==================== block 1
<file path="src/rtl/mi2c_pkg.sv">
// Shared definitions for the I2C master: engine command codes and the
// sequencer state encoding, plus the state-to-command mapping.
package mi2c_pkg;

    localparam logic [5:0] CMD_IDLE = 6'h00;
    localparam logic [5:0] CMD_STAR = 6'h01;
    localparam logic [5:0] CMD_WR   = 6'h02;
    localparam logic [5:0] CMD_GACK = 6'h04;
    localparam logic [5:0] CMD_RD   = 6'h08;
    localparam logic [5:0] CMD_OACK = 6'h10;
    localparam logic [5:0] CMD_STOP = 6'h20;

    typedef enum logic [3:0] {
        ST_IDLE,
        ST_START,
        ST_DEV_W,
        ST_ACK_DW,
        ST_REG_H,
        ST_ACK_RH,
        ST_REG_L,
        ST_ACK_RL,
        ST_WDATA,
        ST_ACK_WD,
        ST_RSTART,
        ST_DEV_R,
        ST_ACK_DR,
        ST_RDATA,
        ST_MACK,
        ST_STOP
    } state_t;

    function automatic logic [5:0] state_cmd(input state_t st);
        case (st)
            ST_START, ST_RSTART:                                  return CMD_STAR;
            ST_DEV_W, ST_REG_H, ST_REG_L, ST_WDATA, ST_DEV_R:     return CMD_WR;
            ST_ACK_DW, ST_ACK_RH, ST_ACK_RL, ST_ACK_WD, ST_ACK_DR: return CMD_GACK;
            ST_RDATA:                                             return CMD_RD;
            ST_MACK:                                              return CMD_OACK;
            ST_STOP:                                              return CMD_STOP;
            default:                                              return CMD_IDLE;
        endcase
    endfunction

endpackage

</file>
<file path="src/rtl/mi2c_ctrl.sv">
// Register-level transaction sequencer for the mi2c_drive bit engine.
// One state per engine command; the FSM advances only on cmd_done_i.
module mi2c_ctrl
    import mi2c_pkg::*;
#(
    parameter int REG_ADDR_BYTES = 1
) (
    input  logic        clk_i,
    input  logic        rst_n,
    input  logic        req_i,
    input  logic        req_rw_i,
    input  logic [6:0]  dev_addr_i,
    input  logic [15:0] reg_addr_i,
    input  logic [3:0]  len_i,
    input  logic [7:0]  wr_data_i,
    output logic        wr_data_rd_o,
    output logic [7:0]  rd_data_o,
    output logic        rd_valid_o,
    output logic        busy_o,
    output logic        done_o,
    output logic        err_o,
    output logic        cmd_en_o,
    output logic [5:0]  cmd_sta_o,
    output logic [7:0]  tx_data_o,
    output logic        rd_over_o,
    input  logic        slave_ack_i,
    input  logic        cmd_done_i,
    input  logic [7:0]  rd_data_i
);

    localparam bit TWO_BYTE = (REG_ADDR_BYTES == 2);

    state_t      state_q, state_d;
    logic        rw_q, rw_d;
    logic [6:0]  dev_q, dev_d;
    logic [15:0] reg_q, reg_d;
    logic [3:0]  cnt_q, cnt_d;
    logic        busy_q, busy_d;
    logic        done_q, done_d;
    logic        err_q, err_d;
    logic        cmd_en_q, cmd_en_d;
    logic [5:0]  cmd_sta_q, cmd_sta_d;
    logic [7:0]  tx_q, tx_d;
    logic        rd_over_q, rd_over_d;
    logic [7:0]  rd_data_q, rd_data_d;
    logic        rd_valid_q, rd_valid_d;
    logic        wr_rd_q, wr_rd_d;
    logic        launch;

    always_comb begin
        state_d    = state_q;
        rw_d       = rw_q;
        dev_d      = dev_q;
        reg_d      = reg_q;
        cnt_d      = cnt_q;
        busy_d     = busy_q;
        done_d     = 1'b0;
        err_d      = err_q;
        cmd_en_d   = 1'b0;
        cmd_sta_d  = cmd_sta_q;
        tx_d       = tx_q;
        rd_over_d  = rd_over_q;
        rd_data_d  = rd_data_q;
        rd_valid_d = 1'b0;
        wr_rd_d    = 1'b0;
        launch     = 1'b0;

        if (state_q == ST_IDLE) begin
            // done_q blocks a request on the completion cycle itself
            if (req_i && !done_q) begin
                rw_d    = req_rw_i;
                dev_d   = dev_addr_i;
                reg_d   = reg_addr_i;
                cnt_d   = len_i;
                err_d   = 1'b0;
                busy_d  = 1'b1;
                state_d = ST_START;
                launch  = 1'b1;
            end
        end else if (cmd_done_i) begin
            launch = 1'b1;
            case (state_q)
                ST_START:  state_d = ST_DEV_W;
                ST_DEV_W:  state_d = ST_ACK_DW;
                ST_ACK_DW: begin
                    if (slave_ack_i) begin
                        err_d   = 1'b1;
                        state_d = ST_STOP;
                    end else begin
                        state_d = TWO_BYTE ? ST_REG_H : ST_REG_L;
                    end
                end
                ST_REG_H:  state_d = ST_ACK_RH;
                ST_ACK_RH: begin
                    if (slave_ack_i) begin
                        err_d   = 1'b1;
                        state_d = ST_STOP;
                    end else begin
                        state_d = ST_REG_L;
                    end
                end
                ST_REG_L:  state_d = ST_ACK_RL;
                ST_ACK_RL: begin
                    if (slave_ack_i) begin
                        err_d   = 1'b1;
                        state_d = ST_STOP;
                    end else begin
                        state_d = rw_q ? ST_RSTART : ST_WDATA;
                    end
                end
                ST_WDATA:  state_d = ST_ACK_WD;
                ST_ACK_WD: begin
                    if (slave_ack_i) begin
                        err_d   = 1'b1;
                        state_d = ST_STOP;
                    end else if (cnt_q == 4'd0) begin
                        state_d = ST_STOP;
                    end else begin
                        cnt_d   = cnt_q - 4'd1;
                        state_d = ST_WDATA;
                    end
                end
                ST_RSTART: state_d = ST_DEV_R;
                ST_DEV_R:  state_d = ST_ACK_DR;
                ST_ACK_DR: begin
                    if (slave_ack_i) begin
                        err_d   = 1'b1;
                        state_d = ST_STOP;
                    end else begin
                        state_d = ST_RDATA;
                    end
                end
                ST_RDATA: begin
                    rd_data_d  = rd_data_i;
                    rd_valid_d = 1'b1;
                    state_d    = ST_MACK;
                end
                ST_MACK: begin
                    if (cnt_q == 4'd0) begin
                        state_d = ST_STOP;
                    end else begin
                        cnt_d   = cnt_q - 4'd1;
                        state_d = ST_RDATA;
                    end
                end
                ST_STOP: begin
                    state_d   = ST_IDLE;
                    busy_d    = 1'b0;
                    done_d    = 1'b1;
                    cmd_sta_d = CMD_IDLE;
                    launch    = 1'b0;
                end
                default: begin
                    state_d = ST_IDLE;
                    launch  = 1'b0;
                end
            endcase
        end

        // The engine latches tx_data at the cmd_done of the command before a WR,
        // so the byte is staged when that preceding command is launched.
        if (launch) begin
            cmd_en_d  = 1'b1;
            cmd_sta_d = state_cmd(state_d);
            case (state_d)
                ST_START:  tx_d = {dev_d, 1'b0};
                ST_ACK_DW: tx_d = TWO_BYTE ? reg_q[15:8] : reg_q[7:0];
                ST_ACK_RH: tx_d = reg_q[7:0];
                ST_ACK_RL: begin
                    if (!rw_q) begin
                        tx_d    = wr_data_i;
                        wr_rd_d = 1'b1;
                    end
                end
                ST_ACK_WD: begin
                    if (cnt_q != 4'd0) begin
                        tx_d    = wr_data_i;
                        wr_rd_d = 1'b1;
                    end
                end
                ST_RSTART: tx_d = {dev_q, 1'b1};
                ST_MACK:   rd_over_d = (cnt_q == 4'd0);
                default:   ;
            endcase
        end
    end

    always_ff @(posedge clk_i or negedge rst_n) begin
        if (!rst_n) begin
            state_q    <= ST_IDLE;
            rw_q       <= 1'b0;
            dev_q      <= 7'd0;
            reg_q      <= 16'd0;
            cnt_q      <= 4'd0;
            busy_q     <= 1'b0;
            done_q     <= 1'b0;
            err_q      <= 1'b0;
            cmd_en_q   <= 1'b0;
            cmd_sta_q  <= CMD_IDLE;
            tx_q       <= 8'd0;
            rd_over_q  <= 1'b1;
            rd_data_q  <= 8'd0;
            rd_valid_q <= 1'b0;
            wr_rd_q    <= 1'b0;
        end else begin
            state_q    <= state_d;
            rw_q       <= rw_d;
            dev_q      <= dev_d;
            reg_q      <= reg_d;
            cnt_q      <= cnt_d;
            busy_q     <= busy_d;
            done_q     <= done_d;
            err_q      <= err_d;
            cmd_en_q   <= cmd_en_d;
            cmd_sta_q  <= cmd_sta_d;
            tx_q       <= tx_d;
            rd_over_q  <= rd_over_d;
            rd_data_q  <= rd_data_d;
            rd_valid_q <= rd_valid_d;
            wr_rd_q    <= wr_rd_d;
        end
    end

    assign wr_data_rd_o = wr_rd_q;
    assign rd_data_o    = rd_data_q;
    assign rd_valid_o   = rd_valid_q;
    assign busy_o       = busy_q;
    assign done_o       = done_q;
    assign err_o        = err_q;
    assign cmd_en_o     = cmd_en_q;
    assign cmd_sta_o    = cmd_sta_q;
    assign tx_data_o    = tx_q;
    assign rd_over_o    = rd_over_q;

endmodule

</file>
<file path="config.mk">
export PLATFORM = sky130hd
export DESIGN_NAME = mi2c_ctrl
export DESIGN_NICKNAME = d
export VERILOG_FILES = /design/src/rtl/mi2c_pkg.sv /design/src/rtl/mi2c_ctrl.sv
export SDC_FILE = /design/constraint.sdc
export NUM_CORES = 1
export LEC_CHECK = 0
export CELL_PAD_IN_SITES_DETAIL_PLACEMENT = 1
export CELL_PAD_IN_SITES_GLOBAL_PLACEMENT = 2
export CORE_ASPECT_RATIO = 0.75
export CORE_MARGIN = 4
export CORE_UTILIZATION = 29
export DETAILED_ROUTE_END_ITERATION = 10
export GPL_TIMING_DRIVEN = 1
export PLACE_DENSITY_LB_ADDON = 0.25
export SYNTH_ARGS = -nofsm -noshare
export SYNTH_HDL_FRONTEND = slang
export SYNTH_SLANG_ARGS = --single-unit
export TNS_END_PERCENT = 1
</file>
<file path="constraint.sdc">
create_clock -name clk_i -period 3.7 [get_ports clk_i]
set_input_delay 0.555 -clock clk_i [delete_from_list [all_inputs] [get_ports clk_i]]
set_output_delay 0.555 -clock clk_i [all_outputs]
set_load 0.05 [all_outputs]
</file>
Figure 1. Track usage over the die (block 1).
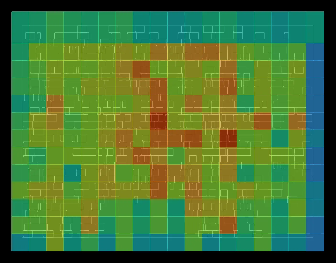
GR Util met3: 0.0409
Finished Core Util: 0.415
met1 Usage GRT: 0.247

Figure 2. Gate-type map (block 1).
Bar = 20 µm.
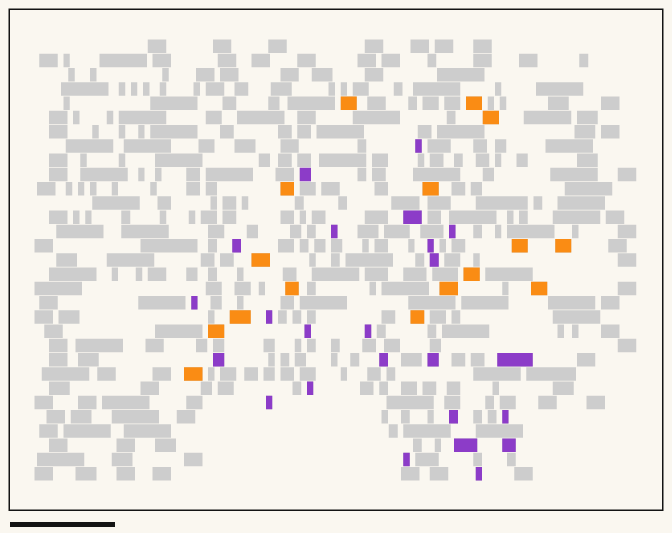
legend:
  purple:
    family: nor cells
    cells: 24
  orange:
    family: non-inverting ao/oa cells
    cells: 16
Finished Layout Cells: 518
Comb area share: 0.380
most frequent logic cell in the layout: clkdlybuf4s50_1

Figure 3. Clock network drawn from the DEF (block 1).
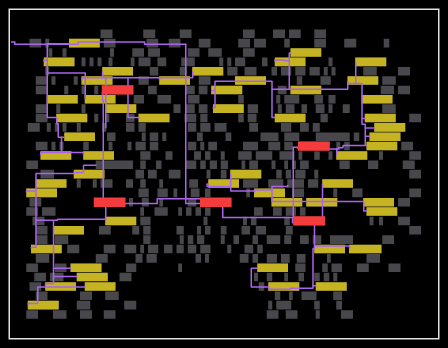
legend:
  purple:
    item: clock wires
    length: 761 µm
  yellow:
    item: flip-flops
    count: 53
  red:
    item: clock-net drivers
    count: 5
flops lie: all over the die
Final Skew: 0.00713 ns
Latency at later pin: 0.29 ns

## per-stage QoR
step | hold WS, ns | setup WS [ns]
2_1_floorplan | 0.259 | 0.654
3_3_place_gp | 0.457 | 0.226
3_5_place_dp | 0.460 | 0.153
4_1_cts | 0.331 | 0.227
5_1_grt | 0.371 | 0.00560
6_report | 0.316 | 0.287
## placed cells by master, fill, tap and decap left out, types with 3 or more instances in the layout
cell / n
a211o_1: 4
o211ai_1: 3
clkdlybuf4s50_1: 68
o22ai_1: 3
inv_1: 10
dfrtp_1: 52
clkbuf_16: 5
o2111ai_1: 3
buf_4: 16
o21ai_0: 21
a41oi_1: 4
a211oi_1: 8
nand2_1: 52
nor3_1: 4
nor2_1: 13
nand2b_1: 4
a21oi_1: 17
a22o_1: 3
o31ai_1: 3
a22oi_1: 3
ha_1: 5
mux2_2: 17
and3_1: 3
## sequential cells by signal, summed over array words and instances, names as in the netlist, 4 cells and up
signal / cells
tx_data_o: 8
state_q: 4
rd_data_o: 8
reg_q: 8
dev_q: 7
cnt_q: 4
cmd_sta_o: 6
==> flow_metrics.env <==
# physical design summary
export IMPL_critPathCapture="tx_data_o[2]$_DFFE_PN0P_"
export IMPL_cts_tree="built"
export IMPL_crit_path_start_kind="flip-flop"
export IMPL_n_antenna_cell=0
export IMPL_n_all_inverters=12
export IMPL_synthSimpleGateAreaFrac=0.157
export IMPL_topCellsByArea="dfrtp_1, nand2_1, mux2_2"
export IMPL_core_rowCount=31
export IMPL_synthFlopType="dfrtp_1"
export IMPL_common_cells="nand2_1, dfrtp_1, o21ai_0, a21oi_1, mux2_2"
export IMPL_seq_area_um2=1330
export IMPL_slew_viol_final=0
export IMPL_top_power_group="combinational logic"
export IMPL_nWellTaps=132
export IMPL_cpPeakStageDelay_ns=0.55
export IMPL_relSlewSlack=0.518
export IMPL_logic_family="AND-OR/OR-AND gates"
export IMPL_nets=439
export IMPL_htree_levels=2
export IMPL_layout_drive_gt1_share=0.145
export IMPL_top_area_cell="dfrtp_1"
export IMPL_cts_buffers=5
export IMPL_routed_wl_mm=9.25
export IMPL_route_detailed_drc=0
export IMPL_dpl_hpwl_mm=7.09
export IMPL_top_cell="nand2_1"
export IMPL_fillerInstances=1146
export IMPL_routedWlPerCell_um=17.9
export IMPL_p_per_area_nw_per_um2=960
export IMPL_status="finished, final reports clean"
export IMPL_synthXorXnorAreaFrac=0.0123
export IMPL_design_area_um2=4060
export IMPL_wl_met1_mm=4.83
export IMPL_syn_avg_cell_area_um2=9.54
export IMPL_route_met2_wl_mm=3.74
export IMPL_grt_pass1_vias=2793
export IMPL_holdBufCountCts=0
export IMPL_fin_crit_sh=0.922
export IMPL_critical_path_cell_chain="inv_1 > ha_1 > or3b_2 > a21oi_1 > nor2_1 > o32ai_1 > a31oi_1 > a21o_1 > ha_1 > buf_4 > nor2_1 > and3_1 > o21ai_0 > a311oi_1 > o31ai_1"
export IMPL_warnings=37
export IMPL_dominant_cells="logic gates"
export IMPL_io_buffers=69
export IMPL_reg2reg_depth=15
export IMPL_dieArea_um2=11900

==================== block 2
===== src/rtl/tank_access_sched_pkg.sv =====
// Shared constants, FSM encoding and arbitration helper for the tank access scheduler.
package tank_access_sched_pkg;

   localparam int DEF_POS_W       = 5;
   localparam int DEF_WORD_DIGITS = 18;
   localparam int DEF_TMO_HMC     = 34;

   typedef enum logic [2:0] {
      S_IDLE  = 3'd0,
      S_WAIT  = 3'd1,
      S_ARMED = 3'd2,
      S_XFER  = 3'd3,
      S_DONE  = 3'd4
   } state_t;

   // Returns 1 when the operand requester wins; ties go to whoever did not win last.
   function automatic logic pick_o(input logic req_f, input logic req_o, input logic last_o);
      if (req_f && req_o) begin
         return !last_o;
      end
      return req_o;
   endfunction

endpackage


===== src/rtl/tank_access_sched_coincidence.sv =====
// Digit index tracker, serial position deserialiser and word-position compare.
// coin is high for the one clock in which digit POS_W-1 has just been captured and pos matches addr.
module tank_coincidence #(
   parameter int POS_W       = 5,
   parameter int WORD_DIGITS = 18,
   parameter int DIG_W       = $clog2(WORD_DIGITS)
) (
   input  logic             clk,
   input  logic             reset_neg,
   input  logic             d0,
   input  logic             cntr,
   input  logic [POS_W-1:0] addr,
   output logic [DIG_W-1:0] digit,
   output logic             coin
);

   logic [DIG_W-1:0] dig_reg;
   logic [DIG_W-1:0] dig_next;
   logic [POS_W-1:0] pos_reg;

   // dig_next is the digit of the clock being sampled; d0 always resynchronises it.
   always_comb begin
      dig_next = dig_reg;
      if (d0) begin
         dig_next = '0;
      end else if (dig_reg != DIG_W'(WORD_DIGITS - 1)) begin
         dig_next = dig_reg + 1'b1;
      end
   end

   always_ff @(posedge clk or negedge reset_neg) begin
      if (!reset_neg) begin
         dig_reg <= '0;
      end else begin
         dig_reg <= dig_next;
      end
   end

   generate
      for (genvar gi = 0; gi < POS_W; gi++) begin : g_pos_bit
         always_ff @(posedge clk or negedge reset_neg) begin
            if (!reset_neg) begin
               pos_reg[gi] <= 1'b0;
            end else if (dig_next == DIG_W'(gi)) begin
               pos_reg[gi] <= cntr;
            end
         end
      end
   endgenerate

   assign digit = dig_reg;
   assign coin  = (dig_reg == DIG_W'(POS_W - 1)) && (pos_reg == addr);

endmodule


===== src/rtl/tank_access_sched.sv =====
// Arbitrates fetch and operand access to one recirculating tank and opens the
// read or write gate for exactly the requested word time.
module tank_access_sched
   import tank_access_sched_pkg::*;
#(
   parameter int POS_W       = DEF_POS_W,
   parameter int WORD_DIGITS = DEF_WORD_DIGITS,
   parameter int TMO_HMC     = DEF_TMO_HMC
) (
   input  logic             clk,
   input  logic             reset_neg,
   input  logic             d0,
   input  logic             cntr,
   input  logic             req_f,
   input  logic [POS_W-1:0] addr_f,
   input  logic             req_o,
   input  logic [POS_W-1:0] addr_o,
   input  logic             wr_o,
   output logic             rd_gate,
   output logic             wr_gate,
   output logic             grant_o,
   output logic             busy,
   output logic             ack_f,
   output logic             ack_o,
   output logic             err_tmo
);

   localparam int DIG_W = $clog2(WORD_DIGITS);
   localparam int HMC_W = $clog2(TMO_HMC);

   state_t           state_reg;
   state_t           state_next;
   logic             winner_reg;
   logic             last_grant_reg;
   logic [POS_W-1:0] addr_reg;
   logic             wr_reg;
   logic             tmo_reg;
   logic [HMC_W-1:0] hmc_reg;

   logic [DIG_W-1:0] digit;
   logic             coin;
   logic             win_next;
   logic             last_digit;
   logic             hmc_expired;

   tank_coincidence #(
      .POS_W       (POS_W),
      .WORD_DIGITS (WORD_DIGITS),
      .DIG_W       (DIG_W)
   ) u_coin (
      .clk       (clk),
      .reset_neg (reset_neg),
      .d0        (d0),
      .cntr      (cntr),
      .addr      (addr_reg),
      .digit     (digit),
      .coin      (coin)
   );

   assign win_next    = pick_o(req_f, req_o, last_grant_reg);
   assign last_digit  = (digit == DIG_W'(WORD_DIGITS - 1));
   assign hmc_expired = d0 && (hmc_reg == HMC_W'(TMO_HMC - 1));

   always_ff @(posedge clk or negedge reset_neg) begin
      if (!reset_neg) begin
         state_reg <= S_IDLE;
      end else begin
         state_reg <= state_next;
      end
   end

   // The window closes on the clock after digit WORD_DIGITS-1; any earlier d0 aborts it.
   always_comb begin
      state_next = state_reg;
      case (state_reg)
         S_IDLE:  if (req_f || req_o) state_next = S_WAIT;
         S_WAIT: begin
            if (coin) begin
               state_next = S_ARMED;
            end else if (hmc_expired) begin
               state_next = S_DONE;
            end
         end
         S_ARMED: if (d0) state_next = S_XFER;
         S_XFER:  if (last_digit || d0) state_next = S_DONE;
         S_DONE:  state_next = S_IDLE;
         default: state_next = S_IDLE;
      endcase
   end

   always_ff @(posedge clk or negedge reset_neg) begin
      if (!reset_neg) begin
         winner_reg     <= 1'b0;
         last_grant_reg <= 1'b1;
         addr_reg       <= '0;
         wr_reg         <= 1'b0;
         tmo_reg        <= 1'b0;
         hmc_reg        <= '0;
      end else begin
         case (state_reg)
            S_IDLE: begin
               if (req_f || req_o) begin
                  winner_reg <= win_next;
                  addr_reg   <= win_next ? addr_o : addr_f;
                  wr_reg     <= win_next & wr_o;
                  tmo_reg    <= 1'b0;
                  hmc_reg    <= '0;
               end
            end
            S_WAIT: begin
               if (!coin && d0) begin
                  hmc_reg <= hmc_reg + 1'b1;
                  if (hmc_expired) begin
                     tmo_reg <= 1'b1;
                  end
               end
            end
            S_XFER: begin
               if (d0 && !last_digit) begin
                  tmo_reg <= 1'b1;
               end
            end
            S_DONE: last_grant_reg <= winner_reg;
            default: ;
         endcase
      end
   end

   // Every output decodes registered state only, so nothing passes straight from the inputs.
   always_comb begin
      rd_gate = 1'b0;
      wr_gate = 1'b0;
      ack_f   = 1'b0;
      ack_o   = 1'b0;
      err_tmo = 1'b0;
      busy    = (state_reg != S_IDLE);
      grant_o = winner_reg;
      if (state_reg == S_XFER) begin
         rd_gate = !wr_reg;
         wr_gate = wr_reg;
      end
      if (state_reg == S_DONE) begin
         ack_f   = !winner_reg;
         ack_o   = winner_reg;
         err_tmo = tmo_reg;
      end
   end

endmodule


===== config.mk =====
export PLATFORM = sky130hd
export DESIGN_NAME = tank_access_sched
export DESIGN_NICKNAME = d
export VERILOG_FILES = /design/src/rtl/tank_access_sched_pkg.sv /design/src/rtl/tank_access_sched_coincidence.sv /design/src/rtl/tank_access_sched.sv
export SDC_FILE = /design/constraint.sdc
export NUM_CORES = 1
export LEC_CHECK = 0
export CORE_AREA = 4 4 70 56
export CTS_BUF_LIST = sky130_fd_sc_hd__clkbuf_16
export CTS_CLUSTER_SIZE = 20
export DETAILED_ROUTE_END_ITERATION = 16
export DIE_AREA = 0 0 74 60
export HOLD_SLACK_MARGIN = 0.15
export PLACE_DENSITY = 0.78
export SETUP_SLACK_MARGIN = 0.05
export SKIP_CTS_REPAIR_TIMING = 1
export SLEW_MARGIN = 20
export SYNTH_ARGS = -nofsm -noshare
export SYNTH_HDL_FRONTEND = slang
export SYNTH_HIERARCHICAL = 1
export SYNTH_SLANG_ARGS = --single-unit

===== constraint.sdc =====
create_clock -name clk -period 4.65 [get_ports clk]
set_input_delay 0.6975 -clock clk [delete_from_list [all_inputs] [get_ports clk]]
set_output_delay 0.6975 -clock clk [all_outputs]
set_load 0.1 [all_outputs]

Figure 4. Local utilization (block 2).
The die is cut into 7 by 6 equal tiles; dark blue is low, red is high, 0 to 100% covered.
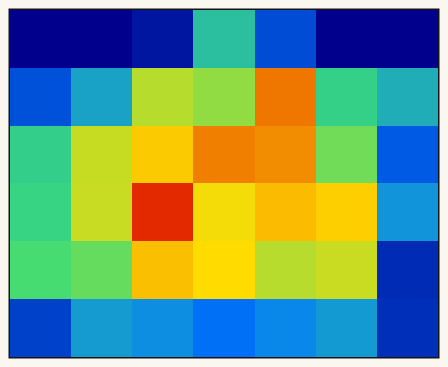
tiles over 75% full: 21%
densest ninth of the die: middle
fullest tile: 95%
mean over tiles: 45%
core footprint: 3220 µm²
floorplan-stage core utilization: 0.534
Finished Core Util: 0.639

==> flow_metrics.env <==
# physical design summary
export IMPL_overflow=0
export IMPL_yosys_stat_chipArea_um2=1720
export IMPL_crit_type="flip-flop to primary output"
export IMPL_rr_endpoint="u_coin/pos_reg[4]$_DFFE_PN0N_"
export IMPL_hp_class="flip-flop to flip-flop"
export IMPL_tns_ns=0
export IMPL_cp_end_kind="primary output"
export IMPL_worst_pin_slew_ns=0.963
export IMPL_die_h_um=60
export IMPL_dr_max_layer_used="met4"
export IMPL_grt_pass1_wl_mm=6.10
export IMPL_topCellsByArea="dfrtp_1, mux2i_1, ha_1"
export IMPL_clock_latency_ns=0.27
export IMPL_setup_viol=0
export IMPL_rr_startpoint="u_coin/digit[1]$_DFF_PN0_"
export IMPL_final_min_clock_period_ns=3.18
export IMPL_syn_avg_cell_area_um2=9.82
export IMPL_synth_async_reset_ratio=1.00
export IMPL_hold_violations=0
export IMPL_status="finished, final reports clean"
export IMPL_grt_pass1_vias=1310
export IMPL_route_detailed_drc=0
Figure 5. Clock network drawn from the DEF (block 2).
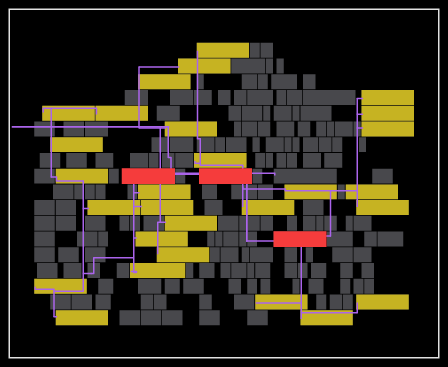
legend:
  purple:
    item: clock wires
    length: 353 µm
  yellow:
    item: flip-flops
    count: 28
  red:
    item: clock-net drivers
    count: 3
routed clock nets: 4
Final Skew: 0.00363 ns
clock share of power: 0.244

-- kinds of logic (layout without fill, tap and decap cells) --
kind of cell,count (synthesis),count (layout),synth area share
flip-flops,28,28,0.408
buffers and inverters,18,37,0.0517
XOR/XNOR,10,10,0.0553
adder cells (fa/ha/maj),5,5,0.0364
AND/OR/NAND/NOR,59,59,0.207
AND-OR/OR-AND,41,41,0.155
multiplexers,14,14,0.0859
-- critical path: stages (launching register included) --
cell             delay, ns
dfrtp_1               0.49
nor3b_1               0.41
nor2b_1               0.18
clkdlybuf4s50_1       1.14
-- report_power, final --
group | leakage, nW | switching [W] | total [W] | internal (W)
combinational | 0.425 | 0.000237 | 0.000392 | 0.000155
sequential | 0.355 | 0.0000794 | 0.000403 | 0.000324
clock | 0.0511 | 0.0000851 | 0.000257 | 0.000172
total | 0.830 | 0.000401 | 0.00105 | 0.000651
-- area by class of cell --
| type | instances | area (µm²) |
|---|---|---|
| clock inverter | 1 | 30.0 |
| sequential | 28 | 702 |
| tap | 40 | 50.0 |
| clock buffer | 3 | 75.1 |
| timing repair buffer | 24 | 238 |
| multi-input combinational | 129 | 928 |
| inverter | 9 | 33.8 |
| fill | 258 | 1160 |

==================== block 3
Figure 6. Metal layers overlaid (block 3).
Bar = 20 µm.
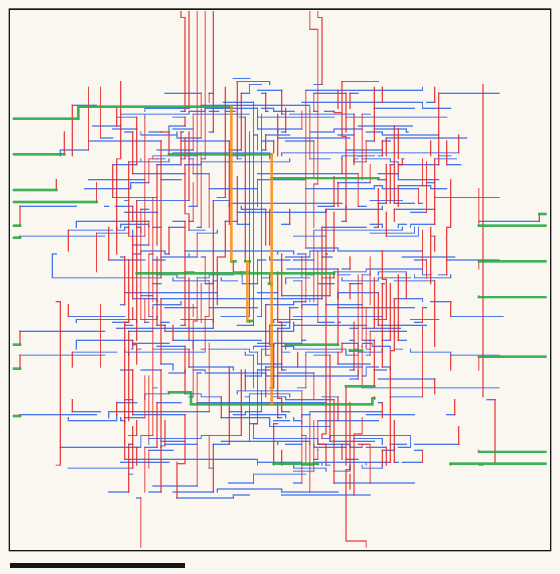
Figure 7. Track usage over the die (block 3).
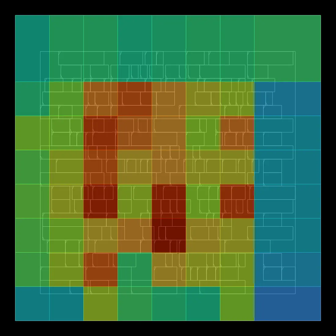
Figure 8. Clock network drawn from the DEF (block 3).
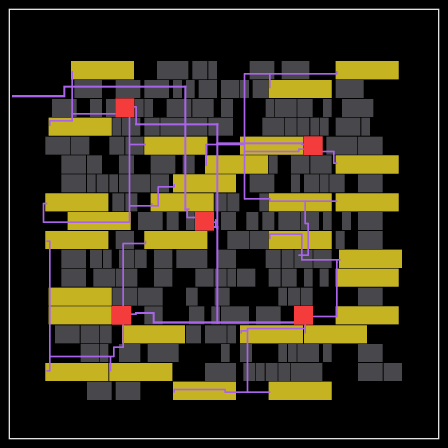
==> src/rtl/verilog_reduce_pipe.sv <==
// Pipelined multi-operand reduction unit with per-packet accumulation.
// Stage 1 reduces one beat; stage 2 folds beats and loads the output register on the last beat.
module verilog_reduce_pipe #(
   parameter int unsigned NUM_IN = 4,
   parameter int unsigned WIDTH  = 1,
   parameter int unsigned CNT_W  = 8
) (
   input  logic                    clk,
   input  logic                    rst_n,
   input  logic                    in_valid,
   output logic                    in_ready,
   input  logic [NUM_IN*WIDTH-1:0] in_data,
   input  logic [2:0]              in_mode,
   input  logic                    in_last,
   output logic                    out_valid,
   input  logic                    out_ready,
   output logic [WIDTH-1:0]        out_data,
   output logic                    out_flag,
   output logic                    out_err,
   output logic [CNT_W-1:0]        out_beats
);

   localparam logic [2:0] MODE_AND  = 3'd0;
   localparam logic [2:0] MODE_OR   = 3'd1;
   localparam logic [2:0] MODE_XOR  = 3'd2;
   localparam logic [2:0] MODE_LAND = 3'd3;
   localparam logic [2:0] MODE_LOR  = 3'd4;

   typedef enum logic {ACC_IDLE, ACC_BUSY} acc_state_t;

   logic en;
   logic in_acc;

   assign en       = !out_valid || out_ready;
   assign in_ready = en;
   assign in_acc   = in_valid && en;

   // Input-side packet tracking so later beats reduce with the first beat's mode
   logic       in_pkt;
   logic [2:0] mode_lat;
   logic [2:0] eff_mode;

   always_ff @(posedge clk or negedge rst_n) begin
      if (!rst_n) begin
         in_pkt   <= 1'b0;
         mode_lat <= 3'd0;
      end else if (in_acc) begin
         in_pkt <= !in_last;
         if (!in_pkt) mode_lat <= in_mode;
      end
   end

   assign eff_mode = in_pkt ? mode_lat : in_mode;

   logic [WIDTH-1:0] red_and;
   logic [WIDTH-1:0] red_or;
   logic [WIDTH-1:0] red_xor;
   logic [WIDTH-1:0] beat_red;
   logic             all_nz;
   logic             any_nz;

   always_comb begin
      red_and  = '1;
      red_or   = '0;
      red_xor  = '0;
      all_nz   = 1'b1;
      any_nz   = 1'b0;
      for (int unsigned k = 0; k < NUM_IN; k++) begin
         red_and = red_and & in_data[k*WIDTH +: WIDTH];
         red_or  = red_or  | in_data[k*WIDTH +: WIDTH];
         red_xor = red_xor ^ in_data[k*WIDTH +: WIDTH];
         all_nz  = all_nz & (|in_data[k*WIDTH +: WIDTH]);
         any_nz  = any_nz | (|in_data[k*WIDTH +: WIDTH]);
      end
      beat_red = red_or;
      case (eff_mode)
         MODE_AND:  beat_red = red_and;
         MODE_OR:   beat_red = red_or;
         MODE_XOR:  beat_red = red_xor;
         MODE_LAND: beat_red = WIDTH'(all_nz);
         MODE_LOR:  beat_red = WIDTH'(any_nz);
         default:   beat_red = red_or;
      endcase
   end

   logic             s1_valid;
   logic [WIDTH-1:0] s1_red;
   logic             s1_last;
   logic [2:0]       s1_mode;

   always_ff @(posedge clk or negedge rst_n) begin
      if (!rst_n) begin
         s1_valid <= 1'b0;
         s1_red   <= '0;
         s1_last  <= 1'b0;
         s1_mode  <= 3'd0;
      end else if (en) begin
         s1_valid <= in_valid;
         if (in_valid) begin
            s1_red  <= beat_red;
            s1_last <= in_last;
            s1_mode <= eff_mode;
         end
      end
   end

   acc_state_t       acc_state;
   acc_state_t       acc_state_nxt;
   logic [WIDTH-1:0] acc;
   logic [WIDTH-1:0] acc_nxt;
   logic [CNT_W-1:0] acc_beats;
   logic [CNT_W-1:0] beats_nxt;
   logic             acc_err;
   logic             err_nxt;
   logic [WIDTH-1:0] combined;
   logic [WIDTH-1:0] merged;
   logic [CNT_W-1:0] beats_inc;
   logic             err_cur;
   logic             first;

   always_ff @(posedge clk or negedge rst_n) begin
      if (!rst_n) begin
         acc_state <= ACC_IDLE;
         acc       <= '0;
         acc_beats <= '0;
         acc_err   <= 1'b0;
      end else begin
         acc_state <= acc_state_nxt;
         acc       <= acc_nxt;
         acc_beats <= beats_nxt;
         acc_err   <= err_nxt;
      end
   end

   // Fold the stage-1 beat into the running result; logical modes fold their per-beat bit
   always_comb begin
      acc_state_nxt = acc_state;
      acc_nxt       = acc;
      beats_nxt     = acc_beats;
      err_nxt       = acc_err;
      first         = (acc_state == ACC_IDLE);
      combined      = acc | s1_red;
      case (s1_mode)
         MODE_AND, MODE_LAND: combined = acc & s1_red;
         MODE_XOR:            combined = acc ^ s1_red;
         default:             combined = acc | s1_red;
      endcase
      merged    = first ? s1_red : combined;
      beats_inc = first ? CNT_W'(1)
                        : ((acc_beats == '1) ? acc_beats : acc_beats + CNT_W'(1));
      err_cur   = first ? (s1_mode > MODE_LOR) : acc_err;
      if (en && s1_valid) begin
         if (s1_last) begin
            acc_state_nxt = ACC_IDLE;
         end else begin
            acc_state_nxt = ACC_BUSY;
            acc_nxt       = merged;
            beats_nxt     = beats_inc;
            err_nxt       = err_cur;
         end
      end
   end

   always_ff @(posedge clk or negedge rst_n) begin
      if (!rst_n) begin
         out_valid <= 1'b0;
         out_data  <= '0;
         out_flag  <= 1'b0;
         out_err   <= 1'b0;
         out_beats <= '0;
      end else if (en) begin
         if (s1_valid && s1_last) begin
            out_valid <= 1'b1;
            out_data  <= merged;
            out_flag  <= |merged;
            out_err   <= err_cur;
            out_beats <= beats_inc;
         end else begin
            out_valid <= 1'b0;
         end
      end
   end

endmodule

==> config.mk <==
export PLATFORM = sky130hd
export DESIGN_NAME = verilog_reduce_pipe
export DESIGN_NICKNAME = d
export VERILOG_FILES = /design/src/rtl/verilog_reduce_pipe.sv
export SDC_FILE = /design/constraint.sdc
export NUM_CORES = 1
export LEC_CHECK = 0
export CAP_MARGIN = 20
export CORE_MARGIN = 5
export CORE_UTILIZATION = 58
export CTS_BUF_LIST = sky130_fd_sc_hd__clkbuf_4 sky130_fd_sc_hd__clkbuf_8
export DETAILED_ROUTE_END_ITERATION = 10
export PLACE_DENSITY_LB_ADDON = 0.05
export SETUP_SLACK_MARGIN = 0.5
export SLEW_MARGIN = 15
export SYNTH_ARGS = -nofsm -noshare
export SYNTH_HDL_FRONTEND = slang
export SYNTH_SLANG_ARGS = --single-unit
==> constraint.sdc <==
create_clock -name clk -period 2.4 [get_ports clk]
set_input_delay 0.24 -clock clk [delete_from_list [all_inputs] [get_ports clk]]
set_output_delay 0.24 -clock clk [all_outputs]
set_load 0.05 [all_outputs]
==> flow_metrics.env <==
# physical design summary
export IMPL_overflow=0
export IMPL_logic_gates=116
export IMPL_crit_fanout=3
export IMPL_p_comb_frac=0.431
export IMPL_logic_area_um2=762
export IMPL_yosys_stat_chipArea_um2=1550
export IMPL_buffer_area_frac=0.136
export IMPL_layout_drive_gt1_share=0.129
export IMPL_power_w=0.00193
export IMPL_cts_tree="built"
export IMPL_grt_max_degree=30
export IMPL_dominant_cells="logic gates"
export IMPL_rr_startpoint="acc_beats[0]$_DFFE_PN0P_"
export IMPL_rr_endpoint="acc_beats[1]$_DFFE_PN0P_"
export IMPL_topCellsByArea="dfrtp_1, ha_1, nand2_1"
export IMPL_drt_iter0_drc=58
export IMPL_seq_power_w=0.000782
export IMPL_synth_cells=158
export IMPL_synthesis_nets=175
export IMPL_crit_type="flip-flop to primary output"
export IMPL_gp_congestion=0.863
export IMPL_clk_pin_slew_ns=0.09
export IMPL_cap_viol_max_count=0
export IMPL_n_sequential_cell=29
export IMPL_hp_class="input port to asynchronous set/reset pin"
export IMPL_relSlewSlack=0.626
export IMPL_seq_area_um2=726
export IMPL_critical_path_cell_chain="clkdlybuf4s50_1"
export IMPL_io_pins=25
export IMPL_path_buffers=1
export IMPL_cp_end_kind="primary output"
export IMPL_clkCellAreaFrac=0.0322
export IMPL_critPathCapture="out_data"
export IMPL_viasPerCell=5.87
export IMPL_syn_avg_cell_area_um2=9.82
export IMPL_edf_count=0
export IMPL_antenna_found_initial=0
export IMPL_seqPwrFrac=0.405
export IMPL_p_comb_w=0.000832
export IMPL_common_cells="dfrtp_1, nand2_1, nor2_1, a21oi_1"
export IMPL_cts_buffer_depth=2
export IMPL_dieArea_um2=3810
export IMPL_synth_async_reset_ratio=1.00
export IMPL_cp_depth=1
export IMPL_die_h_um=61.7
export IMPL_htree_levels=2
export IMPL_seqAreaFraction=0.389
export IMPL_final_antenna_net_count=0
export IMPL_cts_root_buf="clkbuf_4"
export IMPL_status="finished, final reports clean"
export IMPL_tns_ns=0
export IMPL_top_cell_area_share=0.468
export IMPL_cp_startpoint="out_flag$_DFFE_PN0P_"
export IMPL_route_detailed_drc=0
export IMPL_cp_required_ns=2.16
export IMPL_reg2reg_depth=5
export IMPL_hold_violations=0
export IMPL_nClkBuffers=8
export IMPL_route_met2_wl_mm=1.52
export IMPL_fin_crit_sh=0.736
export IMPL_cts_setup_buffers=0
export IMPL_lay_top_count="dfrtp_1"
export IMPL_cpPeakStageDelay_ns=0.81
Notes on Figure 6 above:
legend:
  orange:
    layer: M4
    wire_length: 53.0 µm
  blue:
    layer: M1
    wire_length: 1590 µm
  green:
    layer: M3
    wire_length: 188 µm
  red:
    layer: M2
    wire_length: 1520 µm
Vias: 1268
drt total wl: 3.35 mm
GRT Util Overall: 0.210

Notes on Figure 7 above:
Top Usage Layer GRT: met2
met1 Usage GRT: 0.292
GR Util met3: 0.0702

Notes on Figure 8 above:
legend:
  yellow:
    item: flip-flops
    count: 29
  purple:
    item: clock wires
    length: 396 µm
  red:
    item: clock-net drivers
    count: 5
routed clock nets: 6
Final Skew: 0.0112 ns
clock group power: 0.000315 W
clock share of power: 0.163
Latency at later pin: 0.33 ns

cell families after synthesis:
group / Yosys count / synth area share
compound gates: 50 / 0.218
xor+xnor: 3 / 0.0169
fa+ha+maj: 5 / 0.0403
buf+inv: 13 / 0.0419
flops: 29 / 0.468
mux: 6 / 0.0411
simple gates: 52 / 0.174
repair_timing:
action | CTS | global route
resized | 0 | 1
setup endpoints to repair | 0 | 1
hold buffers | 0 | 0
per-stage QoR:
stage / cell area, µm² / instances / worst slack [ns] / util / hold WS [ns]
floorplan: 1550 / 158 / 0.630 / - / -0.0556
global placement: 1800 / 208 / 0.474 / 0.715 / 0.464
detailed placement: 1800 / 208 / 0.388 / 0.715 / 0.468
CTS: 1860 / 216 / 0.616 / 0.739 / 0.286
global route: 1860 / 216 / 0.549 / 0.739 / 0.304
finish: 1860 / 216 / 0.634 / 0.739 / 0.274
flip-flops by register name, summed over array words and instances (netlist names):
signal and count:
mode_lat 3, acc_state 1, out_beats 8, s1_last 1, acc_beats 8, acc 1
out_flag 1, s1_valid 1, acc_err 1, in_pkt 1, out_valid 1, out_err 1
s1_red 1

==================== block 4
### config.mk
export PLATFORM = sky130hd
export DESIGN_NAME = mult_hilo_unit
export DESIGN_NICKNAME = d
export VERILOG_FILES = /design/src/rtl/mult_hilo_unit.sv
export SDC_FILE = /design/constraint.sdc
export NUM_CORES = 1
export LEC_CHECK = 0
export CAP_MARGIN = 20
export CORE_MARGIN = 3
export CORE_UTILIZATION = 62
export CTS_CLUSTER_DIAMETER = 150
export CTS_CLUSTER_SIZE = 16
export DETAILED_ROUTE_END_ITERATION = 8
export DONT_BUFFER_PORTS = 1
export GPL_ROUTABILITY_DRIVEN = 0
export GPL_TIMING_DRIVEN = 1
export PLACE_DENSITY = 0.84
export SLEW_MARGIN = 20
export SYNTH_ARGS = -nofsm -noshare
export SYNTH_HDL_FRONTEND = slang
export SYNTH_SLANG_ARGS = --single-unit
### constraint.sdc
create_clock -name clk -period 8.78 [get_ports clk]
set_clock_uncertainty 0.05 [all_clocks]
set_input_delay 2.195 -clock clk [delete_from_list [all_inputs] [get_ports clk]]
set_output_delay 2.195 -clock clk [all_outputs]
set_load 0.02 [all_outputs]
### src/rtl/mult_hilo_unit.sv
// Iterative radix-2 shift-add multiplier for MIPS MULT/MULTU that owns the HI/LO registers.
// A start/busy/done handshake lets pipeline control stall MFHI/MFLO until the product lands.
module mult_hilo_unit #(
  parameter int unsigned WIDTH = 32
) (
  input  logic             clk,
  input  logic             rst_n,
  input  logic             start,
  input  logic             is_signed,
  input  logic [WIDTH-1:0] op_a,
  input  logic [WIDTH-1:0] op_b,
  input  logic             flush,
  input  logic             hi_we,
  input  logic             lo_we,
  input  logic [WIDTH-1:0] wdata,
  output logic [WIDTH-1:0] hi,
  output logic [WIDTH-1:0] lo,
  output logic             busy,
  output logic             done
);

  localparam int unsigned CW = $clog2(WIDTH);

  typedef enum logic [1:0] {IDLE, BUSY, DONE} state_t;

  state_t             state, state_nx;
  logic               accept, last, wr_ok, neg;
  logic [WIDTH-1:0]   mag_a, mag_b, mplier;
  logic [2*WIDTH-1:0] mcand, acc, acc_sum, product;
  logic [CW-1:0]      count;

  always_ff @(posedge clk or negedge rst_n) begin
    if (!rst_n) state <= IDLE;
    else        state <= state_nx;
  end

  always_comb begin
    state_nx = state;
    accept   = (state != BUSY) && start && !flush;
    last     = (state == BUSY) && (count == CW'(WIDTH - 1));
    wr_ok    = (state != BUSY) && !start;
    mag_a    = (is_signed && op_a[WIDTH-1]) ? -op_a : op_a;
    mag_b    = (is_signed && op_b[WIDTH-1]) ? -op_b : op_b;
    acc_sum  = mplier[0] ? acc + mcand : acc;
    product  = neg ? -acc_sum : acc_sum;
    case (state)
      IDLE: if (accept) state_nx = BUSY;
      BUSY: begin
        if (flush)     state_nx = IDLE;
        else if (last) state_nx = DONE;
      end
      DONE:    state_nx = accept ? BUSY : IDLE;
      default: state_nx = IDLE;
    endcase
  end

  // The multiplicand shifts left and the multiplier right each step, which is
  // the same sum as adding multiplicand<<count whenever multiplier[count] is set.
  always_ff @(posedge clk or negedge rst_n) begin
    if (!rst_n) begin
      mcand  <= '0;
      mplier <= '0;
      neg    <= 1'b0;
      acc    <= '0;
      count  <= '0;
    end else if (accept) begin
      mcand  <= {{WIDTH{1'b0}}, mag_a};
      mplier <= mag_b;
      neg    <= is_signed & (op_a[WIDTH-1] ^ op_b[WIDTH-1]);
      acc    <= '0;
      count  <= '0;
    end else if (state == BUSY) begin
      acc    <= acc_sum;
      mcand  <= mcand << 1;
      mplier <= mplier >> 1;
      count  <= count + 1'b1;
    end
  end

  always_ff @(posedge clk or negedge rst_n) begin
    if (!rst_n) begin
      hi <= '0;
      lo <= '0;
    end else if (last && !flush) begin
      {hi, lo} <= product;
    end else if (wr_ok) begin
      if (hi_we) hi <= wdata;
      if (lo_we) lo <= wdata;
    end
  end

  assign busy = (state == BUSY);
  assign done = (state == DONE);

endmodule

Figure 9. Track usage over the die (block 4).
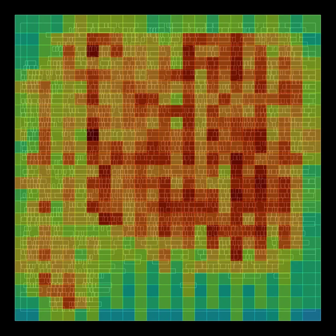
Finished Core Util: 0.657
met2 Resource Use GR: 0.521
WL per Instance: 21.0 µm

==> flow_metrics.env <==
# physical design summary
export IMPL_power_w=0.00433
export IMPL_met1_usage=0.457
export IMPL_fillerInstances=2328
export IMPL_hold_violations=0
export IMPL_critical_path_cell_chain="inv_2 > buf_4 > o311ai_0 > nor3_1 > nand3_1 > nor3_1 > nand4b_1 > or4_1 > or4_4 > o31ai_2 > xnor2_1 > nand2_1 > o21ai_1"
export IMPL_aoi_share=0.275
export IMPL_cp_required_ns=9.16
export IMPL_synth_cell_types=94
export IMPL_swShare=0.457
export IMPL_grtUsageMet3=0.0692
export IMPL_critPathCapture="hi[0]$_DFFE_PN0P_"
export IMPL_p_comb_frac=0.464
export IMPL_placed_cells=2506
export IMPL_crit_path_frequent_cell="nor3_1"
export IMPL_core_region_area_um2=28200
export IMPL_rsz0062_at_grt="no"
export IMPL_ir_drop_uv=153
export IMPL_fin_ws_ns=3.77
export IMPL_synth_seq_cells=232
export IMPL_status="finished, final reports clean"
-- Yosys cell counts, types with 10 or more instances --
cell type  instances  share of area
a31oi_1           23         0.0080
ha_1              68          0.047
nor2_1           170          0.036
xnor2_1           69          0.034
clkbuf_1          96          0.020
a21oi_1          198          0.055
a22o_1            54          0.026
o31ai_1           19         0.0080
xor2_1            64          0.031
or4_1             10         0.0042
o211ai_1          15         0.0063
a211oi_1          22         0.0092
o41ai_1           12         0.0059
mux2_2            22          0.014
mux2i_1           65          0.036
dfrtp_1          232           0.32
nand2b_1          14         0.0049
or3_1             33          0.012
nor2b_1           14         0.0049
buf_1             29         0.0061
o21ai_1           20         0.0056
nand3_1           40          0.011
nor4_1            22         0.0077
nor3_1            50          0.014
nand2_1          315          0.066
inv_1             43         0.0090
o21ai_0          258          0.072
o21a_1            25          0.010
a21o_1            31          0.013
and3_1            13         0.0045
nand4_1           37          0.013
-- registers in the layout, summed over array words and instances (netlist names) --
register	flops
mplier	32
lo	32
acc	64
count	5
hi	32
state	2
mcand	64
neg	1

==================== block 5
Figure 10. Local utilization (block 5).
The die is cut into 11 by 19 equal tiles; dark blue is low, red is high, 0 to 100% covered.
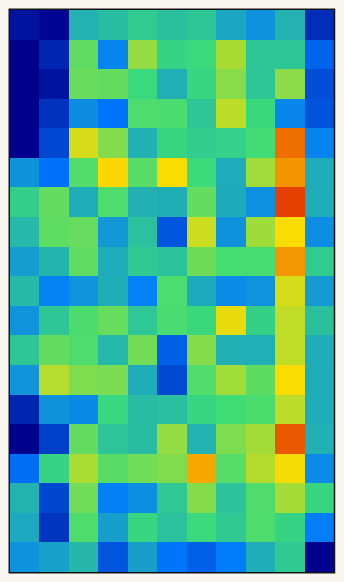
Figure 11. Clock network drawn from the DEF (block 5).
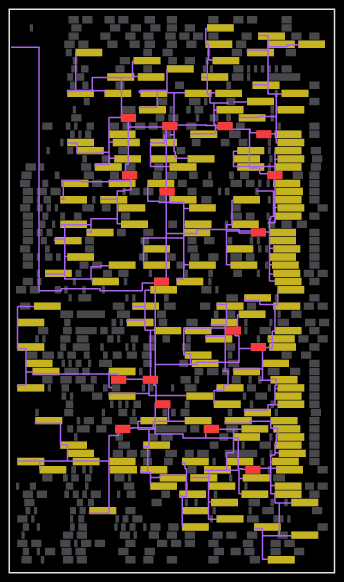
==> src/rtl/core_sched_pkg.sv <==
// ============================================================================
// Module  : core_sched_pkg
// Brief   : Shared types, widths and field offsets for the inter-core scheduler.
// Revision: 1.0
// ============================================================================
`default_nettype none

package core_sched_pkg;

    localparam int c_NCORES  = 4;
    localparam int c_PC_W    = 16;
    localparam int c_TGT_W   = 2;
    localparam int c_PR_W    = 4;
    localparam int c_AW_W    = 19;
    localparam int c_PCP_W   = 17;
    localparam int c_STALL_W = 3;

    localparam logic [c_STALL_W-1:0] c_PAUSE_STALL = 3'd6;

    // Field offsets inside one core's request words
    localparam int c_PR_VALID  = 3;
    localparam int c_PR_RESUME = 2;
    localparam int c_AW_VALID  = 18;
    localparam int c_AW_TGT_LO = 16;

    typedef enum logic [1:0] {
        KIND_AWAKEN = 2'd0,
        KIND_PAUSE  = 2'd1,
        KIND_RESUME = 2'd2
    } kind_e;

    typedef enum logic {
        ST_BOOT = 1'b0,
        ST_RUN  = 1'b1
    } state_e;

    typedef struct packed {
        logic                full;
        kind_e               kind;
        logic [c_TGT_W-1:0]  target;
        logic [c_PC_W-1:0]   pc;
    } slot_t;

    // An awaken request takes priority if a core presents both kinds at once.
    function automatic slot_t decode_req(input logic [c_PR_W-1:0] pr,
                                         input logic [c_AW_W-1:0] aw);
        slot_t s;
        s        = '0;
        s.kind   = KIND_AWAKEN;
        if (aw[c_AW_VALID]) begin
            s.full   = 1'b1;
            s.kind   = KIND_AWAKEN;
            s.target = aw[c_AW_TGT_LO +: c_TGT_W];
            s.pc     = aw[c_PC_W-1:0];
        end else if (pr[c_PR_VALID]) begin
            s.full   = 1'b1;
            s.kind   = pr[c_PR_RESUME] ? KIND_RESUME : KIND_PAUSE;
            s.target = pr[c_TGT_W-1:0];
        end
        return s;
    endfunction

endpackage

`default_nettype wire

==> src/rtl/rr_arbiter4.sv <==
// ============================================================================
// Module  : rr_arbiter4
// Brief   : Combinational 4-way round-robin picker: first request at or after ptr.
// Revision: 1.0
// ============================================================================
`default_nettype none

module rr_arbiter4 (
    input  logic [3:0] i_req,
    input  logic [1:0] i_ptr,
    output logic [3:0] o_grant,
    output logic [1:0] o_idx,
    output logic       o_valid
);

    logic [1:0] w_cand;

    always_comb begin
        o_grant = '0;
        o_idx   = '0;
        o_valid = 1'b0;
        w_cand  = '0;
        for (int k = 0; k < 4; k++) begin
            w_cand = i_ptr + 2'(k);
            if (!o_valid && i_req[w_cand]) begin
                o_valid = 1'b1;
                o_idx   = w_cand;
            end
        end
        if (o_valid) begin
            o_grant[o_idx] = 1'b1;
        end
    end

endmodule

`default_nettype wire

==> src/rtl/core_sched.sv <==
// ============================================================================
// Module  : core_sched
// Brief   : Inter-core scheduler: per-core request slots, round-robin grants,
//           boot of core 0, pause/resume stall control and all-halted flag.
// Revision: 1.0
// ============================================================================
`default_nettype none

module core_sched
    import core_sched_pkg::*;
#(
    parameter int unsigned NCORES      = 4,
    parameter logic [15:0] BOOT_PC     = 16'h0000,
    parameter logic [2:0]  PAUSE_STALL = c_PAUSE_STALL
) (
    input  logic                    clk,
    input  logic                    rst,
    input  logic [4*NCORES-1:0]     pr_req,
    input  logic [19*NCORES-1:0]    aw_req,
    input  logic [NCORES-1:0]       core_halt,
    input  logic [NCORES-1:0]       core_awake,
    output logic [17*NCORES-1:0]    pc_passed,
    output logic [3*NCORES-1:0]     stall_num,
    output logic                    all_halted
);

    state_e              r_state;
    state_e              w_state_nxt;
    logic                w_boot_fire;
    logic                w_run;

    slot_t               r_slot [NCORES];
    slot_t               w_req  [NCORES];
    slot_t               w_gslot;

    logic [NCORES-1:0]   w_arb_req;
    logic [NCORES-1:0]   w_gnt;
    logic [1:0]          w_gidx;
    logic                w_gvalid;
    logic [NCORES-1:0]   w_bp;
    logic [NCORES-1:0]   w_load;

    logic [1:0]          r_rr;
    logic [NCORES-1:0]   r_paused;
    logic [c_PCP_W-1:0]  r_pcp [NCORES];
    logic                r_all_halted;

    // ------------------------------------------------------------------
    // Boot FSM
    // ------------------------------------------------------------------
    always_ff @(posedge clk or posedge rst) begin
        if (rst) begin
            r_state <= ST_BOOT;
        end else begin
            r_state <= w_state_nxt;
        end
    end

    always_comb begin
        w_state_nxt = r_state;
        w_boot_fire = 1'b0;
        w_run       = 1'b0;
        case (r_state)
            ST_BOOT: begin
                w_boot_fire = 1'b1;
                w_state_nxt = ST_RUN;
            end
            ST_RUN: begin
                w_run = 1'b1;
            end
            default: begin
                w_state_nxt = ST_BOOT;
            end
        endcase
    end

    // ------------------------------------------------------------------
    // Request capture, backpressure and slot storage
    // ------------------------------------------------------------------
    for (genvar i = 0; i < NCORES; i++) begin : g_slot
        assign w_req[i]     = decode_req(pr_req[4*i +: 4], aw_req[19*i +: 19]);
        assign w_arb_req[i] = r_slot[i].full & w_run;
        // A slot accepts a new request when empty or when it drains this cycle.
        assign w_bp[i]      = w_req[i].full & r_slot[i].full & ~w_gnt[i];
        assign w_load[i]    = w_req[i].full & ~w_bp[i];

        always_ff @(posedge clk or posedge rst) begin
            if (rst) begin
                r_slot[i] <= '0;
            end else if (w_load[i]) begin
                r_slot[i] <= w_req[i];
            end else if (w_gnt[i]) begin
                r_slot[i].full <= 1'b0;
            end
        end
    end

    rr_arbiter4 u_arb (
        .i_req   (w_arb_req),
        .i_ptr   (r_rr),
        .o_grant (w_gnt),
        .o_idx   (w_gidx),
        .o_valid (w_gvalid)
    );

    assign w_gslot = r_slot[w_gidx];

    // ------------------------------------------------------------------
    // Grant effects, registered one cycle after the grant
    // ------------------------------------------------------------------
    always_ff @(posedge clk or posedge rst) begin
        if (rst) begin
            r_rr     <= '0;
            r_paused <= '0;
            r_pcp    <= '{default: '0};
        end else begin
            r_pcp <= '{default: '0};
            if (w_boot_fire) begin
                r_pcp[0] <= {1'b1, BOOT_PC};
            end
            if (w_gvalid) begin
                r_rr <= w_gidx + 2'd1;
                case (w_gslot.kind)
                    KIND_AWAKEN: r_pcp[w_gslot.target]    <= {1'b1, w_gslot.pc};
                    KIND_PAUSE:  r_paused[w_gslot.target] <= 1'b1;
                    KIND_RESUME: r_paused[w_gslot.target] <= 1'b0;
                    default:     ;
                endcase
            end
        end
    end

    always_ff @(posedge clk or posedge rst) begin
        if (rst) begin
            r_all_halted <= 1'b0;
        end else begin
            r_all_halted <= (core_awake != '0) && ((core_awake & ~core_halt) == '0);
        end
    end

    // ------------------------------------------------------------------
    // Outputs
    // ------------------------------------------------------------------
    for (genvar i = 0; i < NCORES; i++) begin : g_out
        assign pc_passed[17*i +: 17] = r_pcp[i];
        assign stall_num[3*i +: 3]   = (r_paused[i] | w_bp[i]) ? PAUSE_STALL : 3'd0;
    end

    assign all_halted = r_all_halted;

endmodule

`default_nettype wire

==> config.mk <==
export PLATFORM = sky130hd
export DESIGN_NAME = core_sched
export DESIGN_NICKNAME = d
export VERILOG_FILES = /design/src/rtl/core_sched_pkg.sv /design/src/rtl/rr_arbiter4.sv /design/src/rtl/core_sched.sv
export SDC_FILE = /design/constraint.sdc
export NUM_CORES = 1
export LEC_CHECK = 0
export CAP_MARGIN = 20
export CELL_PAD_IN_SITES_DETAIL_PLACEMENT = 1
export CELL_PAD_IN_SITES_GLOBAL_PLACEMENT = 2
export CORE_ASPECT_RATIO = 1.75
export CORE_MARGIN = 1
export CORE_UTILIZATION = 34
export CTS_BUF_LIST = sky130_fd_sc_hd__clkbuf_8
export DETAILED_ROUTE_END_ITERATION = 8
export HOLD_SLACK_MARGIN = 0.1
export PLACE_DENSITY_LB_ADDON = 0.1
export SLEW_MARGIN = 20
export SYNTH_ARGS = -nofsm -noshare
export SYNTH_HDL_FRONTEND = slang
export SYNTH_SLANG_ARGS = --single-unit
==> constraint.sdc <==
create_clock -name clk -period 14.5 [get_ports clk]
set_clock_uncertainty 0.05 [all_clocks]
set_input_delay 2.9 -clock clk [delete_from_list [all_inputs] [get_ports clk]]
set_output_delay 2.9 -clock clk [all_outputs]
set_load 0.02 [all_outputs]
==> flow_metrics.env <==
# physical design summary
export IMPL_status="finished, final reports clean"
export IMPL_fin_ws_ns=7.00
export IMPL_cts_buffers=17
export IMPL_dpl_hpwl_mm=15.2
export IMPL_setup_viol=0
export IMPL_core_rowCount=67
export IMPL_p_comb_w=0.000601
export IMPL_p_leak_nw=4.03
export IMPL_fmax_mhz=133
export IMPL_final_antenna_net_count=0
export IMPL_warnings=30
export IMPL_cp_required_ns=11.55
export IMPL_top_area_cell="dfrtp_1"
export IMPL_crit_fanout=9
export IMPL_relSlewSlack=0.330
export IMPL_rr_startpoint="r_slot[83]$_DFFE_PP0P_"
export IMPL_overflow=0
export IMPL_cp_depth=4
export IMPL_dr_total_vias=5005
export IMPL_common_cells="dfrtp_1, a22o_1, nor2_1, nand2_1, o21ai_0"
export IMPL_max_flop_register="r_slot"
export IMPL_synth_cells=557
export IMPL_n_all_buffers=184
export IMPL_layout_drive_gt1_share=0.112
export IMPL_routed_wl_mm=20.0
export IMPL_buffer_area_frac=0.203
export IMPL_logic_area_um2=2380
export IMPL_fin_crit_sh=0.517
export IMPL_final_cell_mix="clkdlybuf4s50_1, dfrtp_1, a22o_1, nor2_1, nand2_1"
export IMPL_area_growth_pct=36.0
export IMPL_io_buffers=178
export IMPL_dieArea_um2=20100
export IMPL_slew_viol_final=0
export IMPL_cts_resized=0
export IMPL_n_all_inverters=22
export IMPL_logic_gates=342
export IMPL_holdBufCountCts=0
export IMPL_synthFlopType="dfrtp_1"
export IMPL_slowest_stage="clkdlybuf4s50_1"
export IMPL_crit_family="buffers and inverters"
export IMPL_hold_ws_ns=0.458
Notes on Figure 10 above:
nearly empty tiles: 3.3%
mean over tiles: 43%
emptiest ninth of the die: top left
tiles over 75% full: 3.3%
fullest tile: 93%
core footprint: 19100 µm²
Finished Core Util: 0.472
floorplan-stage core utilization: 0.347

Notes on Figure 11 above:
legend:
  purple:
    item: clock wires
    length: 1900 µm
  yellow:
    item: flip-flops
    count: 160
  red:
    item: clock-net drivers
    count: 17
flops lie: all over the die
routed clock nets: 18
clock share of power: 0.213
Latency at later pin: 0.46 ns
clock group power: 0.000341 W

## worst min-delay path by stage
stage | startpoint | end | slack (ns)
6_report | r_slot[7]$_DFFE_PP0P_ | r_slot[7]$_DFFE_PP0P_ | 0.46
5_1_grt | r_slot[36]$_DFFE_PP0P_ | r_slot[36]$_DFFE_PP0P_ | 0.47
4_1_cts | r_slot[63]$_DFFE_PP0P_ | r_slot[63]$_DFFE_PP0P_ | 0.46
3_5_place_dp | r_slot[75]$_DFFE_PP0P_ | r_slot[75]$_DFFE_PP0P_ | 0.44
3_3_place_gp | r_slot[43]$_DFFE_PP0P_ | r_slot[43]$_DFFE_PP0P_ | 0.43
2_1_floorplan | r_slot[81]$_DFFE_PP0P_ | r_slot[81]$_DFFE_PP0P_ | 0.41
## per-layer routing
metal	share of wire	GRT usage
met2	0.56	0.395
met5	0	0
met1	0.36	0.223
met3	0.034	0.0397
met4	0.040	0.0991
## kinds of logic after synthesis
logic type | after synthesis | synth area share
AOI/OAI and AO/OA | 135 | 0.155
other | 2 | 0.00113
and+or+nand+nor | 149 | 0.113
DFF | 160 | 0.603
muxes | 47 | 0.0745
adders and majority gates | 6 | 0.0113
buffers and inverters | 58 | 0.0418

==================== block 6
Figure 12. Gate-type map (block 6).
Bar = 50 µm.
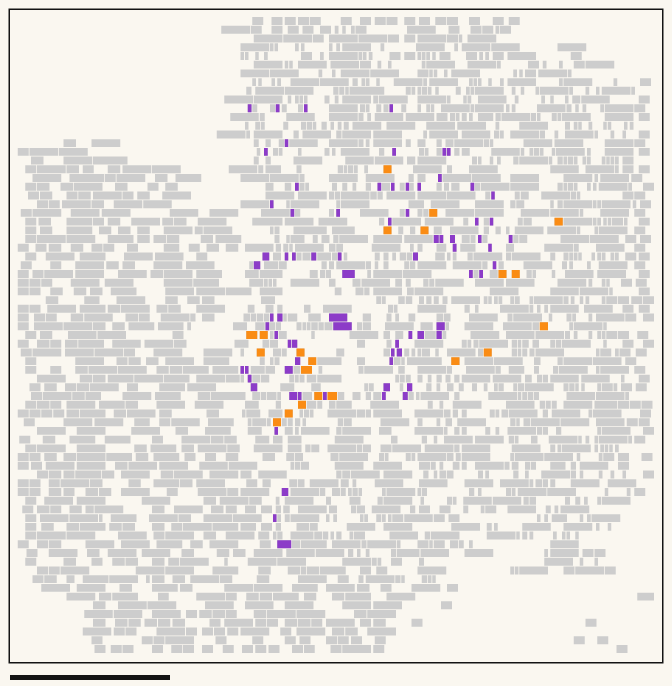
Figure 13. Local utilization (block 6).
The die is cut into 20 by 20 equal tiles; dark blue is low, red is high, 0 to 100% covered.
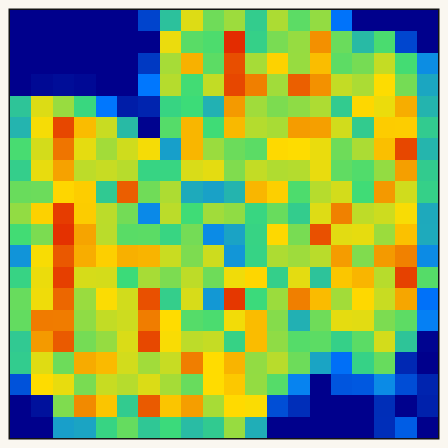
==> config.mk <==
export PLATFORM = sky130hd
export DESIGN_NAME = dpcm_decoder_flat
export DESIGN_NICKNAME = d
export VERILOG_FILES = /design/src/rtl/dpcm_if.sv /design/src/rtl/dpcm_decoder.sv /design/src/flat_wrapper.sv
export SDC_FILE = /design/constraint.sdc
export NUM_CORES = 1
export LEC_CHECK = 0
export CAP_MARGIN = 20
export CORE_MARGIN = 2
export CORE_UTILIZATION = 45
export CTS_CLUSTER_SIZE = 20
export DETAILED_ROUTE_END_ITERATION = 12
export PLACE_DENSITY = 0.68
export SETUP_SLACK_MARGIN = 0.2
export SKIP_CTS_REPAIR_TIMING = 1
export SLEW_MARGIN = 5
export SYNTH_ARGS = -nofsm -noshare
export SYNTH_HDL_FRONTEND = slang
export SYNTH_SLANG_ARGS = --single-unit
==> constraint.sdc <==
create_clock -name clk -period 5.65 [get_ports clk]
set_input_delay 1.695 -clock clk [delete_from_list [all_inputs] [get_ports clk]]
set_output_delay 1.695 -clock clk [all_outputs]
set_load 0.01 [all_outputs]
==> src/rtl/dpcm_if.sv <==
// dpcm_if: block request/response bundle between a DPCM block source/sink and the decoder.
interface dpcm_if #(parameter int W = 8, parameter int N = 16);
  logic start, mode, finish_ack, start_ack, finish, err;
  logic [N*(W+1)-1:0] data_in;
  logic [N*W-1:0] data_out;
  modport slave(input start, mode, data_in, finish_ack, output start_ack, finish, err, data_out);
  modport master(output start, mode, data_in, finish_ack, input start_ack, finish, err, data_out);
endinterface

==> src/rtl/dpcm_decoder.sv <==
// dpcm_decoder: rebuilds a 4x4 DPCM-coded block, one pixel per cycle along a serpentine scan.
module dpcm_decoder #(
  parameter int W = 8,
  parameter int N = 16,
  parameter int LOGN = 4
) (
  input logic clk,
  input logic rst,
  dpcm_if.slave bus
);
  typedef enum logic [1:0] {IDLE, RECON, DONE} state_t;
  state_t state_q, state_d;
  logic [0:N-1][W:0] data_q, data_d;
  logic [0:N-1][W-1:0] buf_q, buf_d, out_q, out_d;
  logic mode_q, mode_d, start_ack_q, start_ack_d, finish_q, finish_d, err_q, err_d;
  logic [W-1:0] acc_q, acc_d, pix;
  logic [LOGN-1:0] cnt_q, cnt_d;
  logic [W+1:0] sum;
  logic [W:0] fld;
  // scan position -> raster index; odd rows (mode 0) or odd columns (mode 1) run backwards
  function automatic logic [LOGN-1:0] raster(input logic m, input logic [LOGN-1:0] k);
    logic [1:0] lane;
    lane = k[2] ? ~k[1:0] : k[1:0];
    return m ? {lane, k[3:2]} : {k[3:2], lane};
  endfunction
  assign fld = data_q[cnt_q];
  assign sum = fld[W] ? {2'b0, acc_q} - {2'b0, fld[W-1:0]} : {2'b0, acc_q} + {2'b0, fld[W-1:0]};
  assign pix = sum[W+1] ? '0 : sum[W] ? '1 : sum[W-1:0];
  assign bus.start_ack = start_ack_q;
  assign bus.finish = finish_q;
  assign bus.err = err_q;
  assign bus.data_out = out_q;
  always_ff @(posedge clk or negedge rst) begin
    if (!rst) begin
      state_q <= IDLE;
      data_q <= '0;
      buf_q <= '0;
      out_q <= '0;
      mode_q <= 1'b0;
      start_ack_q <= 1'b0;
      finish_q <= 1'b0;
      err_q <= 1'b0;
      acc_q <= '0;
      cnt_q <= '0;
    end else begin
      state_q <= state_d;
      data_q <= data_d;
      buf_q <= buf_d;
      out_q <= out_d;
      mode_q <= mode_d;
      start_ack_q <= start_ack_d;
      finish_q <= finish_d;
      err_q <= err_d;
      acc_q <= acc_d;
      cnt_q <= cnt_d;
    end
  end
  always_comb begin
    state_d = state_q;
    data_d = data_q;
    buf_d = buf_q;
    out_d = out_q;
    mode_d = mode_q;
    start_ack_d = 1'b0;
    finish_d = finish_q;
    err_d = err_q;
    acc_d = acc_q;
    cnt_d = cnt_q;
    case (state_q)
      IDLE: if (bus.start) begin
        data_d = bus.data_in;
        mode_d = bus.mode;
        acc_d = bus.data_in[N*(W+1)-2 -: W];
        buf_d[0] = bus.data_in[N*(W+1)-2 -: W];
        cnt_d = {{(LOGN-1){1'b0}}, 1'b1};
        start_ack_d = 1'b1;
        err_d = 1'b0;
        state_d = RECON;
      end
      RECON: begin
        buf_d[raster(mode_q, cnt_q)] = pix;
        acc_d = pix;
        err_d = err_q | sum[W+1] | sum[W];
        cnt_d = cnt_q + 1'b1;
        // publish only complete blocks so data_out never shows a half-decoded mix
        if (&cnt_q) begin
          out_d = buf_d;
          finish_d = 1'b1;
          state_d = DONE;
        end
      end
      DONE: if (bus.finish_ack) begin
        finish_d = 1'b0;
        state_d = IDLE;
      end
      default: state_d = IDLE;
    endcase
  end
endmodule

==> src/flat_wrapper.sv <==
// flat-port wrapper written by rule: the top's interface ports become plain ports
module dpcm_decoder_flat 
#(
  parameter int W = 8,
  parameter int N = 16,
  parameter int LOGN = 4
)
  (clk, rst, bus_start, bus_mode, bus_data_in, bus_finish_ack, bus_start_ack, bus_finish, bus_err, bus_data_out);
  dpcm_if #(.W(W), .N(N)) bus_i ();
  input logic clk;
  input logic rst;
  input wire logic [$bits(bus_i.start)-1:0] bus_start;
  input wire logic [$bits(bus_i.mode)-1:0] bus_mode;
  input wire logic [$bits(bus_i.data_in)-1:0] bus_data_in;
  input wire logic [$bits(bus_i.finish_ack)-1:0] bus_finish_ack;
  output wire logic [$bits(bus_i.start_ack)-1:0] bus_start_ack;
  output wire logic [$bits(bus_i.finish)-1:0] bus_finish;
  output wire logic [$bits(bus_i.err)-1:0] bus_err;
  output wire logic [$bits(bus_i.data_out)-1:0] bus_data_out;
  assign bus_i.start = bus_start;
  assign bus_i.mode = bus_mode;
  assign bus_i.data_in = bus_data_in;
  assign bus_i.finish_ack = bus_finish_ack;
  assign bus_start_ack = bus_i.start_ack;
  assign bus_finish = bus_i.finish;
  assign bus_err = bus_i.err;
  assign bus_data_out = bus_i.data_out;
  dpcm_decoder #(.W(W), .N(N), .LOGN(LOGN)) u_core (.clk(clk), .rst(rst), .bus(bus_i));
endmodule
==> flow_metrics.env <==
# physical design summary
export IMPL_slew_viol_final=0
export IMPL_critPathCapture="u_core.buf_q[93]$_DFFE_PN0P_"
export IMPL_die_h_um=203
export IMPL_final_min_clock_period_ns=4.90
export IMPL_first_pass_iters=5
export IMPL_seqPwrFrac=0.327
export IMPL_synth_cells=1582
export IMPL_p_comb_frac=0.486
export IMPL_power_switching_w=0.00677
export IMPL_n_antenna_cell=1
export IMPL_worst_pin_slew_ns=1.09
export IMPL_fin_crit_sh=0.868
export IMPL_dieArea_um2=41400
export IMPL_seqAreaFraction=0.460
export IMPL_status="finished, final reports clean"
export IMPL_seq_area_um2=10500
export IMPL_synthesis_nets=1751
export IMPL_drt_iter0_drc=862
export IMPL_yosys_stat_chipArea_um2=17900
export IMPL_dr_total_vias=12800
export IMPL_fmax_mhz=204
export IMPL_routedWlPerCell_um=19.3
export IMPL_route_detailed_drc=0
export IMPL_setup_viol=0
export IMPL_grt_pass1_wl_mm=73.5
export IMPL_min_path_cells=2
export IMPL_buffer_area_frac=0.134
Notes on Figure 12 above:
legend:
  orange:
    family: non-inverting ao/oa cells
    cells: 21
    where: middle
  purple:
    family: nor cells
    cells: 75
Comb area share: 0.306
most frequent logic cell in the layout: dfrtp_1
Finished Layout Cells: 2382

Notes on Figure 13 above:
tiles over 75% full: 21%
nearly empty tiles: 12%
fullest tile: 95%
emptiest ninth of the die: top left
Finished Core Util: 0.576
core footprint: 39500 µm²

per-stage QoR:
| stage | hold slack (ns) | setup slack (ns) | util |
|---|---|---|---|
| 4_1_cts | 0.466 | 0.677 | 0.576 |
| 5_1_grt | 0.484 | 0.357 | 0.576 |
| 3_3_place_gp | 0.450 | 0.810 | 0.537 |
| 6_report | 0.468 | 0.748 | 0.576 |
| 2_1_floorplan | 0.439 | 1.22 | - |
| 3_5_place_dp | 0.451 | 0.703 | 0.537 |
worst register-to-register path, cell delays in order, from the launching register on:
cell	delay, ns
dfrtp_4	0.93
mux4_2	0.64
mux4_2	0.51
inv_1	0.08
ha_1	0.32
o21ba_2	0.26
or4_1	0.42
a311oi_1	0.45
or2_2	0.27
nand2_1	0.09
o211a_1	0.49
o21ai_0	0.35
per-layer routing:
| layer | track usage | routed length, µm | vias to the layer above |
|---|---|---|---|
| met3 | 0.0452 | 2860 | 73 |
| met5 | 0 | 27 | - |
| met2 | 0.379 | 22100 | 372 |
| met1 | 0.307 | 19900 | 6342 |
| li1 | - | - | 5974 |
| met4 | 0.0644 | 1170 | 4 |


==> screenshots <==
Metal layers overlaid.
picture 1
Bar = 20 µm.
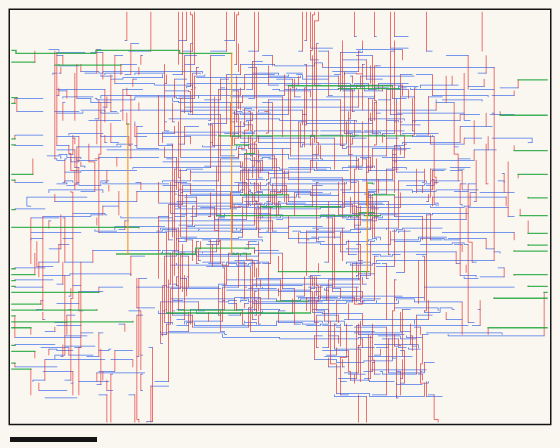
picture 2
Bar = 50 µm.
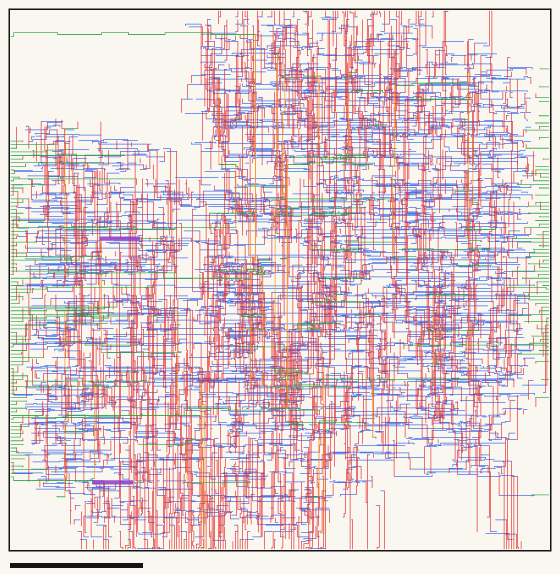
picture 3
Bar = 20 µm.
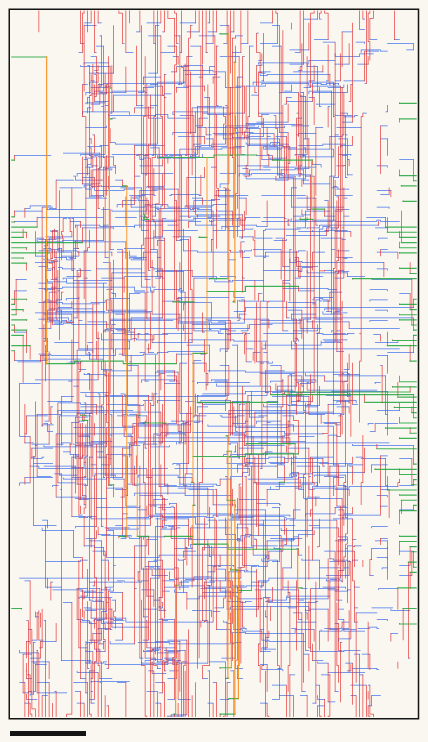
picture 4
Bar = 50 µm.
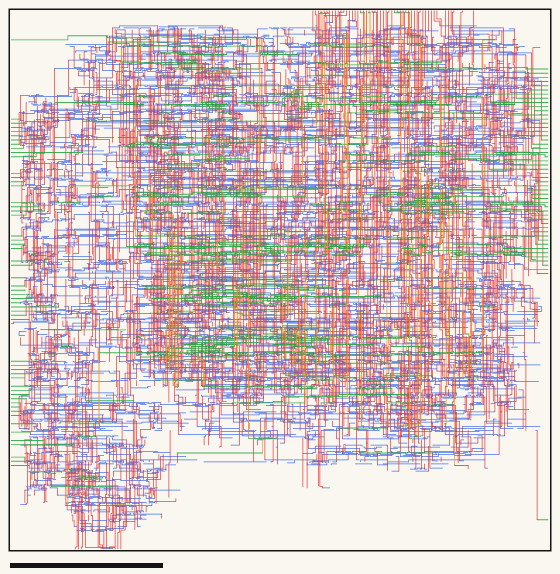
picture 5
Bar = 20 µm.
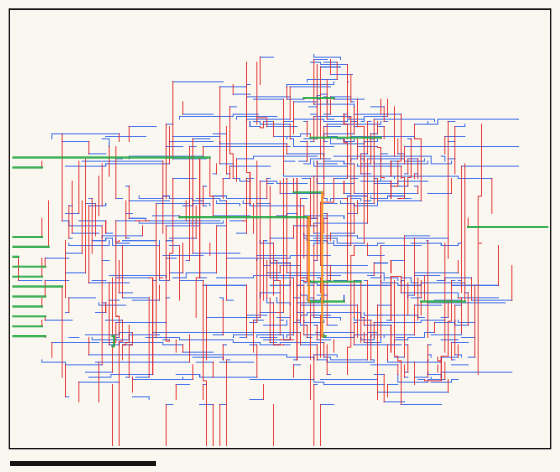
| from | picture |
|---|---|
| block 5 | picture 3 |
| block 1 | picture 1 |
| block 2 | picture 5 |
| block 6 | picture 2 |
| block 4 | picture 4 |
The one with the least wire is picture 5.


==> notes/layouts.md <==
Pictures saved along the way, in no particular order.

Local utilization.
(a)
The die is cut into 12 by 10 equal tiles; dark blue is low, red is high, 0 to 100% covered.
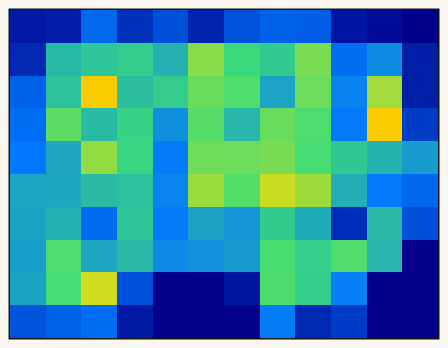
(b)
The die is cut into 18 by 18 equal tiles; dark blue is low, red is high, 0 to 100% covered.
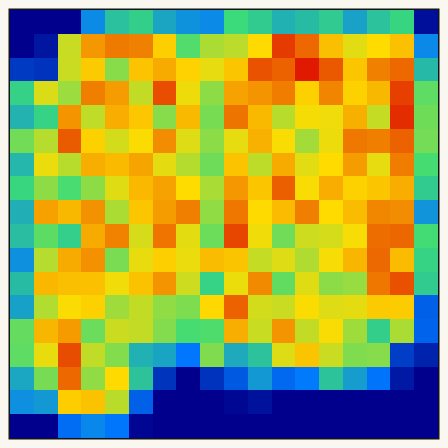
(c)
The die is cut into 6 by 6 equal tiles; dark blue is low, red is high, 0 to 100% covered.
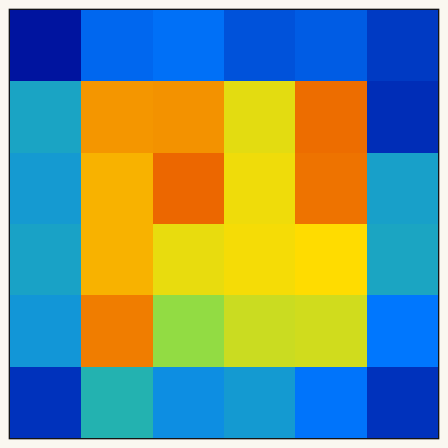
(b) -> block 4
(c) -> block 3
(a) -> block 1
Of these, lowest utilization: (a)

Key to (b):
mean over tiles: 58%
nearly empty tiles: 9.9%
tiles over 75% full: 36%
fullest tile: 97%

Power is estimated from default activity; no workload was simulated.
